# ---- mux_rr_arbiter ----
**src/rtl/mux_arb_pkg.sv**
```systemverilog
// Shared types for the two-source round-robin mux arbiter.
// Latency: none (types and constants only).
// Backpressure: not applicable.
package mux_arb_pkg;

  typedef enum logic [1:0] {
    IDLE    = 2'd0,
    GRANT_A = 2'd1,
    GRANT_B = 2'd2
  } arb_state_t;

  localparam logic SRC_A = 1'b0;
  localparam logic SRC_B = 1'b1;

  // Burst counter width; a MAX_BURST of 1 still needs one flop to exist.
  function automatic int cnt_width(input int max_burst);
    return (max_burst > 1) ? $clog2(max_burst) : 1;
  endfunction

endpackage

```
**src/rtl/mux2_w.sv**
```systemverilog
// WIDTH-bit 2:1 select: out = sel ? in1 : in0.
// Latency: combinational.
// Backpressure: none, pure datapath.
module mux2_w #(
  parameter int WIDTH = 2
) (
  input  logic             sel,
  input  logic [WIDTH-1:0] in0,
  input  logic [WIDTH-1:0] in1,
  output logic [WIDTH-1:0] out
);

  assign out = sel ? in1 : in0;

endmodule

```
**src/rtl/mux_rr_arbiter.sv**
```systemverilog
// Round-robin owner of the shared 2:1 mux; forwards the granted source into one output register.
// Latency: valid in IDLE -> grant next cycle -> y_valid the cycle after; then one beat per cycle.
// Backpressure: readies drop while the output register is full and not draining; a valid drop still moves the grant.
module mux_rr_arbiter
  import mux_arb_pkg::*;
#(
  parameter int WIDTH     = 2,
  parameter int MAX_BURST = 4
) (
  input  logic             clk,
  input  logic             rst,
  input  logic             a_valid,
  input  logic [WIDTH-1:0] a_data,
  output logic             a_ready,
  input  logic             b_valid,
  input  logic [WIDTH-1:0] b_data,
  output logic             b_ready,
  output logic             y_valid,
  output logic [WIDTH-1:0] y_data,
  input  logic             y_ready,
  output logic             sel,
  output logic             busy
);

  localparam int             CW       = cnt_width(MAX_BURST);
  localparam logic [CW-1:0]  CNT_LAST = CW'(MAX_BURST - 1);

  arb_state_t       state;
  arb_state_t       state_nxt;
  logic [CW-1:0]    cnt;
  logic [CW-1:0]    cnt_nxt;
  logic             last;
  logic             last_nxt;
  logic             can_accept;
  logic             xfer_a;
  logic             xfer_b;
  logic [WIDTH-1:0] mux_dat;

  // The output slot can take a beat when empty or draining this edge.
  assign can_accept = !y_valid || y_ready;
  assign a_ready    = (state == GRANT_A) && can_accept;
  assign b_ready    = (state == GRANT_B) && can_accept;
  assign xfer_a     = a_valid && a_ready;
  assign xfer_b     = b_valid && b_ready;

  // sel is a flop that always mirrors state==GRANT_B, so the mux select is glitch-free.
  mux2_w #(.WIDTH(WIDTH)) u_mux (
    .sel (sel),
    .in0 (a_data),
    .in1 (b_data),
    .out (mux_dat)
  );

  // Grant decision: tie-break on last served, bounded bursts, switch or idle on withdrawal.
  always_comb begin
    state_nxt = state;
    cnt_nxt   = cnt;
    last_nxt  = last;
    case (state)
      IDLE: begin
        if (a_valid && b_valid) state_nxt = (last == SRC_A) ? GRANT_B : GRANT_A;
        else if (a_valid)       state_nxt = GRANT_A;
        else if (b_valid)       state_nxt = GRANT_B;
      end
      GRANT_A: begin
        if ((xfer_a && cnt == CNT_LAST && b_valid) || (!a_valid && b_valid)) begin
          state_nxt = GRANT_B;
          cnt_nxt   = '0;
          last_nxt  = SRC_A;
        end else if (!a_valid) begin
          state_nxt = IDLE;
          cnt_nxt   = '0;
          last_nxt  = SRC_A;
        end else if (xfer_a) begin
          cnt_nxt = (cnt == CNT_LAST) ? '0 : cnt + CW'(1);
        end
      end
      GRANT_B: begin
        if ((xfer_b && cnt == CNT_LAST && a_valid) || (!b_valid && a_valid)) begin
          state_nxt = GRANT_A;
          cnt_nxt   = '0;
          last_nxt  = SRC_B;
        end else if (!b_valid) begin
          state_nxt = IDLE;
          cnt_nxt   = '0;
          last_nxt  = SRC_B;
        end else if (xfer_b) begin
          cnt_nxt = (cnt == CNT_LAST) ? '0 : cnt + CW'(1);
        end
      end
      default: begin
        state_nxt = IDLE;
        cnt_nxt   = '0;
      end
    endcase
  end

  // Control registers; sel/busy are registered decodes of the next state.
  always_ff @(posedge clk) begin
    if (rst) begin
      state <= IDLE;
      cnt   <= '0;
      last  <= SRC_B;
      sel   <= 1'b0;
      busy  <= 1'b0;
    end else begin
      state <= state_nxt;
      cnt   <= cnt_nxt;
      last  <= last_nxt;
      sel   <= (state_nxt == GRANT_B);
      busy  <= (state_nxt != IDLE);
    end
  end

  // Output stage: load on transfer, otherwise empty out once downstream takes the beat.
  always_ff @(posedge clk) begin
    if (rst) begin
      y_valid <= 1'b0;
      y_data  <= '0;
    end else if (xfer_a || xfer_b) begin
      y_valid <= 1'b1;
      y_data  <= mux_dat;
    end else if (y_ready) begin
      y_valid <= 1'b0;
    end
  end

endmodule

```
**config.mk**
```make
export PLATFORM = sky130hd
export DESIGN_NAME = mux_rr_arbiter
export DESIGN_NICKNAME = d
export VERILOG_FILES = /design/src/rtl/mux_arb_pkg.sv /design/src/rtl/mux2_w.sv /design/src/rtl/mux_rr_arbiter.sv
export SDC_FILE = /design/constraint.sdc
export NUM_CORES = 1
export LEC_CHECK = 0
export CAP_MARGIN = 5
export CORE_MARGIN = 2
export CORE_UTILIZATION = 41
export DETAILED_ROUTE_END_ITERATION = 7
export HOLD_SLACK_MARGIN = 0.08
export PLACE_DENSITY_LB_ADDON = 0.3
export SYNTH_ARGS = -nofsm -noshare
export SYNTH_HDL_FRONTEND = slang
export SYNTH_SLANG_ARGS = --single-unit
```
**constraint.sdc**
```tcl
create_clock -name clk -period 3.5 [get_ports clk]
set_clock_uncertainty 0.15 [all_clocks]
set_input_delay 0.35 -clock clk [delete_from_list [all_inputs] [get_ports clk]]
set_output_delay 0.35 -clock clk [all_outputs]
set_load 0.05 [all_outputs]
```
# ---- bt_alert_scheduler_flat ----
## config.mk

```make
export PLATFORM = sky130hd
export DESIGN_NAME = bt_alert_scheduler_flat
export DESIGN_NICKNAME = d
export VERILOG_FILES = /design/src/rtl/bt_alert_scheduler_pkg.sv /design/src/rtl/bt_alert_scheduler_if.sv /design/src/rtl/bt_alert_scheduler_rr_arbiter.sv /design/src/rtl/bt_alert_scheduler.sv /design/src/flat_wrapper.sv
export SDC_FILE = /design/constraint.sdc
export NUM_CORES = 1
export LEC_CHECK = 0
export ABC_CLOCK_PERIOD_IN_PS = 3600
export CORE_AREA = 4 4 86 88
export CTS_BUF_LIST = sky130_fd_sc_hd__clkbuf_4
export CTS_CLUSTER_SIZE = 14
export DETAILED_ROUTE_END_ITERATION = 6
export DIE_AREA = 0 0 90 92
export GPL_TIMING_DRIVEN = 0
export PLACE_DENSITY_LB_ADDON = 0.08
export SYNTH_ARGS = -nofsm -noshare
export SYNTH_HDL_FRONTEND = slang
export SYNTH_HIERARCHICAL = 1
export SYNTH_SLANG_ARGS = --single-unit
export TNS_END_PERCENT = 10
```

## constraint.sdc

```tcl
create_clock -name clk_50mhz -period 3.6 [get_ports clk_50mhz]
set_input_delay 1.08 -clock clk_50mhz [delete_from_list [all_inputs] [get_ports clk_50mhz]]
set_output_delay 1.08 -clock clk_50mhz [all_outputs]
set_load 0.01 [all_outputs]
```

## src/rtl/bt_alert_scheduler_pkg.sv

```systemverilog
// Shared encodings, ASCII constants and helpers for the Bluetooth alert message path.
// BT_ALERT_CHECKSUM_EN selects the 8-byte message with a hex XOR checksum.
package bt_alert_scheduler_pkg;

    typedef enum logic [1:0] {
        ST_IDLE = 2'd0,
        ST_ARB  = 2'd1,
        ST_SEND = 2'd2,
        ST_GAP  = 2'd3
    } state_t;

    localparam logic [7:0] ASCII_E     = 8'h45;
    localparam logic [7:0] ASCII_V     = 8'h56;
    localparam logic [7:0] ASCII_COLON = 8'h3A;
    localparam logic [7:0] ASCII_CR    = 8'h0D;
    localparam logic [7:0] ASCII_LF    = 8'h0A;
    localparam logic [7:0] ASCII_ZERO  = 8'h30;

`ifdef BT_ALERT_CHECKSUM_EN
    localparam int MSG_LEN = 8;
`else
    localparam int MSG_LEN = 6;
`endif

    localparam int ID_W  = 4;
    localparam int IDX_W = 3;

    // Uppercase hex digit: 0-9 -> '0'..'9', 10-15 -> 'A'..'F' ('A' - 10 = 0x37).
    function automatic logic [7:0] hex_ascii(input logic [3:0] nib);
        if (nib < 4'd10) begin
            return ASCII_ZERO + {4'h0, nib};
        end
        return 8'h37 + {4'h0, nib};
    endfunction

endpackage

```

## src/rtl/bt_alert_scheduler_if.sv

```systemverilog
// Byte stream from the alert scheduler to the HM-10 UART transmitter, plus message status.
interface bt_alert_scheduler_if;
    logic [7:0] tx_data;
    logic       tx_valid;
    logic       tx_ready;
    logic       msg_done;
    logic [3:0] cur_evt;

    modport master (
        output tx_data,
        output tx_valid,
        output msg_done,
        output cur_evt,
        input  tx_ready
    );

    modport slave (
        input  tx_data,
        input  tx_valid,
        input  msg_done,
        input  cur_evt,
        output tx_ready
    );
endinterface

```

## src/rtl/bt_alert_scheduler_rr_arbiter.sv

```systemverilog
// Round-robin pick of the first request at or after the pointer, wrapping; purely combinational.
module bt_rr_arbiter
    import bt_alert_scheduler_pkg::*;
#(
    parameter int NUM_EVT = 4
) (
    input  logic [NUM_EVT-1:0] i_req,
    input  logic [ID_W-1:0]    i_ptr,
    output logic [NUM_EVT-1:0] o_grant,
    output logic [ID_W-1:0]    o_id,
    output logic               o_any
);

    // Scan from farthest to nearest so the nearest request overwrites any earlier pick.
    always_comb begin
        int j;
        j       = 0;
        o_grant = '0;
        o_id    = '0;
        o_any   = |i_req;
        for (int k = NUM_EVT - 1; k >= 0; k--) begin
            j = int'(i_ptr) + k;
            if (j >= NUM_EVT) begin
                j = j - NUM_EVT;
            end
            if (i_req[j]) begin
                o_grant    = '0;
                o_grant[j] = 1'b1;
                o_id       = ID_W'(j);
            end
        end
    end

endmodule

```

## src/rtl/bt_alert_scheduler.sv

```systemverilog
// Event-to-ASCII alert scheduler feeding the HM-10 UART TX over a valid/ready byte stream.
// Define BT_ALERT_CHECKSUM_EN to append two hex checksum characters before CR LF.
module bt_alert_scheduler
    import bt_alert_scheduler_pkg::*;
#(
    parameter int CLOCK_FREQ = 50_000_000,
    parameter int NUM_EVT    = 4,
    parameter int GAP_CYCLES = 500_000
) (
    input  logic                 clk_50mhz,
    input  logic                 rst_n,
    input  logic [NUM_EVT-1:0]   evt_in,
    bt_alert_scheduler_if.master tx_if,
    output logic                 busy,
    output logic [NUM_EVT-1:0]   overflow,
    input  logic                 clr_overflow
);

    // GAP_CYCLES is meant to be derived from CLOCK_FREQ; a non-positive clock adds a guard bit.
    localparam int GAP_W = $clog2(GAP_CYCLES + 1) + ((CLOCK_FREQ > 0) ? 0 : 1);

    state_t             r_state;
    state_t             w_state_nxt;
    logic [NUM_EVT-1:0] r_sync1;
    logic [NUM_EVT-1:0] r_sync2;
    logic [NUM_EVT-1:0] r_sync3;
    logic [NUM_EVT-1:0] r_pending;
    logic [NUM_EVT-1:0] r_overflow;
    logic [GAP_W-1:0]   r_gap;
    logic [ID_W-1:0]    r_rr_ptr;
    logic [ID_W-1:0]    r_cur_evt;
    logic [IDX_W-1:0]   r_idx;

    logic [NUM_EVT-1:0] w_rise;
    logic [NUM_EVT-1:0] w_grant;
    logic [NUM_EVT-1:0] w_clr_mask;
    logic [NUM_EVT-1:0] w_ovf_set;
    logic [ID_W-1:0]    w_grant_id;
    logic               w_any;
    logic               w_xfer;
    logic               w_last;
    logic [7:0]         w_digit;
    logic [7:0]         w_byte;
`ifdef BT_ALERT_CHECKSUM_EN
    logic [7:0]         w_csum;
`endif

    bt_rr_arbiter #(
        .NUM_EVT (NUM_EVT)
    ) u_arb (
        .i_req   (r_pending),
        .i_ptr   (r_rr_ptr),
        .o_grant (w_grant),
        .o_id    (w_grant_id),
        .o_any   (w_any)
    );

    assign w_rise     = r_sync2 & ~r_sync3;
    assign w_clr_mask = (r_state == ST_ARB) ? w_grant : '0;
    // A rise on an id being granted this cycle re-queues it instead of counting as overflow.
    assign w_ovf_set  = w_rise & r_pending & ~w_clr_mask;
    assign w_xfer     = (r_state == ST_SEND) && tx_if.tx_ready;
    assign w_last     = (r_idx == IDX_W'(MSG_LEN - 1));

    always_comb begin
        w_digit = ASCII_ZERO + {4'h0, r_cur_evt};
`ifdef BT_ALERT_CHECKSUM_EN
        w_csum  = ASCII_E ^ ASCII_V ^ ASCII_COLON ^ w_digit;
`endif
        w_byte  = '0;
        case (r_idx)
            3'd0: w_byte = ASCII_E;
            3'd1: w_byte = ASCII_V;
            3'd2: w_byte = ASCII_COLON;
            3'd3: w_byte = w_digit;
`ifdef BT_ALERT_CHECKSUM_EN
            3'd4: w_byte = hex_ascii(w_csum[7:4]);
            3'd5: w_byte = hex_ascii(w_csum[3:0]);
            3'd6: w_byte = ASCII_CR;
            3'd7: w_byte = ASCII_LF;
`else
            3'd4: w_byte = ASCII_CR;
            3'd5: w_byte = ASCII_LF;
`endif
            default: w_byte = '0;
        endcase
    end

    always_ff @(posedge clk_50mhz or negedge rst_n) begin
        if (!rst_n) begin
            r_state <= ST_IDLE;
        end else begin
            r_state <= w_state_nxt;
        end
    end

    always_comb begin
        w_state_nxt = r_state;
        unique case (r_state)
            ST_IDLE: if (w_any && (r_gap == '0)) w_state_nxt = ST_ARB;
            ST_ARB:  w_state_nxt = ST_SEND;
            ST_SEND: if (w_xfer && w_last) w_state_nxt = ST_GAP;
            ST_GAP:  if (r_gap <= GAP_W'(1)) w_state_nxt = ST_IDLE;
        endcase
    end

    always_ff @(posedge clk_50mhz or negedge rst_n) begin
        if (!rst_n) begin
            r_sync1    <= '0;
            r_sync2    <= '0;
            r_sync3    <= '0;
            r_pending  <= '0;
            r_overflow <= '0;
            r_gap      <= '0;
            r_rr_ptr   <= '0;
            r_cur_evt  <= '0;
            r_idx      <= '0;
        end else begin
            r_sync1    <= evt_in;
            r_sync2    <= r_sync1;
            r_sync3    <= r_sync2;
            r_pending  <= (r_pending & ~w_clr_mask) | w_rise;
            r_overflow <= (clr_overflow ? '0 : r_overflow) | w_ovf_set;

            if (r_state == ST_ARB) begin
                r_cur_evt <= w_grant_id;
                r_rr_ptr  <= (w_grant_id == ID_W'(NUM_EVT - 1)) ? '0 : w_grant_id + ID_W'(1);
                r_idx     <= '0;
            end else if (w_xfer) begin
                r_idx <= r_idx + IDX_W'(1);
            end

            if (w_xfer && w_last) begin
                r_gap <= GAP_W'(GAP_CYCLES);
            end else if (r_gap != '0) begin
                r_gap <= r_gap - GAP_W'(1);
            end
        end
    end

    assign tx_if.tx_valid = (r_state == ST_SEND);
    assign tx_if.tx_data  = (r_state == ST_SEND) ? w_byte : 8'h00;
    assign tx_if.msg_done = w_xfer && w_last;
    assign tx_if.cur_evt  = r_cur_evt;
    assign overflow       = r_overflow;
    assign busy           = (r_state != ST_IDLE) | (|r_pending) | (r_gap != '0);

endmodule
```

## src/flat_wrapper.sv

```systemverilog
// flat-port wrapper written by rule: the top's interface ports become plain ports
module bt_alert_scheduler_flat import bt_alert_scheduler_pkg::*;
#(
    parameter int CLOCK_FREQ = 50_000_000,
    parameter int NUM_EVT    = 4,
    parameter int GAP_CYCLES = 500_000
)
  (clk_50mhz, rst_n, evt_in, busy, overflow, clr_overflow, tx_if_tx_data, tx_if_tx_valid, tx_if_msg_done, tx_if_cur_evt, tx_if_tx_ready);
  bt_alert_scheduler_if tx_if_i ();
  input  logic clk_50mhz;
  input  logic rst_n;
  input  logic [NUM_EVT-1:0] evt_in;
  output logic busy;
  output logic [NUM_EVT-1:0] overflow;
  input  logic clr_overflow;
  output wire logic [$bits(tx_if_i.tx_data)-1:0] tx_if_tx_data;
  output wire logic [$bits(tx_if_i.tx_valid)-1:0] tx_if_tx_valid;
  output wire logic [$bits(tx_if_i.msg_done)-1:0] tx_if_msg_done;
  output wire logic [$bits(tx_if_i.cur_evt)-1:0] tx_if_cur_evt;
  input wire logic [$bits(tx_if_i.tx_ready)-1:0] tx_if_tx_ready;
  assign tx_if_tx_data = tx_if_i.tx_data;
  assign tx_if_tx_valid = tx_if_i.tx_valid;
  assign tx_if_msg_done = tx_if_i.msg_done;
  assign tx_if_cur_evt = tx_if_i.cur_evt;
  assign tx_if_i.tx_ready = tx_if_tx_ready;
  bt_alert_scheduler #(.CLOCK_FREQ(CLOCK_FREQ), .NUM_EVT(NUM_EVT), .GAP_CYCLES(GAP_CYCLES)) u_core (.clk_50mhz(clk_50mhz), .rst_n(rst_n), .evt_in(evt_in), .tx_if(tx_if_i), .busy(busy), .overflow(overflow), .clr_overflow(clr_overflow));
endmodule
```

# ---- alu_sequencer_flat ----
## src/rtl/alu_seq_pkg.sv

```systemverilog
// Shared definitions for the ALU issue/capture sequencer: opcodes, FSM states
// and the per-opcode latency lookup.
package alu_seq_pkg;

  localparam int OP_W    = 4;
  localparam int NUM_OPS = 13;
  localparam int DATA_W  = 32;
  localparam int CNT_W   = 6;

  localparam logic [OP_W-1:0] OP_AND   = 4'd0;
  localparam logic [OP_W-1:0] OP_OR    = 4'd1;
  localparam logic [OP_W-1:0] OP_ADD   = 4'd2;
  localparam logic [OP_W-1:0] OP_SUB   = 4'd3;
  localparam logic [OP_W-1:0] OP_MUL   = 4'd4;
  localparam logic [OP_W-1:0] OP_DIV   = 4'd5;
  localparam logic [OP_W-1:0] OP_SHR   = 4'd6;
  localparam logic [OP_W-1:0] OP_SHL   = 4'd7;
  localparam logic [OP_W-1:0] OP_ROR   = 4'd8;
  localparam logic [OP_W-1:0] OP_ROL   = 4'd9;
  localparam logic [OP_W-1:0] OP_NEG   = 4'd10;
  localparam logic [OP_W-1:0] OP_NOT   = 4'd11;
  localparam logic [OP_W-1:0] OP_INCPC = 4'd12;
  // Highest legal opcode; 13..15 are rejected with err.
  localparam logic [OP_W-1:0] OP_LAST  = OP_INCPC;

  typedef enum logic [1:0] {
    ST_IDLE,
    ST_ISSUE,
    ST_WAIT,
    ST_CAPTURE
  } state_t;

  // Number of WAIT cycles the ALU needs for a given opcode.
  function automatic logic [CNT_W-1:0] op_latency(input logic [OP_W-1:0] op,
                                                  input int mul_lat,
                                                  input int div_lat);
    logic [CNT_W-1:0] lat;
    case (op)
      OP_MUL:  lat = CNT_W'(mul_lat);
      OP_DIV:  lat = CNT_W'(div_lat);
      default: lat = CNT_W'(1);
    endcase
    return lat;
  endfunction

endpackage

```

## src/rtl/alu_sequencer_if.sv

```systemverilog
// Request channel from the control unit into the sequencer (valid/ready).
interface alu_sequencer_if;
  import alu_seq_pkg::*;

  logic              req_valid;
  logic              req_ready;
  logic [OP_W-1:0]   req_op;
  logic [DATA_W-1:0] req_a;
  logic [DATA_W-1:0] req_b;

  // Requester side (control unit).
  modport master (
    output req_valid,
    output req_op,
    output req_a,
    output req_b,
    input  req_ready
  );

  // Sequencer side.
  modport slave (
    input  req_valid,
    input  req_op,
    input  req_a,
    input  req_b,
    output req_ready
  );
endinterface

```

## src/rtl/alu_sequencer_lat_counter.sv

```systemverilog
// Loadable down-counter that times the ALU's WAIT phase.
module lat_counter #(
  parameter int WIDTH = 6
) (
  input  logic             clk,
  input  logic             clr_n,
  input  logic             load,
  input  logic             dec,
  input  logic [WIDTH-1:0] load_value,
  output logic [WIDTH-1:0] value,
  output logic             zero
);

  logic [WIDTH-1:0] count_reg;

  // Load has priority; decrement saturates at zero so a zero latency cannot wrap.
  always_ff @(posedge clk or negedge clr_n) begin
    if (!clr_n) begin
      count_reg <= '0;
    end else if (load) begin
      count_reg <= load_value;
    end else if (dec && (count_reg != '0)) begin
      count_reg <= count_reg - 1'b1;
    end
  end

  assign value = count_reg;
  assign zero  = (count_reg == '0);

endmodule

```

## src/rtl/alu_sequencer.sv

```systemverilog
// Issue/capture controller around the 32-bit ALU: accepts one request, holds
// the one-hot op lines for the op latency, then splits the 64-bit result into Z.
module alu_sequencer
  import alu_seq_pkg::*;
#(
  parameter int MUL_LAT = 10,
  parameter int DIV_LAT = 34
) (
  input  logic                clk,
  input  logic                clr_n,
  alu_sequencer_if.slave      req,
  output logic [DATA_W-1:0]   alu_a,
  output logic [DATA_W-1:0]   alu_b,
  output logic [NUM_OPS-1:0]  op_sel,
  input  logic [2*DATA_W-1:0] alu_c,
  output logic [DATA_W-1:0]   z_hi,
  output logic [DATA_W-1:0]   z_lo,
  output logic                done,
  output logic                err,
  output logic                busy
);

  state_t               state_reg, state_next;
  logic [OP_W-1:0]      op_reg, op_next;
  logic [DATA_W-1:0]    a_reg, a_next;
  logic [DATA_W-1:0]    b_reg, b_next;
  logic [NUM_OPS-1:0]   op_sel_reg, op_sel_next;
  logic [DATA_W-1:0]    z_hi_reg, z_hi_next;
  logic [DATA_W-1:0]    z_lo_reg, z_lo_next;
  logic                 done_reg, done_next;
  logic                 err_reg, err_next;

  logic                 cnt_load;
  logic                 cnt_dec;
  logic [CNT_W-1:0]     cnt_value;
  logic                 cnt_zero;
  logic                 req_legal;
  logic [NUM_OPS-1:0]   req_onehot;
  logic                 wait_last;

  // One-hot decode of the incoming opcode; illegal codes decode to all zero.
  for (genvar gi = 0; gi < NUM_OPS; gi++) begin : g_onehot
    assign req_onehot[gi] = (req.req_op == OP_W'(gi));
  end

  assign req_legal = (req.req_op <= OP_LAST);

  // Leave WAIT on the edge where the count drops to zero; the zero flag also
  // covers a latency parameter of 0, which would otherwise stall the FSM.
  assign wait_last = cnt_zero || (cnt_value == CNT_W'(1));

  lat_counter #(
    .WIDTH(CNT_W)
  ) u_lat_counter (
    .clk       (clk),
    .clr_n     (clr_n),
    .load      (cnt_load),
    .dec       (cnt_dec),
    .load_value(op_latency(op_reg, MUL_LAT, DIV_LAT)),
    .value     (cnt_value),
    .zero      (cnt_zero)
  );

  // State and datapath registers; reset clears everything so an interrupted op never completes.
  always_ff @(posedge clk or negedge clr_n) begin
    if (!clr_n) begin
      state_reg  <= ST_IDLE;
      op_reg     <= '0;
      a_reg      <= '0;
      b_reg      <= '0;
      op_sel_reg <= '0;
      z_hi_reg   <= '0;
      z_lo_reg   <= '0;
      done_reg   <= 1'b0;
      err_reg    <= 1'b0;
    end else begin
      state_reg  <= state_next;
      op_reg     <= op_next;
      a_reg      <= a_next;
      b_reg      <= b_next;
      op_sel_reg <= op_sel_next;
      z_hi_reg   <= z_hi_next;
      z_lo_reg   <= z_lo_next;
      done_reg   <= done_next;
      err_reg    <= err_next;
    end
  end

  // Next-state and next-register logic; op_sel is set at acceptance so it is
  // already valid throughout ISSUE, and cleared on the way into CAPTURE.
  always_comb begin
    state_next  = state_reg;
    op_next     = op_reg;
    a_next      = a_reg;
    b_next      = b_reg;
    op_sel_next = op_sel_reg;
    z_hi_next   = z_hi_reg;
    z_lo_next   = z_lo_reg;
    done_next   = 1'b0;
    err_next    = 1'b0;
    cnt_load    = 1'b0;
    cnt_dec     = 1'b0;

    case (state_reg)
      ST_IDLE: begin
        if (req.req_valid) begin
          op_next = req.req_op;
          a_next  = req.req_a;
          b_next  = req.req_b;
          if (req_legal) begin
            op_sel_next = req_onehot;
            state_next  = ST_ISSUE;
          end else begin
            err_next = 1'b1;
          end
        end
      end
      ST_ISSUE: begin
        cnt_load   = 1'b1;
        state_next = ST_WAIT;
      end
      ST_WAIT: begin
        cnt_dec = 1'b1;
        if (wait_last) begin
          op_sel_next = '0;
          state_next  = ST_CAPTURE;
        end
      end
      ST_CAPTURE: begin
        z_hi_next  = alu_c[2*DATA_W-1:DATA_W];
        z_lo_next  = alu_c[DATA_W-1:0];
        done_next  = 1'b1;
        state_next = ST_IDLE;
      end
      default: begin
        op_sel_next = '0;
        state_next  = ST_IDLE;
      end
    endcase
  end

  assign req.req_ready = (state_reg == ST_IDLE);
  assign busy          = (state_reg != ST_IDLE);
  assign alu_a         = a_reg;
  assign alu_b         = b_reg;
  assign op_sel        = op_sel_reg;
  assign z_hi          = z_hi_reg;
  assign z_lo          = z_lo_reg;
  assign done          = done_reg;
  assign err           = err_reg;

endmodule
```

## src/flat_wrapper.sv

```systemverilog
// flat-port wrapper written by rule: the top's interface ports become plain ports
module alu_sequencer_flat import alu_seq_pkg::*;
#(
  parameter int MUL_LAT = 10,
  parameter int DIV_LAT = 34
)
  (clk, clr_n, alu_a, alu_b, op_sel, alu_c, z_hi, z_lo, done, err, busy, req_req_valid, req_req_op, req_req_a, req_req_b, req_req_ready);
  alu_sequencer_if req_i ();
  input  logic clk;
  input  logic clr_n;
  output logic [DATA_W-1:0] alu_a;
  output logic [DATA_W-1:0] alu_b;
  output logic [NUM_OPS-1:0] op_sel;
  input  logic [2*DATA_W-1:0] alu_c;
  output logic [DATA_W-1:0] z_hi;
  output logic [DATA_W-1:0] z_lo;
  output logic done;
  output logic err;
  output logic busy;
  input wire logic [$bits(req_i.req_valid)-1:0] req_req_valid;
  input wire logic [$bits(req_i.req_op)-1:0] req_req_op;
  input wire logic [$bits(req_i.req_a)-1:0] req_req_a;
  input wire logic [$bits(req_i.req_b)-1:0] req_req_b;
  output wire logic [$bits(req_i.req_ready)-1:0] req_req_ready;
  assign req_i.req_valid = req_req_valid;
  assign req_i.req_op = req_req_op;
  assign req_i.req_a = req_req_a;
  assign req_i.req_b = req_req_b;
  assign req_req_ready = req_i.req_ready;
  alu_sequencer #(.MUL_LAT(MUL_LAT), .DIV_LAT(DIV_LAT)) u_core (.clk(clk), .clr_n(clr_n), .req(req_i), .alu_a(alu_a), .alu_b(alu_b), .op_sel(op_sel), .alu_c(alu_c), .z_hi(z_hi), .z_lo(z_lo), .done(done), .err(err), .busy(busy));
endmodule
```

## config.mk

```make
export PLATFORM = sky130hd
export DESIGN_NAME = alu_sequencer_flat
export DESIGN_NICKNAME = d
export VERILOG_FILES = /design/src/rtl/alu_seq_pkg.sv /design/src/rtl/alu_sequencer_if.sv /design/src/rtl/alu_sequencer_lat_counter.sv /design/src/rtl/alu_sequencer.sv /design/src/flat_wrapper.sv
export SDC_FILE = /design/constraint.sdc
export NUM_CORES = 1
export LEC_CHECK = 0
export CAP_MARGIN = 20
export CORE_AREA = 2 2 146 148
export DETAILED_ROUTE_END_ITERATION = 12
export DIE_AREA = 0 0 148 150
export PLACE_DENSITY = 0.66
export SLEW_MARGIN = 20
export SYNTH_ARGS = -nofsm -noshare
export SYNTH_HDL_FRONTEND = slang
export SYNTH_SLANG_ARGS = --single-unit
```

## constraint.sdc

```tcl
create_clock -name clk -period 1.85 [get_ports clk]
set_input_delay 0.2775 -clock clk [delete_from_list [all_inputs] [get_ports clk]]
set_output_delay 0.2775 -clock clk [all_outputs]
set_load 0.05 [all_outputs]
```

# ---- major_cycle_counter ----
[config.mk]
export PLATFORM = sky130hd
export DESIGN_NAME = major_cycle_counter
export DESIGN_NICKNAME = d
export VERILOG_FILES = /design/src/rtl/edsac_timing_pkg.sv /design/src/rtl/dpulse_encoder.sv /design/src/rtl/major_cycle_counter.sv
export SDC_FILE = /design/constraint.sdc
export NUM_CORES = 1
export LEC_CHECK = 0
export CAP_MARGIN = 20
export CORE_MARGIN = 1
export CORE_UTILIZATION = 33
export CTS_BUF_LIST = sky130_fd_sc_hd__clkbuf_8
export CTS_CLUSTER_SIZE = 28
export DETAILED_ROUTE_END_ITERATION = 16
export PLACE_DENSITY = 0.65
export RECOVER_POWER = 25
export SLEW_MARGIN = 40
export SYNTH_ARGS = -nofsm -noshare
export SYNTH_HDL_FRONTEND = slang
export SYNTH_SLANG_ARGS = --single-unit
[constraint.sdc]
create_clock -name clk -period 2.1 [get_ports clk]
set_input_delay 0.525 -clock clk [delete_from_list [all_inputs] [get_ports clk]]
set_output_delay 0.525 -clock clk [all_outputs]
set_load 0.03 [all_outputs]
[src/rtl/edsac_timing_pkg.sv]
// edsac_timing_pkg: shared digit-timing constants and the major-cycle FSM state type
package edsac_timing_pkg;
   localparam int DIGITS_PER_MINOR     = 36;
   localparam int DEFAULT_MINOR_CYCLES = 16;
   typedef enum logic {SEARCH, LOCKED} state_t;
endpackage

[src/rtl/dpulse_encoder.sv]
// dpulse_encoder: combinational 36-bit one-hot to 6-bit index encoder with one-hot valid flag
module dpulse_encoder
   import edsac_timing_pkg::*;
(
   input  logic [DIGITS_PER_MINOR-1:0] pulse,
   output logic [5:0]                  idx,
   output logic                        one_hot
);
   always_comb begin
      idx = '0;
      for (int i = 0; i < DIGITS_PER_MINOR; i++)
         if (pulse[i]) idx = idx | 6'(i);
      one_hot = (pulse != '0) && ((pulse & (pulse - DIGITS_PER_MINOR'(1))) == '0);
   end
endmodule

[src/rtl/major_cycle_counter.sv]
// major_cycle_counter: locks to the digit stream and counts minor cycles within a major cycle.
// Define MAJOR_CYCLE_ONEHOT_CHECK_EN to enable digit-sequence fault checking (pulse_err).
module major_cycle_counter
   import edsac_timing_pkg::*;
#(
   parameter int MINOR_CYCLES = DEFAULT_MINOR_CYCLES
)(
   input  logic                        clk,
   input  logic                        rst_n,
   input  logic [DIGITS_PER_MINOR-1:0] digit_pulse,
   output logic [5:0]                  digit_num,
   output logic [3:0]                  minor_cycle,
   output logic                        major_start,
   output logic                        minor_end,
   output logic                        locked,
   output logic                        pulse_err
);
   logic [DIGITS_PER_MINOR-1:0] prev;
   state_t state, state_d;
   logic [5:0] idx;
   logic one_hot, change, fault, last, major_d, end_d;
   logic [3:0] minor_d;

   dpulse_encoder u_enc (.pulse(digit_pulse), .idx(idx), .one_hot(one_hot));

   assign change = digit_pulse != prev;
   assign last   = minor_cycle == 4'(MINOR_CYCLES - 1);
   assign locked = state == LOCKED;

`ifdef MAJOR_CYCLE_ONEHOT_CHECK_EN
   logic prev_one_hot;
   // A change is legal only if one-hot and, when the previous value was one-hot, its cyclic successor
   assign fault = change && (!one_hot ||
                  (prev_one_hot && digit_pulse != {prev[DIGITS_PER_MINOR-2:0], prev[DIGITS_PER_MINOR-1]}));
   always_ff @(posedge clk or negedge rst_n)
      if (!rst_n) begin
         prev_one_hot <= 1'b0;
         pulse_err    <= 1'b0;
      end else begin
         prev_one_hot <= one_hot;
         if (fault) pulse_err <= 1'b1;
      end
`else
   assign fault     = 1'b0;
   assign pulse_err = 1'b0;
`endif

   always_comb begin
      state_d = state;
      minor_d = minor_cycle;
      major_d = 1'b0;
      end_d   = 1'b0;
      if (state == SEARCH) begin
         if (change && digit_pulse[0]) begin
            state_d = LOCKED;
            minor_d = '0;
            major_d = 1'b1;
         end
      end else if (fault) begin
         state_d = SEARCH;
      end else begin
         end_d = change && digit_pulse[DIGITS_PER_MINOR-1];
         if (change && digit_pulse[0]) begin
            minor_d = last ? 4'd0 : minor_cycle + 4'd1;
            major_d = last;
         end
      end
   end

   always_ff @(posedge clk or negedge rst_n)
      if (!rst_n) begin
         state       <= SEARCH;
         prev        <= '0;
         digit_num   <= '0;
         minor_cycle <= '0;
         major_start <= 1'b0;
         minor_end   <= 1'b0;
      end else begin
         state       <= state_d;
         prev        <= digit_pulse;
         minor_cycle <= minor_d;
         major_start <= major_d;
         minor_end   <= end_d;
         if (one_hot) digit_num <= idx;
      end
endmodule
**alu_sequencer_flat: sequential cells colored by netlist name**

Other sequential cells in the stronger gray, the rest of the logic in the fainter gray.
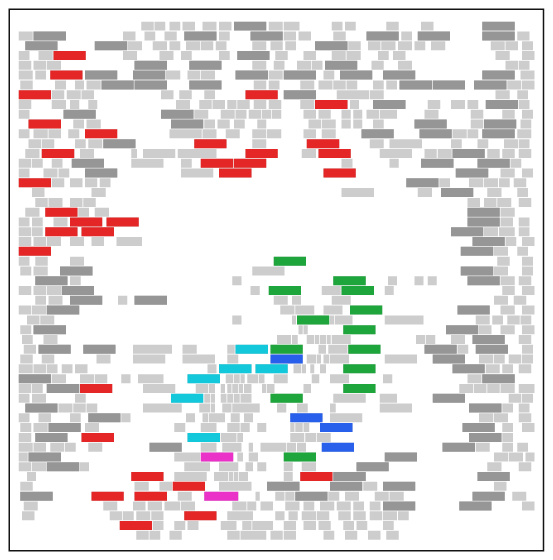
`u_core.op_sel` -> green  # sequential cells 13
`u_core.op_reg` -> blue  # sequential cells 4, where bottom middle
`u_core.u_lat_counter.value` -> cyan  # sequential cells 6
`u_core.state_reg` -> magenta  # sequential cells 2
`u_core.alu_a` -> red  # sequential cells 32

==> summary.txt, alu_sequencer_flat <==
result of the run: finished, final reports clean
number of optimization iterations in the first detailed-route pass: 4
Die Height: 150 um
buffers outside the clock class: 298
reported max-cap violation count: 0
chip footprint: 22,200 um^2
clk buf depth: 2
Crit path max-delay family: flip-flops
pre-CTS setup slack: -0.05285 ns
Clock buffer cells: 20
worst hold slack: 0.2695 ns
proportion of cell area occupied by multi-input gates: 0.2180
Cells after Synth: 393
number of hold violations in the final report: 0
Placed Area: 9320 um^2
crit path kind: reg -> reg
final-layout non-clock buffer area share: 0.2857
Required @ worst endpoint: 2.15 ns
hold-fix buffers at CTS: 1
total setup violations reported at the end of the flow: 0
die x size: 148 um
largest family of logic cells by area: multiplexers
area of the core: 20,690 um^2
via count of the routed design: 4,321
nets: 834
count of port buffers added during placement: 279
Max-area cell class: registers
aggregate global routing overflow: 0
crit share post-route: 0.9536
root buffer selected by CTS: sky130_fd_sc_hd__clkbuf_16
Highest Clock Rate: 566.9 MHz
average wire per cell in the routed design: 15.83 um
Basic Gates by Area: 0.03602
global-route usage over all layers: 0.1408
alu_sequencer_flat: layer usage:
metal  GRT usage  wire [um]  up-vias
met4     0.04857        286        0
met1      0.1598       6039     2118
li1            -          -     1983
met2      0.2366       7620      202
met3     0.06280       1552       18
met5           0          0        -
alu_sequencer_flat: worst paths after layout:
check,start,end,slack [ns],cells after the start
worst max-delay path,u_core.state_reg[0],u_core.op_sel[1],0.09,7
worst min-delay path,clr_n,u_core.alu_b[22],0.27,2
worst max register to register,u_core.state_reg[0],u_core.op_sel[1],0.09,7
worst min register to register,u_core.op_sel[5],u_core.op_sel[5],0.49,1
max in group asynchronous,clr_n,u_core.state_reg[0],0.96,3
min in group clk,req_req_b[19],u_core.alu_b[19],0.46,2
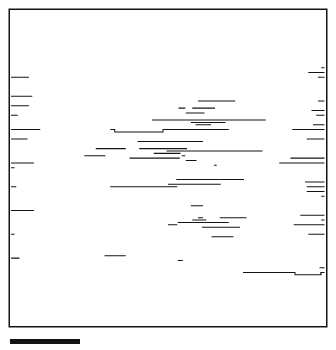
**Above:** major_cycle_counter (met3 routing).
Scale bar: 20 um.
nets with wire on the layer = 55
share of all routed wire = 5.7%
longest straight run = 32.2 um
wire length on this layer = 471 um

==> summary.txt, major_cycle_counter <==
number of global-route vias before repair: 2,575
most popular library cell in the synthesized design by count: sky130_fd_sc_hd__dfrtp_1
hold path startpoint: digit_pulse[11]
TritonCTS clock tree: yes
total setup violations reported at the end of the flow: 6
cells resized by post-CTS repair: 136
failing checks: negative setup slack
smallest setup slack after layout: -0.3928 ns
Placed Area: 3729 um^2
aggregate negative setup slack: -2.261 ns
CTS buffer count: 5
result of the run: finished with violations
via count of the routed design: 2,537
instance count along the most critical hold path: 2
crit path kind: in -> reg
kind of capture point of the worst setup path: register
[major_cycle_counter: flip-flops by register name, indices dropped and copies added (netlist names)]
signal	count
digit_num	6
locked	1
major_start	1
minor_cycle	4
minor_end	1
prev	36
[major_cycle_counter: kinds of logic after synthesis]
group	share of synthesized area
multiplexers	0.02629
other	0.001459
buffers and inverters	0.02337
AND/OR/NAND/NOR	0.2332
flip-flops	0.4771
XOR/XNOR	0.1227
adder cells (fa/ha/maj)	0.01266
AND-OR/OR-AND	0.1032
[major_cycle_counter: metal layers]
layer / vias up / wire [um] / global-route usage
li1: 1174 / - / -
met1: 1261 / 3623 / 0.2815
met2: 90 / 4017 / 0.3492
met3: 12 / 470 / 0.04377
met4: 0 / 148 / 0.05242
met5: - / 0 / 0
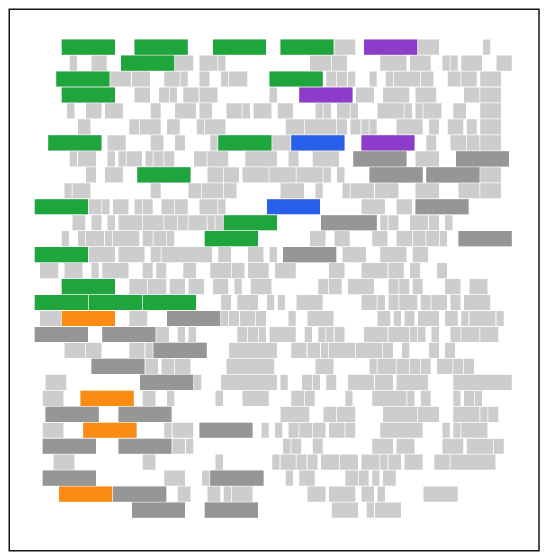
**Above:** bt_alert_scheduler_flat (sequential cells colored by netlist name).
Other sequential cells in the stronger gray, the rest of the logic in the fainter gray.
`u_core/r_state` -> blue  # sequential cells 2
`u_core/r_idx` -> purple  # sequential cells 3
`u_core/r_gap` -> green  # sequential cells 19
`u_core/r_sync2` -> orange  # sequential cells 4, where bottom left
not colored = 24
total area of sequential cells: 1303 um^2

==> summary.txt, bt_alert_scheduler_flat <==
result of the run: finished, final reports clean
growth of design area from synthesis to finish: 15.52%
area of the core: 6644 um^2
antenna violations before repair: 0
R2R depth: 18
average wire per cell in the routed design: 15.32 um
final design instance area without fill: 4164 um^2
smallest setup slack after layout: 0.1772 ns
overall routed net length: 7800 um
crit path DAT: 2.34 ns
synthesis warning total: 6
number of global-route vias before repair: 2,812
yosys stat area: 3605 um^2
chip footprint: 8280 um^2
Commonest Layout Cell: sky130_fd_sc_hd__dfrtp_1
crit path kind: reg -> out
area share of the largest cell type after synthesis: 0.3610
HPWL after detailed placement: 5812 um
Crit path max-delay family: simple AND/OR/NAND/NOR gates
CTS buffer count: 5
Required @ worst endpoint: 2.52 ns
number of synthesized flops with an enable pin: 0
type of the worst min-delay path: reg -> reg
commonest cells in the synthesized netlist: sky130_fd_sc_hd__dfrtp_1, sky130_fd_sc_hd__nor2_1, sky130_fd_sc_hd__nand2_1, sky130_fd_sc_hd__ha_1, sky130_fd_sc_hd__inv_1
count of instantiated cells in the yosys netlist: 387
clock sink count: 52
H-tree levels: 2
Cell area leaders: sky130_fd_sc_hd__dfrtp_1, sky130_fd_sc_hd__ha_1, sky130_fd_sc_hd__nor2_1
R2R Path Start: u_core/r_rr_ptr[0]
Core Util at FP: 0.5426
r2r setup slk: 0.25 ns
fin util: 0.6267
number of optimization iterations in the first detailed-route pass: 5
combined area of the multi-input logic cells: 2181 um^2
layout cell share with drive strength beyond 1: 0.1562
count of port buffers added during placement: 25
[bt_alert_scheduler_flat: sequential cells by signal, indices dropped and copies added (netlist names), 4 cells and up]
signal and count:
u_core/r_pending 4, u_core/r_gap 19, u_core/tx_if.cur_evt 4, u_core/r_sync2 4
u_core/r_rr_ptr 4, u_core/r_sync1 4, u_core/r_sync3 4, u_core/overflow 4
[bt_alert_scheduler_flat: logic make-up (layout without fill, tap and decap cells)]
logic type	count (synthesis)	in the layout	synth area share
simple gates	144	144	0.2180
compound gates	81	81	0.1545
flops	52	52	0.3610
buf+inv	41	83	0.04929
fa+ha+maj	30	30	0.1041
xor+xnor	21	21	0.05102
mux	17	17	0.06109
other cells	1	1	0.001040
[bt_alert_scheduler_flat: metal layers]
metal,GRT usage,vias to the layer above
li1,-,1464
met5,0,-
met3,0.02379,8
met4,0.03827,0
met2,0.3223,67
met1,0.2733,1394
[bt_alert_scheduler_flat: layout make-up]
type                    count  share of cell area
inverters                  26             0.02434
repair buffers             36             0.08113
plain buffers              13             0.01923
clock inverters             2            0.003906
clock buffers               6             0.01082
flip-flops and latches     52              0.3128
well taps                  80             0.02404
multi-input cells         294              0.5237
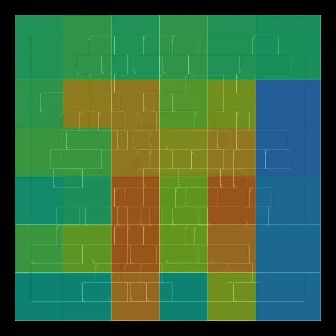
**Above:** mux_rr_arbiter (routing congestion).
fin util: 0.5420
Global Route met3 Usage: 0.05000
grt met1 use: 0.1878
layer with the highest usage after global routing: met2
average wire per cell in the routed design: 12.40 um

==> summary.txt, mux_rr_arbiter <==
area leader, netlist: sky130_fd_sc_hd__dfxtp_1
clk latency of the worst-skew pair: 0.25 ns
Floorplan Nets: 80
maximum single-stage delay on the critical path: 0.80 ns
yosys stat area: 649.4 um^2
dominant logic cell types in the final layout: sky130_fd_sc_hd__clkdlybuf4s50_1, sky130_fd_sc_hd__dfxtp_1, sky130_fd_sc_hd__nor2_1
wire length of the first global-routing pass: 1952 um
number of hold violations in the final report: 0
Die Height: 43.80 um
Layout fillers: 129
async set-or-reset flop fraction in the synthesized netlist: 0
result of the run: finished, final reports clean
reported max-cap violation count: 0
post-synthesis cell type count: 30
count of port buffers added during placement: 15
Core Util at FP: 0.4361
kind of capture point of the worst setup path: output pin
via count of the routed design: 519
die x size: 43.80 um
most popular library cell in the synthesized design by count: sky130_fd_sc_hd__dfxtp_1
largest family of logic cells by area: AND-OR/OR-AND gates
worst relative slew slack: 0.6691
buffers outside the clock class: 15
fraction of area in clock buffers and inverters: 0.02791
HPWL after detailed placement: 928.1 um
average footprint of a synthesized cell: 9.839 um^2
synthesis warning total: 0
combined area of the multi-input logic cells: 402.9 um^2
Commonest Layout Cell: sky130_fd_sc_hd__clkdlybuf4s50_1
final-layout non-clock buffer area share: 0.1860
H-tree levels: 1
Highest Clock Rate: 397.2 MHz
sequence of cells on the critical path: inv_1 > ha_1 > and2_1 > clkdlybuf4s50_1
Slew @ Worst Pin: 0.4948 ns
nets: 96
-- mux_rr_arbiter: metal layers --
metal  routed length (um)  vias to the layer above  track usage
met1                  626                      239       0.1878
met5                    0                        -            0
met3                   36                        0      0.05000
li1                     -                      276            -
met2                  526                        4       0.2029
met4                    0                        0      0.01818
-- mux_rr_arbiter: registers in the layout (all words and copies together), names as in the netlist --
name     flops
cnt          2
state        2
y_data       2
busy         1
last         1
sel          1
y_valid      1
-- mux_rr_arbiter: worst reg2reg max path, cell delays in order (launching register included) --
cell	delay (ns)
sky130_fd_sc_hd__dfxtp_1	0.38
sky130_fd_sc_hd__inv_1	0.10
sky130_fd_sc_hd__ha_1	0.31
sky130_fd_sc_hd__a22oi_2	0.26
sky130_fd_sc_hd__a311oi_2	0.08
sky130_fd_sc_hd__a311oi_2	0.33
sky130_fd_sc_hd__nor4b_2	0.24
-- mux_rr_arbiter: metrics by stage --
stage | area [um^2] | hold WS (ns)
2_1_floorplan | 649.4 | 0.3034
3_3_place_gp | 784.5 | 0.3150
3_5_place_dp | 784.5 | 0.3231
4_1_cts | 807.0 | 0.3374
5_1_grt | 807.0 | 0.3737
6_report | 807.0 | 0.3315

==> gallery <==
Selected gate families.
image #1
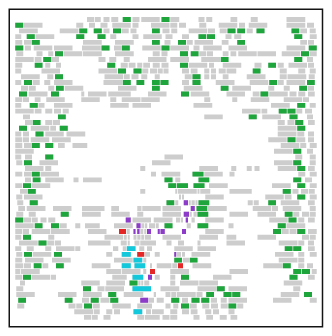
image #2
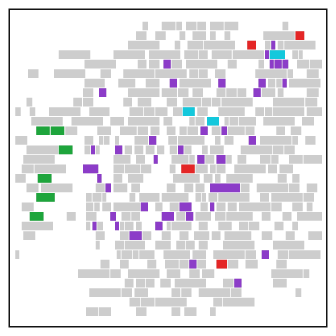
image #3
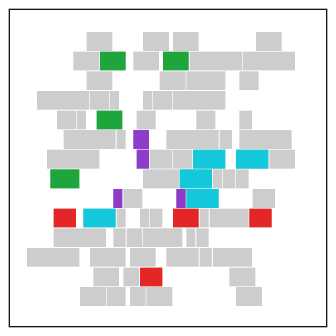
image #4
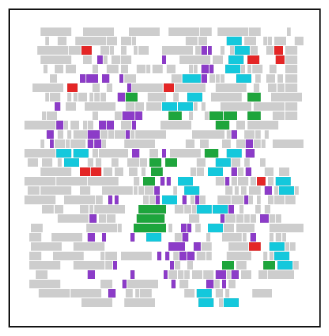
The one with the most cells is image #1.
- image #4 = bt_alert_scheduler_flat
- image #2 = major_cycle_counter
- image #1 = alu_sequencer_flat
- image #3 = mux_rr_arbiter


# ---- mem_addr_sequencer_flat ----
**mem_addr_sequencer_flat: met2 routing**

Cells faint in the background.
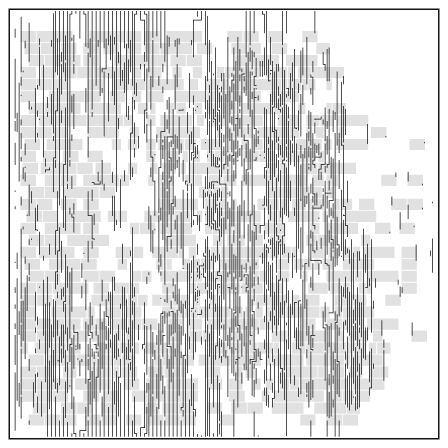

[src/rtl/mem_addr_pkg.sv]
// mem_addr_pkg: shared FSM state type and default constants for the address sequencer.
package mem_addr_pkg;
  typedef enum logic {IDLE, BURST} state_e;
  localparam int EXC_BASE_DEFAULT = 253;
  localparam int N_EXC_DEFAULT = 3;
endpackage

[src/rtl/mem_addr_sequencer_if.sv]
// mem_addr_sequencer_if: control-side inputs and memory-side outputs of the address sequencer.
interface mem_addr_sequencer_if #(
  parameter int WIDTH = 32,
  parameter int N_SRC = 4,
  parameter int N_EXC = mem_addr_pkg::N_EXC_DEFAULT,
  parameter int MAX_BURST = 4
);
  localparam int SEL_W = $clog2(N_SRC + N_EXC);
  localparam int LEN_W = $clog2(MAX_BURST) + 1;
  logic [N_SRC*WIDTH-1:0] src_bus;
  logic [SEL_W-1:0] sel;
  logic load;
  logic burst_start;
  logic [LEN_W-1:0] burst_len;
  logic mem_ready;
  logic [WIDTH-1:0] addr;
  logic addr_valid;
  logic busy;
  logic done;
  logic err;
  modport master(output src_bus, sel, load, burst_start, burst_len, mem_ready,
                 input addr, addr_valid, busy, done, err);
  modport slave(input src_bus, sel, load, burst_start, burst_len, mem_ready,
                output addr, addr_valid, busy, done, err);
endinterface

[src/rtl/addr_src_mux.sv]
// addr_src_mux: picks an external source or a constant exception vector, flagging out-of-range selects.
module addr_src_mux #(
  parameter int WIDTH = 32,
  parameter int N_SRC = 4,
  parameter int N_EXC = 3,
  parameter int EXC_BASE = 253,
  parameter int SEL_W = 3
) (
  input  logic [N_SRC*WIDTH-1:0] src_bus_i,
  input  logic [SEL_W-1:0]       sel_i,
  output logic [WIDTH-1:0]       addr_o,
  output logic                   valid_o
);
  always_comb begin
    addr_o = '0;
    valid_o = 1'b0;
    for (int i = 0; i < N_SRC; i++) begin
      if (sel_i == SEL_W'(i)) begin
        addr_o = src_bus_i[i*WIDTH +: WIDTH];
        valid_o = 1'b1;
      end
    end
    for (int k = 0; k < N_EXC; k++) begin
      if (sel_i == SEL_W'(N_SRC + k)) begin
        addr_o = WIDTH'(EXC_BASE + k);
        valid_o = 1'b1;
      end
    end
  end
endmodule

[src/rtl/mem_addr_sequencer.sv]
// mem_addr_sequencer: registered memory-address selector with handshake-stepped byte bursts.
module mem_addr_sequencer
  import mem_addr_pkg::*;
#(
  parameter int WIDTH = 32,
  parameter int N_SRC = 4,
  parameter int N_EXC = N_EXC_DEFAULT,
  parameter int EXC_BASE = EXC_BASE_DEFAULT,
  parameter int MAX_BURST = 4
) (
  input logic clk,
  input logic reset,
  mem_addr_sequencer_if.slave bus
);
  localparam int SEL_W = $clog2(N_SRC + N_EXC);
  localparam int LEN_W = $clog2(MAX_BURST) + 1;
  state_e state_q, state_d;
  logic [WIDTH-1:0] addr_q, addr_d, sel_addr;
  logic [LEN_W-1:0] len_q, len_d, cnt_q, cnt_d;
  logic valid_q, valid_d, done_q, done_d, err_q, err_d, sel_ok, len_ok;

  addr_src_mux #(.WIDTH(WIDTH), .N_SRC(N_SRC), .N_EXC(N_EXC), .EXC_BASE(EXC_BASE), .SEL_W(SEL_W)) u_mux (
    .src_bus_i(bus.src_bus),
    .sel_i(bus.sel),
    .addr_o(sel_addr),
    .valid_o(sel_ok)
  );

  assign len_ok = bus.burst_len != '0 && bus.burst_len <= LEN_W'(MAX_BURST);

  always_comb begin
    state_d = state_q;
    addr_d = addr_q;
    valid_d = valid_q;
    len_d = len_q;
    cnt_d = cnt_q;
    done_d = 1'b0;
    err_d = 1'b0;
    if (state_q == IDLE) begin
      if (bus.burst_start) begin
        err_d = !(sel_ok && len_ok);
        if (sel_ok && len_ok) begin
          addr_d = sel_addr;
          valid_d = 1'b1;
          len_d = bus.burst_len;
          cnt_d = '0;
          state_d = BURST;
        end
      end else if (bus.load) begin
        err_d = !sel_ok;
        addr_d = sel_ok ? sel_addr : addr_q;
        valid_d = sel_ok ? 1'b1 : valid_q;
      end
    end else if (bus.mem_ready) begin
      // last beat keeps its address; only the handshake flags drop
      if (cnt_q < len_q - LEN_W'(1)) begin
        addr_d = addr_q + WIDTH'(1);
        cnt_d = cnt_q + LEN_W'(1);
      end else begin
        done_d = 1'b1;
        valid_d = 1'b0;
        state_d = IDLE;
      end
    end
  end

  always_ff @(posedge clk) begin
    if (reset) begin
      state_q <= IDLE;
      addr_q <= '0;
      valid_q <= 1'b0;
      len_q <= '0;
      cnt_q <= '0;
      done_q <= 1'b0;
      err_q <= 1'b0;
    end else begin
      state_q <= state_d;
      addr_q <= addr_d;
      valid_q <= valid_d;
      len_q <= len_d;
      cnt_q <= cnt_d;
      done_q <= done_d;
      err_q <= err_d;
    end
  end

  assign bus.addr = addr_q;
  assign bus.addr_valid = valid_q;
  assign bus.busy = state_q == BURST;
  assign bus.done = done_q;
  assign bus.err = err_q;
endmodule

[src/flat_wrapper.sv]
// flat-port wrapper written by rule: the top's interface ports become plain ports
module mem_addr_sequencer_flat import mem_addr_pkg::*;
#(
  parameter int WIDTH = 32,
  parameter int N_SRC = 4,
  parameter int N_EXC = N_EXC_DEFAULT,
  parameter int EXC_BASE = EXC_BASE_DEFAULT,
  parameter int MAX_BURST = 4
)
  (clk, reset, bus_src_bus, bus_sel, bus_load, bus_burst_start, bus_burst_len, bus_mem_ready, bus_addr, bus_addr_valid, bus_busy, bus_done, bus_err);
  mem_addr_sequencer_if #(.WIDTH(WIDTH), .N_SRC(N_SRC), .N_EXC(N_EXC), .MAX_BURST(MAX_BURST)) bus_i ();
  input logic clk;
  input logic reset;
  input wire logic [$bits(bus_i.src_bus)-1:0] bus_src_bus;
  input wire logic [$bits(bus_i.sel)-1:0] bus_sel;
  input wire logic [$bits(bus_i.load)-1:0] bus_load;
  input wire logic [$bits(bus_i.burst_start)-1:0] bus_burst_start;
  input wire logic [$bits(bus_i.burst_len)-1:0] bus_burst_len;
  input wire logic [$bits(bus_i.mem_ready)-1:0] bus_mem_ready;
  output wire logic [$bits(bus_i.addr)-1:0] bus_addr;
  output wire logic [$bits(bus_i.addr_valid)-1:0] bus_addr_valid;
  output wire logic [$bits(bus_i.busy)-1:0] bus_busy;
  output wire logic [$bits(bus_i.done)-1:0] bus_done;
  output wire logic [$bits(bus_i.err)-1:0] bus_err;
  assign bus_i.src_bus = bus_src_bus;
  assign bus_i.sel = bus_sel;
  assign bus_i.load = bus_load;
  assign bus_i.burst_start = bus_burst_start;
  assign bus_i.burst_len = bus_burst_len;
  assign bus_i.mem_ready = bus_mem_ready;
  assign bus_addr = bus_i.addr;
  assign bus_addr_valid = bus_i.addr_valid;
  assign bus_busy = bus_i.busy;
  assign bus_done = bus_i.done;
  assign bus_err = bus_i.err;
  mem_addr_sequencer #(.WIDTH(WIDTH), .N_SRC(N_SRC), .N_EXC(N_EXC), .EXC_BASE(EXC_BASE), .MAX_BURST(MAX_BURST)) u_core (.clk(clk), .reset(reset), .bus(bus_i));
endmodule
[config.mk]
export PLATFORM = sky130hd
export DESIGN_NAME = mem_addr_sequencer_flat
export DESIGN_NICKNAME = d
export VERILOG_FILES = /design/src/rtl/mem_addr_pkg.sv /design/src/rtl/mem_addr_sequencer_if.sv /design/src/rtl/addr_src_mux.sv /design/src/rtl/mem_addr_sequencer.sv /design/src/flat_wrapper.sv
export SDC_FILE = /design/constraint.sdc
export NUM_CORES = 1
export LEC_CHECK = 0
export CORE_MARGIN = 2
export CORE_UTILIZATION = 42
export DETAILED_ROUTE_END_ITERATION = 8
export MAX_ROUTING_LAYER = met4
export PLACE_DENSITY = 0.82
export SYNTH_ARGS = -nofsm -noshare
export SYNTH_HDL_FRONTEND = slang
export SYNTH_HIERARCHICAL = 1
export SYNTH_SLANG_ARGS = --single-unit
[constraint.sdc]
create_clock -name clk -period 3 [get_ports clk]
set_input_delay 0.3 -clock clk [delete_from_list [all_inputs] [get_ports clk]]
set_output_delay 0.3 -clock clk [all_outputs]
set_load 0.01 [all_outputs]
# ---- hazard_scoreboard_unit ----
File: config.mk
export PLATFORM = sky130hd
export DESIGN_NAME = hazard_scoreboard_unit
export DESIGN_NICKNAME = d
export VERILOG_FILES = /design/src/rtl/haz_pkg.sv /design/src/rtl/hazard_scoreboard.sv /design/src/rtl/hazard_scoreboard_unit.sv
export SDC_FILE = /design/constraint.sdc
export NUM_CORES = 1
export LEC_CHECK = 0
export CAP_MARGIN = 10
export CORE_ASPECT_RATIO = 2
export CORE_MARGIN = 5
export CORE_UTILIZATION = 45
export DETAILED_ROUTE_END_ITERATION = 8
export PLACE_DENSITY = 0.61
export RECOVER_POWER = 25
export SLEW_MARGIN = 20
export SYNTH_ARGS = -nofsm -noshare
export SYNTH_HDL_FRONTEND = slang
export SYNTH_SLANG_ARGS = --single-unit
export TNS_END_PERCENT = 20
File: constraint.sdc
create_clock -name clk -period 3.35 [get_ports clk]
set_input_delay 0.335 -clock clk [delete_from_list [all_inputs] [get_ports clk]]
set_output_delay 0.335 -clock clk [all_outputs]
set_load 0.01 [all_outputs]
File: src/rtl/haz_pkg.sv
// Shared types and encodings for the scoreboard hazard/forwarding unit:
// operation classes, forward-select codes and fixed retire ages.
package haz_pkg;

   typedef enum logic [2:0] {
      OP_NONE  = 3'd0,
      OP_ALU   = 3'd1,
      OP_LOAD  = 3'd2,
      OP_STORE = 3'd3,
      OP_MUL   = 3'd4,
      OP_DIV   = 3'd5
   } opclass_t;

   localparam logic [1:0] FWD_RF   = 2'b00;
   localparam logic [1:0] FWD_EXE  = 2'b01;
   localparam logic [1:0] FWD_MEM  = 2'b10;
   localparam logic [1:0] FWD_LOAD = 2'b11;

   localparam int ALU_RETIRE_AGE  = 2;
   localparam int LOAD_RETIRE_AGE = 2;

endpackage

File: src/rtl/hazard_scoreboard.sv
// Per-register in-flight writer table (busy/class/age) with retire logic,
// plus a readiness lookup for each of the two ID source operands.
module hazard_scoreboard
   import haz_pkg::*;
#(
   parameter int NUM_REGS = 32,
   parameter int REG_AW   = 5,
   parameter int MUL_LAT  = 3,
   parameter int AGE_W    = 3
) (
   input  logic              clk,
   input  logic              rst_n,
   input  logic              issue_i,
   input  logic [REG_AW-1:0] issue_rd_i,
   input  opclass_t          issue_cls_i,
   input  logic              div_done_i,
   input  logic [REG_AW-1:0] rs1_i,
   input  logic              rs1use_i,
   input  logic [REG_AW-1:0] rs2_i,
   input  logic              rs2use_i,
   input  logic              store_i,
   output logic [1:0]        fwd_a_o,
   output logic [1:0]        fwd_b_o,
   output logic              stall_a_o,
   output logic              stall_b_o,
   output logic              ls_hit_o
);

   localparam logic [AGE_W-1:0] ALU_LAST_AGE  = AGE_W'(ALU_RETIRE_AGE - 1);
   localparam logic [AGE_W-1:0] LOAD_LAST_AGE = AGE_W'(LOAD_RETIRE_AGE - 1);
   localparam logic [AGE_W-1:0] MUL_LAST_AGE  = AGE_W'(MUL_LAT - 1);
   localparam logic [AGE_W-1:0] AGE_MAX       = '1;

   logic [NUM_REGS-1:0]            busy_vec;
   opclass_t [NUM_REGS-1:0]        cls_vec;
   logic [NUM_REGS-1:0][AGE_W-1:0] age_vec;

   // x0 is hard-wired zero and never has a pending writer
   assign busy_vec[0] = 1'b0;
   assign cls_vec[0]  = OP_NONE;
   assign age_vec[0]  = '0;

   genvar gi;
   generate
      for (gi = 1; gi < NUM_REGS; gi++) begin : g_entry
         localparam logic [REG_AW-1:0] IDX = REG_AW'(gi);
         logic             busy_q, busy_d;
         opclass_t         cls_q, cls_d;
         logic [AGE_W-1:0] age_q, age_d;
         logic             retire;

         always_comb begin
            unique case (cls_q)
               OP_LOAD: retire = (age_q >= LOAD_LAST_AGE);
               OP_MUL:  retire = (age_q >= MUL_LAST_AGE);
               OP_DIV:  retire = div_done_i;
               default: retire = (age_q >= ALU_LAST_AGE);
            endcase
         end

         // A new writer to this register takes priority over retirement (WAW)
         always_comb begin
            busy_d = busy_q;
            cls_d  = cls_q;
            age_d  = age_q;
            if (issue_i && (issue_rd_i == IDX)) begin
               busy_d = 1'b1;
               cls_d  = issue_cls_i;
               age_d  = '0;
            end else if (busy_q) begin
               if (retire) begin
                  busy_d = 1'b0;
               end else if (age_q != AGE_MAX) begin
                  age_d = age_q + 1'b1;
               end
            end
         end

         always_ff @(posedge clk or negedge rst_n) begin
            if (!rst_n) begin
               busy_q <= 1'b0;
               cls_q  <= OP_NONE;
               age_q  <= '0;
            end else begin
               busy_q <= busy_d;
               cls_q  <= cls_d;
               age_q  <= age_d;
            end
         end

         assign busy_vec[gi] = busy_q;
         assign cls_vec[gi]  = cls_q;
         assign age_vec[gi]  = age_q;
      end
   endgenerate

   logic [1:0][REG_AW-1:0] rs_idx;
   logic [1:0]             rs_use;
   logic [1:0][1:0]        fwd_all;
   logic [1:0]             stall_all;
   logic [1:0]             ls_all;

   assign rs_idx = {rs2_i, rs1_i};
   assign rs_use = {rs2use_i, rs1use_i};

   generate
      for (gi = 0; gi < 2; gi++) begin : g_port
         localparam bit IS_RS2 = (gi == 1);
         logic [REG_AW-1:0] idx;
         logic              hit;
         logic [1:0]        fwd;
         logic              stl;
         logic              ls;

         always_comb begin
            idx = rs_idx[gi];
            hit = rs_use[gi] && (idx != '0) && busy_vec[idx];
            fwd = FWD_RF;
            stl = 1'b0;
            ls  = 1'b0;
            if (hit) begin
               unique case (cls_vec[idx])
                  OP_LOAD: begin
                     // Store data from a just-issued load is picked up in EXE instead of stalling
                     if (age_vec[idx] == '0) begin
                        if (IS_RS2 && store_i) ls = 1'b1;
                        else                   stl = 1'b1;
                     end else begin
                        fwd = FWD_LOAD;
                     end
                  end
                  OP_MUL: begin
                     if (age_vec[idx] == MUL_LAST_AGE) fwd = FWD_MEM;
                     else                              stl = 1'b1;
                  end
                  OP_DIV: begin
                     if (div_done_i) fwd = FWD_MEM;
                     else            stl = 1'b1;
                  end
                  default: begin
                     fwd = (age_vec[idx] == '0) ? FWD_EXE : FWD_MEM;
                  end
               endcase
            end
         end

         assign fwd_all[gi]   = fwd;
         assign stall_all[gi] = stl;
         assign ls_all[gi]    = ls;
      end
   endgenerate

   assign fwd_a_o   = fwd_all[0];
   assign fwd_b_o   = fwd_all[1];
   assign stall_a_o = stall_all[0];
   assign stall_b_o = stall_all[1];
   assign ls_hit_o  = ls_all[1];

endmodule

File: src/rtl/hazard_scoreboard_unit.sv
// ID-stage hazard unit: combines scoreboard readiness with divider occupancy into
// stall/flush/forward controls. HAZ_PERF_CNT_EN adds stall/flush cycle counters.
module hazard_scoreboard_unit
   import haz_pkg::*;
#(
   parameter int NUM_REGS = 32,
   parameter int REG_AW   = 5,
   parameter int MUL_LAT  = 3,
   parameter int AGE_W    = 3
) (
   input  logic              clk,
   input  logic              rst_n,
   input  logic [REG_AW-1:0] rs1_ID,
   input  logic [REG_AW-1:0] rs2_ID,
   input  logic              rs1use_ID,
   input  logic              rs2use_ID,
   input  logic [REG_AW-1:0] rd_ID,
   input  logic              rdwr_ID,
   input  opclass_t          opclass_ID,
   input  logic              Branch_ID,
   input  logic              div_done,
   output logic              PC_EN_IF,
   output logic              reg_FD_stall,
   output logic              reg_FD_flush,
   output logic              reg_DE_flush,
   output logic [1:0]        forward_ctrl_A,
   output logic [1:0]        forward_ctrl_B,
   output logic              forward_ctrl_ls,
   output logic              div_busy
`ifdef HAZ_PERF_CNT_EN
   ,
   output logic [31:0]       stall_cnt,
   output logic [31:0]       flush_cnt
`endif
);

   logic stall_a, stall_b, ls_hit;
   logic stall, issue;
   logic div_busy_q, div_busy_d;
   logic st_tag_q, st_tag_d;

   hazard_scoreboard #(
      .NUM_REGS (NUM_REGS),
      .REG_AW   (REG_AW),
      .MUL_LAT  (MUL_LAT),
      .AGE_W    (AGE_W)
   ) u_sb (
      .clk         (clk),
      .rst_n       (rst_n),
      .issue_i     (issue),
      .issue_rd_i  (rd_ID),
      .issue_cls_i (opclass_ID),
      .div_done_i  (div_done),
      .rs1_i       (rs1_ID),
      .rs1use_i    (rs1use_ID),
      .rs2_i       (rs2_ID),
      .rs2use_i    (rs2use_ID),
      .store_i     (opclass_ID == OP_STORE),
      .fwd_a_o     (forward_ctrl_A),
      .fwd_b_o     (forward_ctrl_B),
      .stall_a_o   (stall_a),
      .stall_b_o   (stall_b),
      .ls_hit_o    (ls_hit)
   );

   always_comb begin
      stall = stall_a | stall_b | ((opclass_ID == OP_DIV) && div_busy_q);
      issue = !stall && rdwr_ID && (rd_ID != '0);
      div_busy_d = div_busy_q;
      if (!stall && (opclass_ID == OP_DIV)) begin
         div_busy_d = 1'b1;
      end else if (div_done) begin
         div_busy_d = 1'b0;
      end
      // The store moves to EXE next cycle while the load sits in MEM
      st_tag_d = !stall && ls_hit;
   end

   always_ff @(posedge clk or negedge rst_n) begin
      if (!rst_n) begin
         div_busy_q <= 1'b0;
         st_tag_q   <= 1'b0;
      end else begin
         div_busy_q <= div_busy_d;
         st_tag_q   <= st_tag_d;
      end
   end

   assign PC_EN_IF        = ~stall;
   assign reg_FD_stall    = stall;
   assign reg_DE_flush    = stall;
   // Held low while reset is asserted, even with a taken branch on the inputs
   assign reg_FD_flush    = Branch_ID & ~stall & rst_n;
   assign forward_ctrl_ls = st_tag_q;
   assign div_busy        = div_busy_q;

`ifdef HAZ_PERF_CNT_EN
   logic [31:0] stall_cnt_q, flush_cnt_q;

   always_ff @(posedge clk or negedge rst_n) begin
      if (!rst_n) begin
         stall_cnt_q <= '0;
         flush_cnt_q <= '0;
      end else begin
         if (stall)        stall_cnt_q <= stall_cnt_q + 32'd1;
         if (reg_FD_flush) flush_cnt_q <= flush_cnt_q + 32'd1;
      end
   end

   assign stall_cnt = stall_cnt_q;
   assign flush_cnt = flush_cnt_q;
`endif

endmodule

**mem_addr_sequencer_flat: routing congestion**

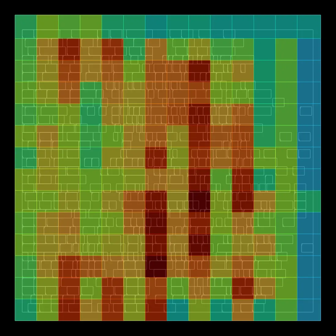
Global Route met3 Usage: 0.04101
average wire per cell in the routed design: 18.70 um
global-route usage over all layers: 0.2672
met2 usage: 0.4466
layer with the highest usage after global routing: met2

## Picture notes: 'met2 routing' of mem_addr_sequencer_flat
share of all routed wire = 50%
wire length on this layer = 6,410 um
nets with wire on the layer = 637
longest straight run = 44.0 um
overall routed net length: 12,940 um
via count of the routed design: 4,238

==> summary.txt, mem_addr_sequencer_flat <==
result of the run: finished, final reports clean
Ant. Diodes: 0
Routed met3 length: 1096 um
Die Height: 97.17 um
die x size: 97.17 um
IR Drop Worst-Case VDD: 0.1852 mV
power share of the sequential group: 0.388
chip footprint: 9442 um^2
smallest setup slack after layout: 0.3683 ns
clk buf depth: 2
largest power group: combinational logic
Slew @ Worst Pin: 0.6550 ns
uppermost metal layer occupied by signal nets: met4
metal2 WL: 6409 um
Clock Skews: 0.01015 ns
Basic Gates by Area: 0.2519
synthesis warning total: 6
mem_addr_sequencer_flat: cell type report:
class / count / area (um^2) / share of cell area
Clock buffer: 5 / 68.82 / 0.01257
Clock inverter: 2 / 10.01 / 0.001828
Inverter: 15 / 56.30 / 0.01028
Multi-Input combinational cell: 341 / 2576 / 0.4705
Sequential cell: 42 / 840.8 / 0.1536
Tap cell: 105 / 131.4 / 0.02399
Timing Repair Buffer: 182 / 1792 / 0.3272
mem_addr_sequencer_flat: worst paths after layout:
kind / endpoint / slack (ns)
worst max-delay path: u_core/bus.addr[31] / 0.37
worst min-delay path: u_core/bus.addr_valid / 0.49
worst max register to register: u_core/bus.addr[31] / 0.37
worst min register to register: u_core/bus.addr_valid / 0.49
mem_addr_sequencer_flat: worst max-delay path: cells and delay by family, from the launching register on:
| kind | cells | cell delay, ns |
|---|---|---|
| DFF | 1 | 0.35 |
| AOI/OAI and AO/OA | 3 | 0.97 |
| buffers and inverters | 1 | 0.05 |
| adders and majority gates | 2 | 0.48 |
| xor gates and xnor gates | 1 | 0.13 |
| and+or+nand+nor | 1 | 0.58 |
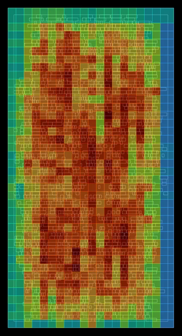
**Above:** hazard_scoreboard_unit (routing congestion).
layer with the highest usage after global routing: met2
grt met1 use: 0.3391

==> summary.txt, hazard_scoreboard_unit <==
Placed Area: 19,380 um^2
count of instantiated cells in the yosys netlist: 1,485
nets: 1,990
critical path peak fanout: 4
HPWL after detailed placement: 47,340 um
leakage power: 9.532 nW
multiplexer share of the synthesized area: 0.1988
total count of max-transition violations in the final report: 131
result of the run: finished with violations
failing checks: max-capacitance violations, max-slew violations, negative setup slack
main flop type: sky130_fd_sc_hd__dfrtp_1
total setup violations reported at the end of the flow: 213
average footprint of a synthesized cell: 10.65 um^2
smallest setup slack after layout: -0.5167 ns
reported max-cap violation count: 1
aggregate negative setup slack: -47.72 ns
portion of total power attributed to combinational logic: 0.484
power attributed to combinational cells: 6.42 mW
R2R depth: 13
Clock Power Share: 0.207
## hazard_scoreboard_unit: cell type report
class / count / area, um^2
Antenna cell: 1 / 2.502
Multi-Input combinational cell: 1117 / 9799
Inverter: 61 / 231.5
Clock inverter: 11 / 157.7
Tap cell: 445 / 556.8
Sequential cell: 219 / 5482
Clock buffer: 29 / 618.1
Fill cell: 3015 / 14490
Timing Repair Buffer: 432 / 3621
## hazard_scoreboard_unit: what timing repair did
| action | in CTS | in global routing |
|---|---|---|
| endpoints found under the hold margin | 28 | 0 |
| cloned | 1 | 0 |
| resized | 79 | 12 |
| pin swaps | 14 | 7 |
| endpoints found under the setup margin | 226 | 223 |
| buffers inserted | 5 | 4 |
| hold buffers | 1 | 0 |
## hazard_scoreboard_unit: flip-flops by register name, summed over array words and instances (netlist names)
register             count
div_busy                 1
forward_ctrl_ls          1
u_sb.g_entry.age_q      93
u_sb.g_entry.busy_q     31
u_sb.g_entry.cls_q      93
## hazard_scoreboard_unit: routing by layer
layer / wire [um] / part of all wire / track usage
met1: 21140 / 0.34 / 0.3391
met2: 31560 / 0.51 / 0.5555
met3: 2807 / 0.046 / 0.03670
met4: 5778 / 0.094 / 0.2306
met5: 23 / 0.00038 / 0

# ---- mips32_fetch_buffer_flat ----
**mips32_fetch_buffer_flat: met2 routing**

Cells faint in the background.
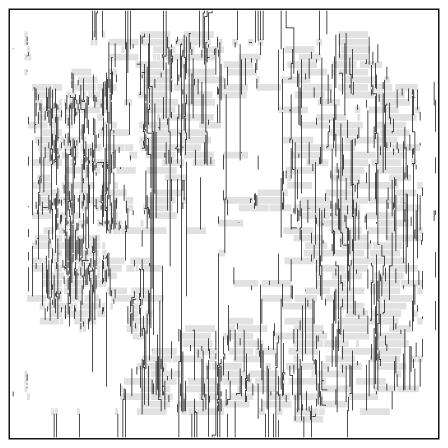

$ cat config.mk
export PLATFORM = sky130hd
export DESIGN_NAME = mips32_fetch_buffer_flat
export DESIGN_NICKNAME = d
export VERILOG_FILES = /design/src/rtl/mips32_pkg.sv /design/src/rtl/mips32_fetch_buffer_if.sv /design/src/rtl/mips32_fetch_buffer_fetch_fifo.sv /design/src/rtl/mips32_fetch_buffer.sv /design/src/flat_wrapper.sv
export SDC_FILE = /design/constraint.sdc
export NUM_CORES = 1
export LEC_CHECK = 0
export CORE_MARGIN = 5
export CORE_UTILIZATION = 41
export DETAILED_ROUTE_END_ITERATION = 6
export DONT_BUFFER_PORTS = 1
export PLACE_DENSITY = 0.61
export SLEW_MARGIN = 40
export SYNTH_ARGS = -nofsm -noshare
export SYNTH_HDL_FRONTEND = slang
export SYNTH_SLANG_ARGS = --single-unit
$ cat constraint.sdc
create_clock -name clk1 -period 5.01 [get_ports clk1]
set_input_delay 1.002 -clock clk1 [delete_from_list [all_inputs] [get_ports clk1]]
set_output_delay 1.002 -clock clk1 [all_outputs]
set_load 0.05 [all_outputs]
$ cat src/rtl/mips32_pkg.sv
// Shared MIPS32 definitions: opcode encodings, instruction field positions and
// the fetch-buffer entry/state types used by the fetch front end.
package mips32_pkg;

   localparam int INSTR_W = 32;
   localparam int OPC_HI  = 31;
   localparam int OPC_LO  = 26;

   localparam logic [5:0] OP_ADD   = 6'b000000;
   localparam logic [5:0] OP_SUB   = 6'b000001;
   localparam logic [5:0] OP_AND   = 6'b000010;
   localparam logic [5:0] OP_OR    = 6'b000011;
   localparam logic [5:0] OP_SLT   = 6'b000100;
   localparam logic [5:0] OP_MUL   = 6'b000101;
   localparam logic [5:0] OP_LW    = 6'b001000;
   localparam logic [5:0] OP_SW    = 6'b001001;
   localparam logic [5:0] OP_ADDI  = 6'b001010;
   localparam logic [5:0] OP_SUBI  = 6'b001011;
   localparam logic [5:0] OP_SLTI  = 6'b001100;
   localparam logic [5:0] OP_BNEQZ = 6'b001101;
   localparam logic [5:0] OP_BEQZ  = 6'b001110;
   localparam logic [5:0] OP_HLT   = 6'b111111;

   typedef enum logic [1:0] {
      RUN   = 2'd0,
      DRAIN = 2'd1,
      HALT  = 2'd2
   } fetch_state_e;

   typedef struct packed {
      logic [31:0]        npc;
      logic [INSTR_W-1:0] instr;
   } fetch_entry_t;

   function automatic logic isHalt(input logic [INSTR_W-1:0] instr);
      return instr[OPC_HI:OPC_LO] == OP_HLT;
   endfunction

endpackage

$ cat src/rtl/mips32_fetch_buffer_if.sv
// Fetch-buffer bus bundle: instruction-memory req/ack side, decode valid/ready
// side, branch redirect and status. master = fetch buffer, slave = environment.
interface mips32_fetch_buffer_if #(
   parameter int ADDR_W = 10,
   parameter int DEPTH  = 4
);
   import mips32_pkg::*;

   localparam int CNT_W = $clog2(DEPTH + 1);

   logic                imem_req;
   logic [ADDR_W-1:0]   imem_addr;
   logic                imem_ack;
   logic [INSTR_W-1:0]  imem_rdata;
   logic                id_valid;
   logic                id_ready;
   logic [INSTR_W-1:0]  id_instr;
   logic [31:0]         id_npc;
   logic                redirect;
   logic [31:0]         redirect_pc;
   logic                halted;
   logic [CNT_W-1:0]    occupancy;

   modport master (
      output imem_req, imem_addr, id_valid, id_instr, id_npc, halted, occupancy,
      input  imem_ack, imem_rdata, id_ready, redirect, redirect_pc
   );

   modport slave (
      input  imem_req, imem_addr, id_valid, id_instr, id_npc, halted, occupancy,
      output imem_ack, imem_rdata, id_ready, redirect, redirect_pc
   );

endinterface

$ cat src/rtl/mips32_fetch_buffer_fetch_fifo.sv
// Synchronous DEPTH-entry prefetch FIFO of {npc, instr} with flush; the head
// reads as zero whenever the FIFO is empty.
module fetch_fifo
   import mips32_pkg::*;
#(
   parameter int DEPTH = 4
) (
   input  logic                         clk_i,
   input  logic                         rst_ni,
   input  logic                         push_i,
   input  logic                         pop_i,
   input  logic                         flush_i,
   input  fetch_entry_t                 data_i,
   output fetch_entry_t                 data_o,
   output logic                         valid_o,
   output logic [$clog2(DEPTH+1)-1:0]   count_o,
   output logic [$clog2(DEPTH+1)-1:0]   countNext_o
);

   localparam int PTR_W = $clog2(DEPTH);
   localparam int CNT_W = $clog2(DEPTH + 1);

   fetch_entry_t       mem_q [DEPTH];
   logic [PTR_W-1:0]   wrPtr_q, rdPtr_q;
   logic [CNT_W-1:0]   count_q, count_d;
   logic               pushEff, popEff;

   // A push into a full FIFO is only accepted when the head leaves that same cycle.
   assign valid_o     = (count_q != '0);
   assign popEff      = pop_i && valid_o;
   assign pushEff     = push_i && ((count_q != CNT_W'(DEPTH)) || popEff);
   assign count_d     = flush_i ? '0 : count_q + CNT_W'(pushEff) - CNT_W'(popEff);
   assign count_o     = count_q;
   assign countNext_o = count_d;
   assign data_o      = valid_o ? mem_q[rdPtr_q] : '0;

   always_ff @(posedge clk_i) begin
      if (!rst_ni) begin
         wrPtr_q <= '0;
         rdPtr_q <= '0;
         count_q <= '0;
      end else if (flush_i) begin
         wrPtr_q <= '0;
         rdPtr_q <= '0;
         count_q <= '0;
      end else begin
         if (pushEff) wrPtr_q <= wrPtr_q + PTR_W'(1);
         if (popEff)  rdPtr_q <= rdPtr_q + PTR_W'(1);
         count_q <= count_d;
      end
   end

   always_ff @(posedge clk_i) begin
      if (pushEff && !flush_i) mem_q[wrPtr_q] <= data_i;
   end

endmodule

$ cat src/rtl/mips32_fetch_buffer.sv
// Instruction-fetch front end: issues word reads to instruction memory, buffers
// {instr, npc} for decode, follows taken-branch redirects and stops after HLT.
module mips32_fetch_buffer
   import mips32_pkg::*;
#(
   parameter int          DEPTH    = 4,
   parameter int          ADDR_W   = 10,
   parameter int unsigned RESET_PC = 0
) (
   input  logic                   clk1,
   input  logic                   rst_n,
   mips32_fetch_buffer_if.master  bus
);

   localparam int                CNT_W      = $clog2(DEPTH + 1);
   localparam logic [CNT_W-1:0]  FULL_CNT   = CNT_W'(DEPTH);
   localparam logic [ADDR_W-1:0] RESET_ADDR = ADDR_W'(RESET_PC);

   fetch_state_e       state_q;
   logic               req_q, halted_q;
   logic [ADDR_W-1:0]  addr_q, target_q;
   logic [ADDR_W-1:0]  addrInc, redirAddr;
   logic               ackEdge, pushEn, popEn, headValid;
   logic [CNT_W-1:0]   count, countNext;
   fetch_entry_t       pushEntry, headEntry;

   assign redirAddr = bus.redirect_pc[ADDR_W-1:0];
   assign addrInc   = addr_q + ADDR_W'(1);
   assign ackEdge   = req_q && bus.imem_ack;
   assign pushEn    = ackEdge && (state_q == RUN) && !bus.redirect;
   assign popEn     = headValid && bus.id_ready;
   assign pushEntry = '{npc: 32'(addrInc), instr: bus.imem_rdata};

   fetch_fifo #(.DEPTH(DEPTH)) u_fifo (
      .clk_i       (clk1),
      .rst_ni      (rst_n),
      .push_i      (pushEn),
      .pop_i       (popEn),
      .flush_i     (bus.redirect),
      .data_i      (pushEntry),
      .data_o      (headEntry),
      .valid_o     (headValid),
      .count_o     (count),
      .countNext_o (countNext)
   );

   // addr_q is the outstanding request address while req_q=1, otherwise the next
   // word to fetch; target_q parks a redirect until the in-flight ack returns.
   always_ff @(posedge clk1) begin
      if (!rst_n) begin
         state_q  <= RUN;
         req_q    <= 1'b0;
         addr_q   <= RESET_ADDR;
         target_q <= '0;
         halted_q <= 1'b0;
      end else begin
         unique case (state_q)
            RUN: begin
               if (bus.redirect) begin
                  halted_q <= 1'b0;
                  if (req_q && !bus.imem_ack) begin
                     target_q <= redirAddr;
                     state_q  <= DRAIN;
                  end else begin
                     addr_q <= redirAddr;
                     req_q  <= 1'b1;
                  end
               end else if (req_q) begin
                  if (bus.imem_ack) begin
                     addr_q <= addrInc;
                     if (isHalt(bus.imem_rdata)) begin
                        req_q    <= 1'b0;
                        halted_q <= 1'b1;
                        state_q  <= HALT;
                     end else begin
                        req_q <= (countNext < FULL_CNT);
                     end
                  end
               end else begin
                  req_q <= (countNext < FULL_CNT);
               end
            end
            DRAIN: begin
               if (bus.imem_ack) begin
                  addr_q  <= bus.redirect ? redirAddr : target_q;
                  req_q   <= 1'b1;
                  state_q <= RUN;
               end else if (bus.redirect) begin
                  target_q <= redirAddr;
               end
            end
            HALT: begin
               if (bus.redirect) begin
                  halted_q <= 1'b0;
                  addr_q   <= redirAddr;
                  req_q    <= 1'b1;
                  state_q  <= RUN;
               end
            end
            default: state_q <= RUN;
         endcase
      end
   end

   assign bus.imem_req  = req_q;
   assign bus.imem_addr = addr_q;
   assign bus.id_valid  = headValid;
   assign bus.id_instr  = headEntry.instr;
   assign bus.id_npc    = headEntry.npc;
   assign bus.halted    = halted_q;
   assign bus.occupancy = count;

endmodule

$ cat src/flat_wrapper.sv
// flat-port wrapper written by rule: the top's interface ports become plain ports
module mips32_fetch_buffer_flat import mips32_pkg::*;
#(
   parameter int          DEPTH    = 4,
   parameter int          ADDR_W   = 10,
   parameter int unsigned RESET_PC = 0
)
  (clk1, rst_n, bus_imem_req, bus_imem_addr, bus_id_valid, bus_id_instr, bus_id_npc, bus_halted, bus_occupancy, bus_imem_ack, bus_imem_rdata, bus_id_ready, bus_redirect, bus_redirect_pc);
  mips32_fetch_buffer_if #(.ADDR_W(ADDR_W), .DEPTH(DEPTH)) bus_i ();
  input  logic clk1;
  input  logic rst_n;
  output wire logic [$bits(bus_i.imem_req)-1:0] bus_imem_req;
  output wire logic [$bits(bus_i.imem_addr)-1:0] bus_imem_addr;
  output wire logic [$bits(bus_i.id_valid)-1:0] bus_id_valid;
  output wire logic [$bits(bus_i.id_instr)-1:0] bus_id_instr;
  output wire logic [$bits(bus_i.id_npc)-1:0] bus_id_npc;
  output wire logic [$bits(bus_i.halted)-1:0] bus_halted;
  output wire logic [$bits(bus_i.occupancy)-1:0] bus_occupancy;
  input wire logic [$bits(bus_i.imem_ack)-1:0] bus_imem_ack;
  input wire logic [$bits(bus_i.imem_rdata)-1:0] bus_imem_rdata;
  input wire logic [$bits(bus_i.id_ready)-1:0] bus_id_ready;
  input wire logic [$bits(bus_i.redirect)-1:0] bus_redirect;
  input wire logic [$bits(bus_i.redirect_pc)-1:0] bus_redirect_pc;
  assign bus_imem_req = bus_i.imem_req;
  assign bus_imem_addr = bus_i.imem_addr;
  assign bus_id_valid = bus_i.id_valid;
  assign bus_id_instr = bus_i.id_instr;
  assign bus_id_npc = bus_i.id_npc;
  assign bus_halted = bus_i.halted;
  assign bus_occupancy = bus_i.occupancy;
  assign bus_i.imem_ack = bus_imem_ack;
  assign bus_i.imem_rdata = bus_imem_rdata;
  assign bus_i.id_ready = bus_id_ready;
  assign bus_i.redirect = bus_redirect;
  assign bus_i.redirect_pc = bus_redirect_pc;
  mips32_fetch_buffer #(.DEPTH(DEPTH), .ADDR_W(ADDR_W), .RESET_PC(RESET_PC)) u_core (.clk1(clk1), .rst_n(rst_n), .bus(bus_i));
endmodule
# ---- mem_stage ----
--- config.mk ---
export PLATFORM = sky130hd
export DESIGN_NAME = mem_stage
export DESIGN_NICKNAME = d
export VERILOG_FILES = /design/src/rtl/mem_stage.sv
export SDC_FILE = /design/constraint.sdc
export NUM_CORES = 1
export LEC_CHECK = 0
export CORE_MARGIN = 10
export CORE_UTILIZATION = 43
export CTS_CLUSTER_DIAMETER = 200
export CTS_CLUSTER_SIZE = 24
export DETAILED_ROUTE_END_ITERATION = 12
export PLACE_DENSITY = 0.8
export SETUP_SLACK_MARGIN = 0.2
export SYNTH_ARGS = -nofsm -noshare
export SYNTH_HDL_FRONTEND = slang
export SYNTH_SLANG_ARGS = --single-unit
--- constraint.sdc ---
create_clock -name clk -period 1.4 [get_ports clk]
set_input_delay 0.14 -clock clk [delete_from_list [all_inputs] [get_ports clk]]
set_output_delay 0.14 -clock clk [all_outputs]
set_load 0.02 [all_outputs]
--- src/rtl/mem_stage.sv ---
// MEM pipeline stage: issues data-memory requests, stalls upstream until ack, feeds WB.
// Optional request timeout enabled by defining MEM_TIMEOUT_EN.
module mem_stage #(
    parameter int TIMEOUT_CYCLES = 255
) (
    input  logic        clk,
    input  logic        reset,
    input  logic [31:0] ALU_result_MEM,
    input  logic [31:0] Read_Data_2_MEM,
    input  logic        MemRead_MEM,
    input  logic        MemWrite_MEM,
    input  logic        MemToReg_MEM,
    input  logic        RegWrite_MEM,
    input  logic        Branch_MEM,
    input  logic        Zero_MEM,
    input  logic [4:0]  Write_register_MEM,
    output logic        dmem_req,
    output logic        dmem_we,
    output logic [31:0] dmem_addr,
    output logic [31:0] dmem_wdata,
    input  logic [31:0] dmem_rdata,
    input  logic        dmem_ack,
    output logic        stall_MEM,
    output logic        PCSrc_MEM,
    output logic [31:0] Write_data_WB,
    output logic [4:0]  Write_register_WB,
    output logic        RegWrite_WB,
    output logic        align_err,
    output logic        bus_err
);

    localparam logic [1:0] S_IDLE = 2'd0;
    localparam logic [1:0] S_REQ  = 2'd1;
    localparam logic [1:0] S_DONE = 2'd2;

    logic [1:0]  state_q, state_d;
    logic        dmem_req_q, dmem_req_d;
    logic        dmem_we_q, dmem_we_d;
    logic [31:0] dmem_addr_q, dmem_addr_d;
    logic [31:0] dmem_wdata_q, dmem_wdata_d;
    logic [31:0] rdata_q, rdata_d;
    logic [31:0] wb_data_q, wb_data_d;
    logic [4:0]  wb_reg_q, wb_reg_d;
    logic        wb_rw_q, wb_rw_d;
    logic        align_err_q, align_err_d;
    logic        mem_access, misaligned, memop, wb_drop;

`ifdef MEM_TIMEOUT_EN
    localparam int CNT_W = (TIMEOUT_CYCLES > 255) ? $clog2(TIMEOUT_CYCLES + 1) : 8;
    localparam logic [CNT_W-1:0] CNT_LIM = CNT_W'(TIMEOUT_CYCLES - 1);
    logic [CNT_W-1:0] cnt_q, cnt_d;
    logic             bus_err_q, bus_err_d;
    logic             timed_out_q, timed_out_d;
`else
    logic unused_timeout;
    assign unused_timeout = ^TIMEOUT_CYCLES;
`endif

    assign mem_access = MemRead_MEM | MemWrite_MEM;
    assign misaligned = mem_access & (ALU_result_MEM[1:0] != 2'b00);
    assign memop      = mem_access & (ALU_result_MEM[1:0] == 2'b00);
    assign stall_MEM  = ((state_q == S_IDLE) & memop) | (state_q == S_REQ);
    assign PCSrc_MEM  = Branch_MEM & Zero_MEM;

    always_comb begin
        state_d      = state_q;
        dmem_req_d   = dmem_req_q;
        dmem_we_d    = dmem_we_q;
        dmem_addr_d  = dmem_addr_q;
        dmem_wdata_d = dmem_wdata_q;
        rdata_d      = rdata_q;
        wb_data_d    = wb_data_q;
        wb_reg_d     = wb_reg_q;
        wb_rw_d      = wb_rw_q;
        align_err_d  = (state_q == S_IDLE) & misaligned;
        wb_drop      = 1'b0;
`ifdef MEM_TIMEOUT_EN
        cnt_d        = cnt_q;
        bus_err_d    = bus_err_q;
        timed_out_d  = timed_out_q;
        wb_drop      = (state_q == S_DONE) & timed_out_q;
`endif
        case (state_q)
            S_IDLE: begin
                if (memop) begin
                    state_d      = S_REQ;
                    dmem_req_d   = 1'b1;
                    dmem_we_d    = MemWrite_MEM;
                    dmem_addr_d  = ALU_result_MEM;
                    dmem_wdata_d = Read_Data_2_MEM;
`ifdef MEM_TIMEOUT_EN
                    cnt_d        = '0;
                    timed_out_d  = 1'b0;
`endif
                end
            end
            S_REQ: begin
                if (dmem_ack) begin
                    state_d    = S_DONE;
                    dmem_req_d = 1'b0;
                    dmem_we_d  = 1'b0;
                    rdata_d    = dmem_rdata;
                end
`ifdef MEM_TIMEOUT_EN
                // Ack on the limit cycle takes priority over the abort.
                else if (cnt_q == CNT_LIM) begin
                    state_d     = S_DONE;
                    dmem_req_d  = 1'b0;
                    dmem_we_d   = 1'b0;
                    rdata_d     = '0;
                    bus_err_d   = 1'b1;
                    timed_out_d = 1'b1;
                end else begin
                    cnt_d = cnt_q + 1'b1;
                end
`endif
            end
            S_DONE:  state_d = S_IDLE;
            default: state_d = S_IDLE;
        endcase

        if (stall_MEM) begin
            wb_rw_d = 1'b0;
        end else begin
            wb_reg_d  = Write_register_MEM;
            wb_rw_d   = RegWrite_MEM & ~misaligned & ~wb_drop;
            wb_data_d = MemToReg_MEM ? rdata_q : ALU_result_MEM;
        end
    end

    always_ff @(posedge clk) begin
        if (reset) begin
            state_q      <= S_IDLE;
            dmem_req_q   <= 1'b0;
            dmem_we_q    <= 1'b0;
            dmem_addr_q  <= '0;
            dmem_wdata_q <= '0;
            rdata_q      <= '0;
            wb_data_q    <= '0;
            wb_reg_q     <= '0;
            wb_rw_q      <= 1'b0;
            align_err_q  <= 1'b0;
        end else begin
            state_q      <= state_d;
            dmem_req_q   <= dmem_req_d;
            dmem_we_q    <= dmem_we_d;
            dmem_addr_q  <= dmem_addr_d;
            dmem_wdata_q <= dmem_wdata_d;
            rdata_q      <= rdata_d;
            wb_data_q    <= wb_data_d;
            wb_reg_q     <= wb_reg_d;
            wb_rw_q      <= wb_rw_d;
            align_err_q  <= align_err_d;
        end
    end

`ifdef MEM_TIMEOUT_EN
    always_ff @(posedge clk) begin
        if (reset) begin
            cnt_q       <= '0;
            bus_err_q   <= 1'b0;
            timed_out_q <= 1'b0;
        end else begin
            cnt_q       <= cnt_d;
            bus_err_q   <= bus_err_d;
            timed_out_q <= timed_out_d;
        end
    end
    assign bus_err = bus_err_q;
`else
    assign bus_err = 1'b0;
`endif

    assign dmem_req          = dmem_req_q;
    assign dmem_we           = dmem_we_q;
    assign dmem_addr         = dmem_addr_q;
    assign dmem_wdata        = dmem_wdata_q;
    assign Write_data_WB     = wb_data_q;
    assign Write_register_WB = wb_reg_q;
    assign RegWrite_WB       = wb_rw_q;
    assign align_err         = align_err_q;

endmodule

# ---- counter_month_year ----
==> src/rtl/calendar_pkg.sv <==
// calendar_pkg: shared month constants, widths and the days-in-month lookup.
package calendar_pkg;
    localparam int MONTH_W = 4;
    localparam int DIM_W   = 6;
    localparam logic [MONTH_W-1:0] JAN = 4'd1;
    localparam logic [MONTH_W-1:0] FEB = 4'd2;
    localparam logic [MONTH_W-1:0] MAR = 4'd3;
    localparam logic [MONTH_W-1:0] APR = 4'd4;
    localparam logic [MONTH_W-1:0] MAY = 4'd5;
    localparam logic [MONTH_W-1:0] JUN = 4'd6;
    localparam logic [MONTH_W-1:0] JUL = 4'd7;
    localparam logic [MONTH_W-1:0] AUG = 4'd8;
    localparam logic [MONTH_W-1:0] SEP = 4'd9;
    localparam logic [MONTH_W-1:0] OCT = 4'd10;
    localparam logic [MONTH_W-1:0] NOV = 4'd11;
    localparam logic [MONTH_W-1:0] DEC = 4'd12;

    function automatic logic [DIM_W-1:0] dim_lookup(input logic [MONTH_W-1:0] m, input logic leap);
        return (m == FEB) ? (leap ? 6'd29 : 6'd28) :
               (m == APR || m == JUN || m == SEP || m == NOV) ? 6'd30 : 6'd31;
    endfunction
endpackage

==> src/rtl/leap_year_detect.sv <==
// leap_year_detect: combinational Gregorian leap-year decode.
module leap_year_detect #(
    parameter int YEAR_W = 12
) (
    input  logic [YEAR_W-1:0] year_i,
    output logic              leap_o
);
    localparam logic [YEAR_W-1:0] C4   = YEAR_W'(4);
    localparam logic [YEAR_W-1:0] C100 = YEAR_W'(100);
    localparam logic [YEAR_W-1:0] C400 = YEAR_W'(400);
    localparam logic [YEAR_W-1:0] Z    = '0;

    assign leap_o = ((year_i % C4) == Z && (year_i % C100) != Z) || (year_i % C400) == Z;
endmodule

==> src/rtl/counter_month_year.sv <==
// counter_month_year: month/year calendar stage fed by the day counter's wrap pulse.
// Returns days-in-month for the current month/year back to the day counter.
module counter_month_year
    import calendar_pkg::*;
#(
    parameter int YEAR_W    = 12,
    parameter int YEAR_MIN  = 2000,
    parameter int YEAR_MAX  = 2099,
    parameter int YEAR_INIT = 2000
) (
    input  logic               clk,
    input  logic               rst_n,
    input  logic               carry_in,
    input  logic               inc_month,
    input  logic               dec_month,
    input  logic               inc_year,
    input  logic               dec_year,
    output logic [MONTH_W-1:0] month,
    output logic [YEAR_W-1:0]  year,
    output logic [DIM_W-1:0]   dim,
    output logic               leap,
    output logic               carry_out
);
    localparam logic [YEAR_W-1:0] Y_MIN  = YEAR_W'(YEAR_MIN);
    localparam logic [YEAR_W-1:0] Y_MAX  = YEAR_W'(YEAR_MAX);
    localparam logic [YEAR_W-1:0] Y_INIT = YEAR_W'(YEAR_INIT);
    localparam logic [YEAR_W-1:0] Y_ONE  = YEAR_W'(1);

    logic [MONTH_W-1:0] month_q, month_d;
    logic [YEAR_W-1:0]  year_q, year_d;
    logic               carry_q, carry_d;
    logic               manual, auto, m_bad, y_bad, roll_year;

    always_ff @(posedge clk or negedge rst_n) begin
        if (!rst_n) begin
            month_q <= JAN;
            year_q  <= Y_INIT;
            carry_q <= 1'b0;
        end else begin
            month_q <= month_d;
            year_q  <= year_d;
            carry_q <= carry_d;
        end
    end

    // Any manual strobe discards the day-wrap pulse; recovery from an illegal value wins over everything.
    always_comb begin
        manual    = inc_month | dec_month | inc_year | dec_year;
        auto      = carry_in & ~manual;
        m_bad     = (month_q == '0) || (month_q > DEC);
        y_bad     = (year_q < Y_MIN) || (year_q > Y_MAX);
        roll_year = auto & ~m_bad & (month_q == DEC);
        month_d   = month_q;
        year_d    = year_q;
        carry_d   = 1'b0;
        if (m_bad)
            month_d = JAN;
        else if (inc_month ^ dec_month)
            month_d = inc_month ? ((month_q == DEC) ? JAN : month_q + 4'd1)
                                : ((month_q == JAN) ? DEC : month_q - 4'd1);
        else if (auto)
            month_d = (month_q == DEC) ? JAN : month_q + 4'd1;
        if (y_bad)
            year_d = Y_MIN;
        else if (inc_year ^ dec_year)
            year_d = inc_year ? ((year_q == Y_MAX) ? Y_MIN : year_q + Y_ONE)
                              : ((year_q == Y_MIN) ? Y_MAX : year_q - Y_ONE);
        else if (roll_year) begin
            year_d  = (year_q == Y_MAX) ? Y_MIN : year_q + Y_ONE;
            carry_d = (year_q == Y_MAX);
        end
    end

    leap_year_detect #(.YEAR_W(YEAR_W)) u_leap (
        .year_i (year_q),
        .leap_o (leap)
    );

    assign month     = month_q;
    assign year      = year_q;
    assign carry_out = carry_q;
    assign dim       = dim_lookup(month_q, leap);
endmodule

==> config.mk <==
export PLATFORM = sky130hd
export DESIGN_NAME = counter_month_year
export DESIGN_NICKNAME = d
export VERILOG_FILES = /design/src/rtl/calendar_pkg.sv /design/src/rtl/leap_year_detect.sv /design/src/rtl/counter_month_year.sv
export SDC_FILE = /design/constraint.sdc
export NUM_CORES = 1
export LEC_CHECK = 0
export ABC_AREA = 1
export CAP_MARGIN = 30
export CORE_MARGIN = 1.5
export CORE_UTILIZATION = 50
export CTS_CLUSTER_SIZE = 12
export DETAILED_ROUTE_END_ITERATION = 16
export PLACE_DENSITY = 0.83
export SYNTH_ARGS = -nofsm -noshare
export SYNTH_HDL_FRONTEND = slang
export SYNTH_HIERARCHICAL = 1
export SYNTH_SLANG_ARGS = --single-unit
==> constraint.sdc <==
create_clock -name clk -period 4.05 [get_ports clk]
set_input_delay 1.215 -clock clk [delete_from_list [all_inputs] [get_ports clk]]
set_output_delay 1.215 -clock clk [all_outputs]
set_load 0.01 [all_outputs]
# ---- tcam_spike_sched ----
## config.mk

```make
export PLATFORM = sky130hd
export DESIGN_NAME = tcam_spike_sched
export DESIGN_NICKNAME = d
export VERILOG_FILES = /design/src/rtl/tcam_pkg.sv /design/src/rtl/tcam_prio_enc.sv /design/src/rtl/tcam_spike_sched.sv
export SDC_FILE = /design/constraint.sdc
export NUM_CORES = 1
export LEC_CHECK = 0
export ABC_AREA = 0
export ABC_CLOCK_PERIOD_IN_PS = 2700
export CAP_MARGIN = 15
export CELL_PAD_IN_SITES_DETAIL_PLACEMENT = 1
export CELL_PAD_IN_SITES_GLOBAL_PLACEMENT = 2
export CORE_MARGIN = 5
export CORE_UTILIZATION = 29
export DETAILED_ROUTE_END_ITERATION = 8
export PLACE_DENSITY_LB_ADDON = 0.05
export SLEW_MARGIN = 20
export SYNTH_ARGS = -nofsm -noshare
export SYNTH_HDL_FRONTEND = slang
export SYNTH_SLANG_ARGS = --single-unit
```

## constraint.sdc

```tcl
create_clock -name clk -period 2.7 [get_ports clk]
set_input_delay 0.54 -clock clk [delete_from_list [all_inputs] [get_ports clk]]
set_output_delay 0.54 -clock clk [all_outputs]
set_load 0.005 [all_outputs]
```

## src/rtl/tcam_pkg.sv

```systemverilog
// Purpose: shared TCAM command encodings and scheduler FSM state type.
// Latency: n/a (types and constants only).
// Backpressure: n/a.
package tcam_pkg;

    // Command presented on tcam_mode each cycle.
    typedef enum logic [2:0] {
        MODE_I   = 3'b000,  // idle / no-op
        MODE_W   = 3'b001,  // write entry
        MODE_R   = 3'b010,  // read entry payload
        MODE_C   = 3'b100,  // compare key against all entries
        MODE_RST = 3'b101   // array reset
    } tcam_mode_e;

    typedef enum logic [2:0] {
        ST_IDLE,
        ST_WR,
        ST_CMP,
        ST_CMP_WAIT,
        ST_SCAN,
        ST_RD,
        ST_RD_WAIT,
        ST_OUT
    } sched_state_e;

    // Wide enough for any practical compare/read latency.
    localparam int CNT_W = 8;

endpackage

```

## src/rtl/tcam_prio_enc.sv

```systemverilog
// Purpose: lowest-set-bit priority encoder over a TCAM hit vector.
// Latency: combinational.
// Backpressure: none.
//
// Ports:
//   vec_i  Words        hit vector
//   idx_o  AddressSize  index of lowest set bit (0 when none set)
//   any_o  1            at least one bit set
module tcam_prio_enc #(
    parameter int Words       = 16,
    parameter int AddressSize = 4
) (
    input  logic [Words-1:0]       vec_i,
    output logic [AddressSize-1:0] idx_o,
    output logic                   any_o
);

    // Walk from the top down so the lowest set bit is the last to win.
    always_comb begin
        idx_o = '0;
        any_o = |vec_i;
        for (int i = Words - 1; i >= 0; i--) begin
            if (vec_i[i]) begin
                idx_o = AddressSize'(i);
            end
        end
    end

endmodule

```

## src/rtl/tcam_spike_sched.sv

```systemverilog
// Purpose: turns a fired spike ID into one synapse event per matching TCAM entry.
// Latency: first event 1+CMP_LAT+1+1+RD_LAT+1 cycles after spike accept; 3+RD_LAT between events.
// Backpressure: syn_ready low stalls in OUT with syn_* held; no new spike/cfg until scan ends.
//
// Ports:
//   clk, rst_n                         clock, async active-low reset
//   spk_valid/spk_ready, spk_id        spike input handshake and packet ID
//   cfg_valid/cfg_ready, cfg_addr/data/mskb   entry-program handshake
//   syn_valid/syn_ready, syn_dst/weight/addr  synapse-event output handshake
//   tcam_mode/data/mskb/a/vbe/vbi      registered TCAM command bus
//   tcam_hitline, tcam_dst/weight      TCAM compare and read results
//   busy                               high whenever the FSM is not IDLE
module tcam_spike_sched
    import tcam_pkg::*;
#(
    parameter int ID_Width     = 4,
    parameter int AddressSize  = 4,
    parameter int Words        = 16,
    parameter int Bits         = 8,
    parameter int Weight_Width = 4,
    parameter int CMP_LAT      = 2,
    parameter int RD_LAT       = 1
) (
    input  logic                    clk,
    input  logic                    rst_n,

    input  logic                    spk_valid,
    output logic                    spk_ready,
    input  logic [ID_Width-1:0]     spk_id,

    input  logic                    cfg_valid,
    output logic                    cfg_ready,
    input  logic [AddressSize-1:0]  cfg_addr,
    input  logic [Bits-1:0]         cfg_data,
    input  logic [Bits-1:0]         cfg_mskb,

    output logic                    syn_valid,
    input  logic                    syn_ready,
    output logic [ID_Width-1:0]     syn_dst,
    output logic [Weight_Width-1:0] syn_weight,
    output logic [AddressSize-1:0]  syn_addr,

    output logic [2:0]              tcam_mode,
    output logic [Bits-1:0]         tcam_data,
    output logic [Bits-1:0]         tcam_mskb,
    output logic [AddressSize-1:0]  tcam_a,
    output logic                    tcam_vbe,
    output logic                    tcam_vbi,
    input  logic [Words-1:0]        tcam_hitline,
    input  logic [ID_Width-1:0]     tcam_dst,
    input  logic [Weight_Width-1:0] tcam_weight,

    output logic                    busy
);

    sched_state_e              state_q;
    tcam_mode_e                tcam_mode_q;
    logic [AddressSize-1:0]    tcam_a_q;
    logic [Bits-1:0]           tcam_data_q;
    logic [Bits-1:0]           tcam_mskb_q;
    logic                      tcam_vbe_q;
    logic                      tcam_vbi_q;
    logic [Words-1:0]          hit_vec_q;
    logic [AddressSize-1:0]    cur_addr_q;
    logic [CNT_W-1:0]          cnt_q;
    logic                      syn_valid_q;
    logic [ID_Width-1:0]       syn_dst_q;
    logic [Weight_Width-1:0]   syn_weight_q;
    logic [AddressSize-1:0]    syn_addr_q;
    logic                      rst_seen_q;

    logic [AddressSize-1:0]    prio_idx;
    logic                      prio_any;
    logic                      idle_rdy;

    tcam_prio_enc #(
        .Words       (Words),
        .AddressSize (AddressSize)
    ) u_prio_enc (
        .vec_i (hit_vec_q),
        .idx_o (prio_idx),
        .any_o (prio_any)
    );

    // The array-reset command is still on the bus during the first cycle after
    // reset release, so intake stays closed until tcam_mode has left RST.
    assign idle_rdy  = (state_q == ST_IDLE) && (tcam_mode_q != MODE_RST);
    assign cfg_ready = idle_rdy;
    assign spk_ready = idle_rdy;
    assign busy      = (state_q != ST_IDLE);

    assign tcam_mode  = tcam_mode_q;
    assign tcam_data  = tcam_data_q;
    assign tcam_mskb  = tcam_mskb_q;
    assign tcam_a     = tcam_a_q;
    assign tcam_vbe   = tcam_vbe_q;
    assign tcam_vbi   = tcam_vbi_q;

    assign syn_valid  = syn_valid_q;
    assign syn_dst    = syn_dst_q;
    assign syn_weight = syn_weight_q;
    assign syn_addr   = syn_addr_q;

    // TCAM command outputs are registered: each state's command is loaded on
    // the transition into that state and falls back to idle one cycle later.
    always_ff @(posedge clk or negedge rst_n) begin
        if (!rst_n) begin
            state_q      <= ST_IDLE;
            tcam_mode_q  <= MODE_RST;
            tcam_a_q     <= '0;
            tcam_data_q  <= '0;
            tcam_mskb_q  <= '0;
            tcam_vbe_q   <= 1'b0;
            tcam_vbi_q   <= 1'b0;
            hit_vec_q    <= '0;
            cur_addr_q   <= '0;
            cnt_q        <= '0;
            syn_valid_q  <= 1'b0;
            syn_dst_q    <= '0;
            syn_weight_q <= '0;
            syn_addr_q   <= '0;
            rst_seen_q   <= 1'b0;
        end else begin
            tcam_mode_q <= MODE_I;
            tcam_a_q    <= '0;
            tcam_data_q <= '0;
            tcam_mskb_q <= '0;
            tcam_vbe_q  <= 1'b0;
            tcam_vbi_q  <= 1'b0;

            if (!rst_seen_q) begin
                // Hold the array-reset command for one full cycle after release.
                rst_seen_q  <= 1'b1;
                tcam_mode_q <= MODE_RST;
            end else begin
                case (state_q)
                    ST_IDLE: begin
                        if (idle_rdy && cfg_valid) begin
                            state_q     <= ST_WR;
                            tcam_mode_q <= MODE_W;
                            tcam_a_q    <= cfg_addr;
                            tcam_data_q <= cfg_data;
                            tcam_mskb_q <= cfg_mskb;
                            tcam_vbe_q  <= 1'b1;
                            tcam_vbi_q  <= 1'b1;
                        end else if (idle_rdy && spk_valid) begin
                            // Key is the spike ID left-aligned; only the ID bits take part.
                            state_q     <= ST_CMP;
                            tcam_mode_q <= MODE_C;
                            tcam_data_q <= Bits'(spk_id) << (Bits - ID_Width);
                            tcam_mskb_q <= ~({Bits{1'b1}} >> ID_Width);
                        end
                    end

                    ST_WR: begin
                        state_q <= ST_IDLE;
                    end

                    ST_CMP: begin
                        state_q <= ST_CMP_WAIT;
                        cnt_q   <= '0;
                    end

                    ST_CMP_WAIT: begin
                        if (cnt_q == CNT_W'(CMP_LAT - 1)) begin
                            hit_vec_q <= tcam_hitline;
                            state_q   <= ST_SCAN;
                        end else begin
                            cnt_q <= cnt_q + 1'b1;
                        end
                    end

                    ST_SCAN: begin
                        if (!prio_any) begin
                            state_q <= ST_IDLE;
                        end else begin
                            cur_addr_q  <= prio_idx;
                            state_q     <= ST_RD;
                            tcam_mode_q <= MODE_R;
                            tcam_a_q    <= prio_idx;
                        end
                    end

                    ST_RD: begin
                        state_q <= ST_RD_WAIT;
                        cnt_q   <= '0;
                    end

                    ST_RD_WAIT: begin
                        if (cnt_q == CNT_W'(RD_LAT - 1)) begin
                            syn_valid_q  <= 1'b1;
                            syn_dst_q    <= tcam_dst;
                            syn_weight_q <= tcam_weight;
                            syn_addr_q   <= cur_addr_q;
                            state_q      <= ST_OUT;
                        end else begin
                            cnt_q <= cnt_q + 1'b1;
                        end
                    end

                    ST_OUT: begin
                        if (syn_ready) begin
                            syn_valid_q           <= 1'b0;
                            hit_vec_q[cur_addr_q] <= 1'b0;
                            state_q               <= ST_SCAN;
                        end
                    end

                    default: begin
                        state_q <= ST_IDLE;
                    end
                endcase
            end
        end
    end

endmodule

```

**mem_stage: sequential cells colored by netlist name**

Other sequential cells in the stronger gray, the rest of the logic in the fainter gray.
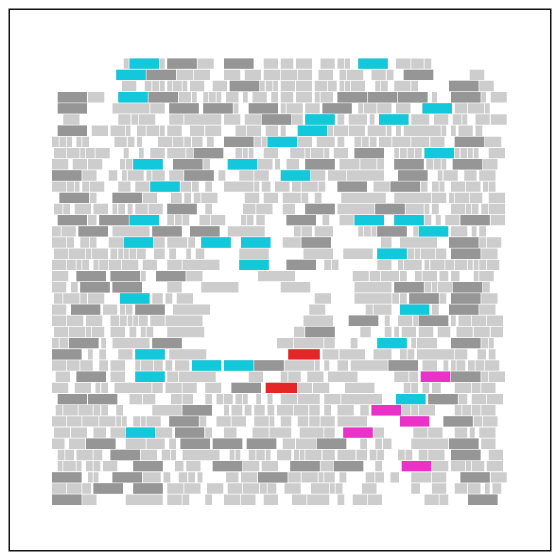
`Write_register_WB` -> magenta  # sequential cells 5, where bottom right
`state_q` -> red  # sequential cells 2
`rdata_q` -> cyan  # sequential cells 32
not colored = 100

==> summary.txt, mem_stage <==
smallest setup slack after layout: -0.008568 ns
post-synthesis cell area: 5334 um^2
synthesis warning total: 0
fin util: 0.7529
largest family of logic cells by area: simple AND/OR/NAND/NOR gates
Cells after Synth: 617
Ant. Diodes: 0
count of port buffers added during placement: 216
total setup violations reported at the end of the flow: 2
overall routed net length: 20,990 um
via-per-instance ratio: 5.254
crit path launch: state_q[0]
result of the run: finished with violations
failing checks: negative setup slack
clock sink count: 139
dominant logic cell types in the final layout: sky130_fd_sc_hd__dfxtp_1, sky130_fd_sc_hd__nand2_1, sky130_fd_sc_hd__clkdlybuf4s50_1
Placed Area: 7732 um^2
kind of capture point of the worst setup path: register
Hold Crit Endpoint: align_err
post-synthesis cell type count: 32
die x size: 131.4 um
final std cells w/o fill: 1,023
chip footprint: 17,260 um^2
number of stages on the worst setup path: 6
growth of design area from synthesis to finish: 70.26%
## mem_stage: final cells by class
cell class | count | share of cell area
multi-input cells | 425 | 0.3101
flip-flops and latches | 139 | 0.3067
repair buffers | 260 | 0.2975
clock buffers | 24 | 0.05525
well taps | 168 | 0.02315
clock inverters | 6 | 0.006889
inverters | 1 | 0.0004133
## mem_stage: per-layer routing
metal	track usage	vias up	routed length, um
li1	-	2532	-
met1	0.2217	2568	8143
met2	0.3504	229	10610
met3	0.08498	46	1655
met4	0.07911	0	588
met5	0	-	0
## mem_stage: what timing repair did
item | CTS | global route
pin swaps | 7 | 55
endpoints found under the setup margin | 242 | 185
buffers inserted | 0 | 5
cloned | 0 | 14
hold buffers | 0 | 0
endpoints found under the hold margin | 0 | 0
gates resized | 371 | 190
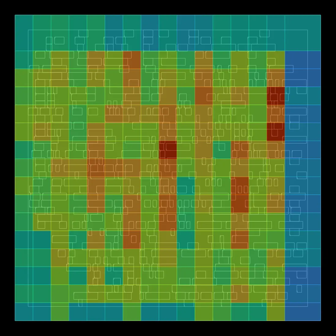
**Above:** tcam_spike_sched (routing congestion).
average wire per cell in the routed design: 17.25 um
layer with the highest usage after global routing: met2

==> summary.txt, tcam_spike_sched <==
Slew @ Worst Pin: 0.6802 ns
global placement routability congestion: 0.7326
result of the run: finished, final reports clean
grt met1 use: 0.1934
highest-delay cell along the critical path: sky130_fd_sc_hd__clkdlybuf4s50_1
Cells after Synth: 330
aggregate global routing overflow: 0
RR Endpoint: syn_dst[2]
Cell area leaders: sky130_fd_sc_hd__dfrtp_1, sky130_fd_sc_hd__o21ai_0, sky130_fd_sc_hd__nand2_1
Floorplan Nets: 386
area leader, netlist: sky130_fd_sc_hd__dfrtp_1
Die Height: 117.3 um
kind of capture point of the worst setup path: output pin
growth of design area from synthesis to finish: 43.21%
yosys stat area: 3336 um^2
RSZ-0062 raised after global routing: no
hold-fix buffers at CTS: 0
crit path launch: state_q[2]
chip footprint: 13,750 um^2
maximum single-stage delay on the critical path: 0.58 ns
clk latency of the worst-skew pair: 0.33 ns
reported max-cap violation count: 0
r2r setup slk: 0.67 ns
H-tree levels: 3
Commonest Layout Cell: sky130_fd_sc_hd__clkdlybuf4s50_1
post-synthesis cell area: 3336 um^2
[tcam_spike_sched: metal layers]
metal | wire length (um) | vias to the layer above
met2 | 4772 | 70
met1 | 4381 | 1390
met4 | 188 | 0
met3 | 611 | 16
met5 | 0 | -
li1 | - | 1374
[tcam_spike_sched: sequential cells by signal, indices dropped and copies added, names as in the netlist]
register	flops
hit_vec_q	16
cnt_q	8
tcam_data	8
tcam_mskb	8
cur_addr_q	4
syn_addr	4
syn_dst	4
syn_weight	4
tcam_a	4
state_q	3
tcam_mode	3
rst_seen_q	1
syn_valid	1
tcam_vbi	1
[tcam_spike_sched: cells by family after synthesis]
logic type | Yosys count | share of synthesized area
buffers and inverters | 27 | 0.04276
flip-flops | 69 | 0.5184
adder cells (fa/ha/maj) | 3 | 0.01125
multiplexers | 12 | 0.04614
AND/OR/NAND/NOR | 123 | 0.1879
other | 1 | 0.001124
XOR/XNOR | 4 | 0.01050
AND-OR/OR-AND | 91 | 0.1819
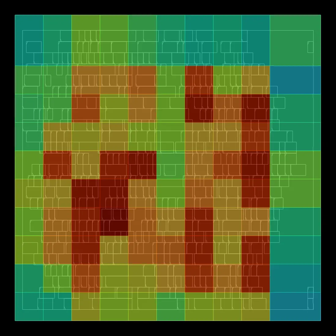
**Above:** counter_month_year (routing congestion).
fin util: 0.7013
Global Route met3 Usage: 0.01897

==> summary.txt, counter_month_year <==
CP Launch Type: register
smallest setup slack after layout: -0.7612 ns
minimum clock period: 4.811 ns
met2 usage: 0.4712
share of synthesized area occupied by flip-flops and latches: 0.1700
ports placed on the boundary: 31
grt met1 use: 0.3480
register fraction of the total cell area: 0.1289
total setup violations reported at the end of the flow: 2
layer with the highest usage after global routing: met2
Post-DRT Antenna Nets: 0
result of the run: finished with violations
failing checks: negative setup slack
Routed met3 length: 405 um
Hold Crit Endpoint: month[0]
buffers outside the clock class: 75
number of warnings in the stage logs: 33
## counter_month_year: cell usage in the layout, fill, tap and decap left out, drive strengths merged
| master | synthesis | routed |
|---|---|---|
| a21boi | 2 | 2 |
| a21o | 1 | 1 |
| a21oi | 9 | 9 |
| a31oi | 2 | 2 |
| a32o | 1 | 1 |
| buf | 9 | 51 |
| clkbuf | 0 | 3 |
| clkdlybuf4s50 | 0 | 24 |
| clkinv | 0 | 1 |
| conb | 2 | 4 |
| dfrtp | 10 | 10 |
| dfstp | 7 | 7 |
| ha | 7 | 7 |
| inv | 55 | 55 |
| nand2 | 159 | 159 |
| nand3 | 63 | 63 |
| nand3b | 1 | 1 |
| nand4 | 8 | 8 |
| nor2 | 47 | 47 |
| nor3 | 5 | 5 |
| o211ai | 1 | 1 |
| o21ai | 23 | 23 |
| o22ai | 2 | 2 |
| or2 | 1 | 1 |
| xnor2 | 2 | 2 |
| xor2 | 7 | 7 |
## counter_month_year: sequential cells by signal, summed over array words and instances (netlist names)
signal,count
carry_out,1
year,12
month,4
## counter_month_year: logic make-up after synthesis
group | Yosys count
fa+ha+maj | 7
other cells | 2
flops | 17
xor+xnor | 9
buf+inv | 64
simple gates | 284
compound gates | 41
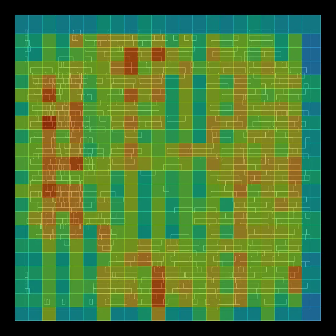
**Above:** mips32_fetch_buffer_flat (routing congestion).
Global Route met3 Usage: 0.05141
average wire per cell in the routed design: 20.45 um

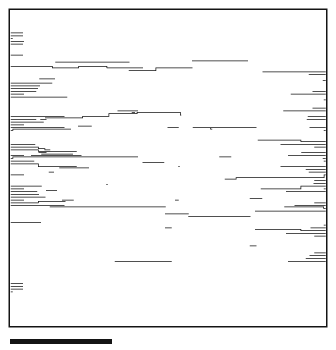
**Above:** mips32_fetch_buffer_flat (met3 routing).
Scale bar: 50 um.
nets with wire on the layer = 93
longest straight run = 61.0 um

## Picture notes: 'met2 routing' of mips32_fetch_buffer_flat
main direction = vertical
longest straight run = 128 um
wire length on this layer = 8,210 um
overall routed net length: 16,690 um
via count of the routed design: 4,309
met2 usage: 0.2323

==> summary.txt, mips32_fetch_buffer_flat <==
main flop type: sky130_fd_sc_hd__edfxtp_1
number of flip-flops in the largest register: 168
DRC marker count from the first detailed-route iteration: 228
count of port buffers added during placement: 0
kind of capture point of the worst setup path: output pin
synthesis warning total: 0
layer with the highest usage after global routing: met2
area fraction in compound gates: 0.04803
total count of max-transition violations in the final report: 0
average footprint of a synthesized cell: 16.12 um^2
layout cell share with drive strength beyond 1: 0.1722
number of warnings in the stage logs: 54
global placement routability congestion: 0.8176
wire length of the first global-routing pass: 26,010 um
post-synthesis cell type count: 58
metal2 WL: 8207 um
Layout fillers: 1,750
grt met1 use: 0.1734
crit share post-route: 0.7008
critical path peak fanout: 44
CTS buffer count: 21
Post-Synth XOR/XNOR Area: 0.01391
number of optimization iterations in the first detailed-route pass: 4
multiplexer share of the synthesized area: 0.1322
uppermost metal layer occupied by signal nets: met4
Highest Clock Rate: 284.8 MHz
H-tree levels: 1
area share of the largest cell type after synthesis: 0.5904
root buffer selected by CTS: sky130_fd_sc_hd__clkbuf_16
worst relative slew slack: 0.4640
number of placement rows: 52
antenna violations before repair: 0
result of the run: finished, final reports clean
FF+latch count, synth: 201
Post-DRT Antenna Nets: 0
number of synthesized flops with an enable pin: 168
[mips32_fetch_buffer_flat: through the flow]
stage	area (um^2)	hold slack, ns	instances	util
2_1_floorplan	8623	0.4561	551	-
5_1_grt	9412	0.5204	816	0.4622
6_report	9412	0.4876	816	0.4622
4_1_cts	9404	0.4958	816	0.4618
3_5_place_dp	8763	0.4813	780	0.4303
3_3_place_gp	8743	0.4699	779	0.4293
[mips32_fetch_buffer_flat: worst paths after layout]
path,start,endpoint,cells after the start
setup / recovery,u_core.u_fifo.count_o[1],bus_id_npc[7],3
setup reg to reg,u_core.state_q[0],u_core.bus.imem_req,13
hold reg to reg,u_core.target_q[9],u_core.target_q[9],2
hold / removal,u_core.target_q[9],u_core.target_q[9],2
[mips32_fetch_buffer_flat: final cells by class]
cell class	count	area, um^2	share of cell area
tap	270	337.8	0.03589
clock inverter	9	92.59	0.009838
multi-input combinational	289	2605	0.2768
clock buffer	27	548.0	0.05823
inverter	12	45.04	0.004786
timing repair buffer	8	72.57	0.007711
sequential	201	5710	0.6068

==> notes/layouts.md <==
Pictures saved along the way, in no particular order.

Met2 routing.
Cells faint in the background.
Plate I
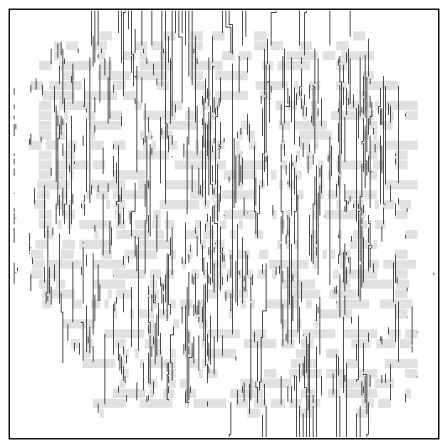
Plate II
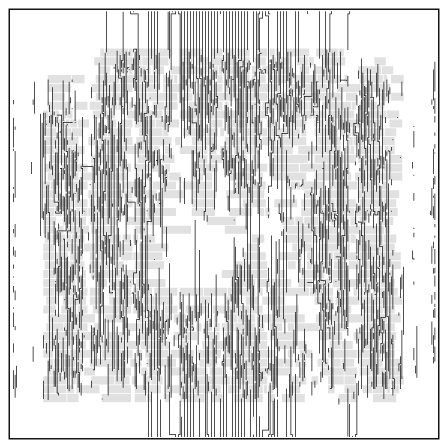
Plate III
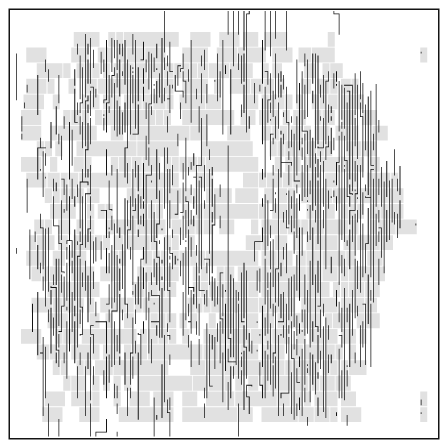
Plate I -> tcam_spike_sched
Plate II -> mem_stage
Plate III -> counter_month_year

Key to Plate III:
wire length on this layer = 3,750 um
longest straight run = 33.5 um
share of all routed wire = 51%



==> notes/layouts.md <==
Pictures saved along the way, in no particular order.

Sequential cells colored by netlist name.
Other sequential cells in the stronger gray, the rest of the logic in the fainter gray.
picture 1
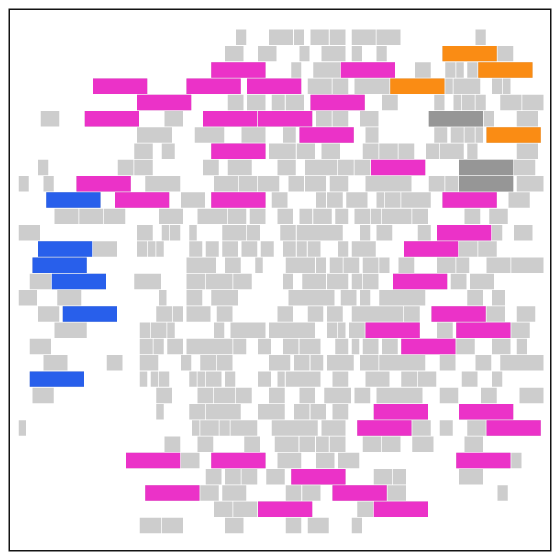
picture 2
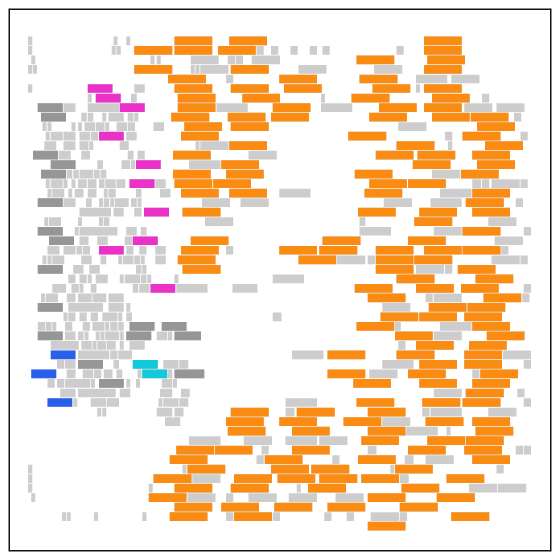
picture 3
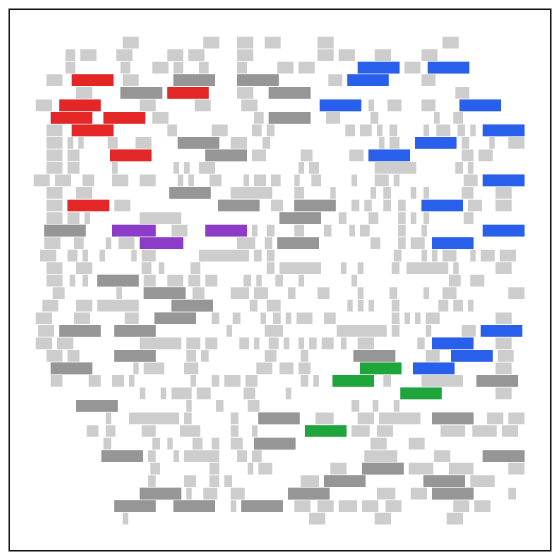
picture 4
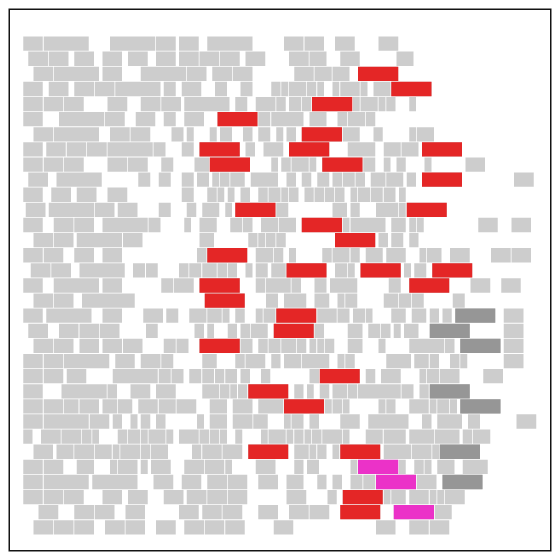
picture 5
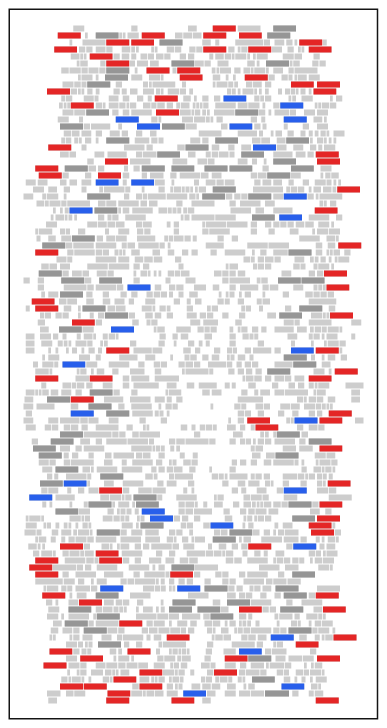
picture 6
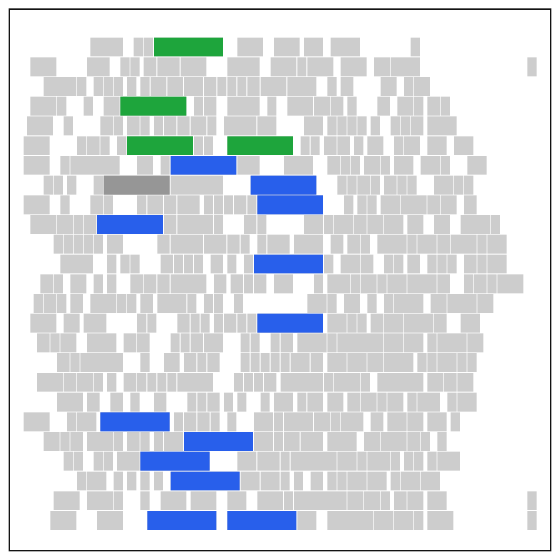
The one with the fewest cells is picture 1.
The one with the fewest sequential cells is picture 6.
picture 5: hazard_scoreboard_unit
picture 4: mem_addr_sequencer_flat
picture 3: tcam_spike_sched
picture 1: major_cycle_counter
picture 2: mips32_fetch_buffer_flat
picture 6: counter_month_year


==> gallery <==
Routing congestion.
panel A
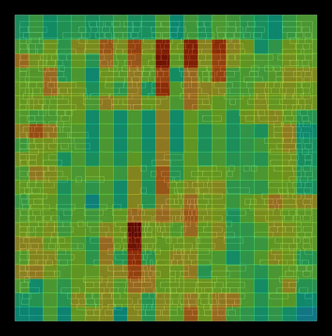
panel B
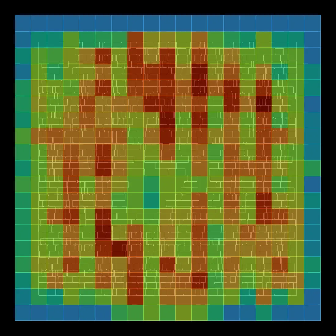
panel C
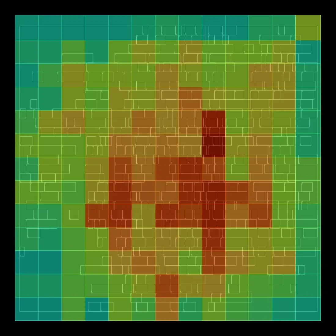
panel D
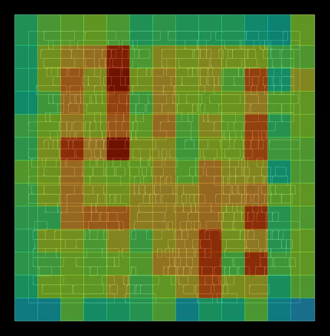
bt_alert_scheduler_flat is panel D.
major_cycle_counter is panel C.
alu_sequencer_flat is panel A.
mem_stage is panel B.
Of these, highest utilization: panel B
Of these, lowest utilization: panel A

Power and IR drop assume default switching activity.
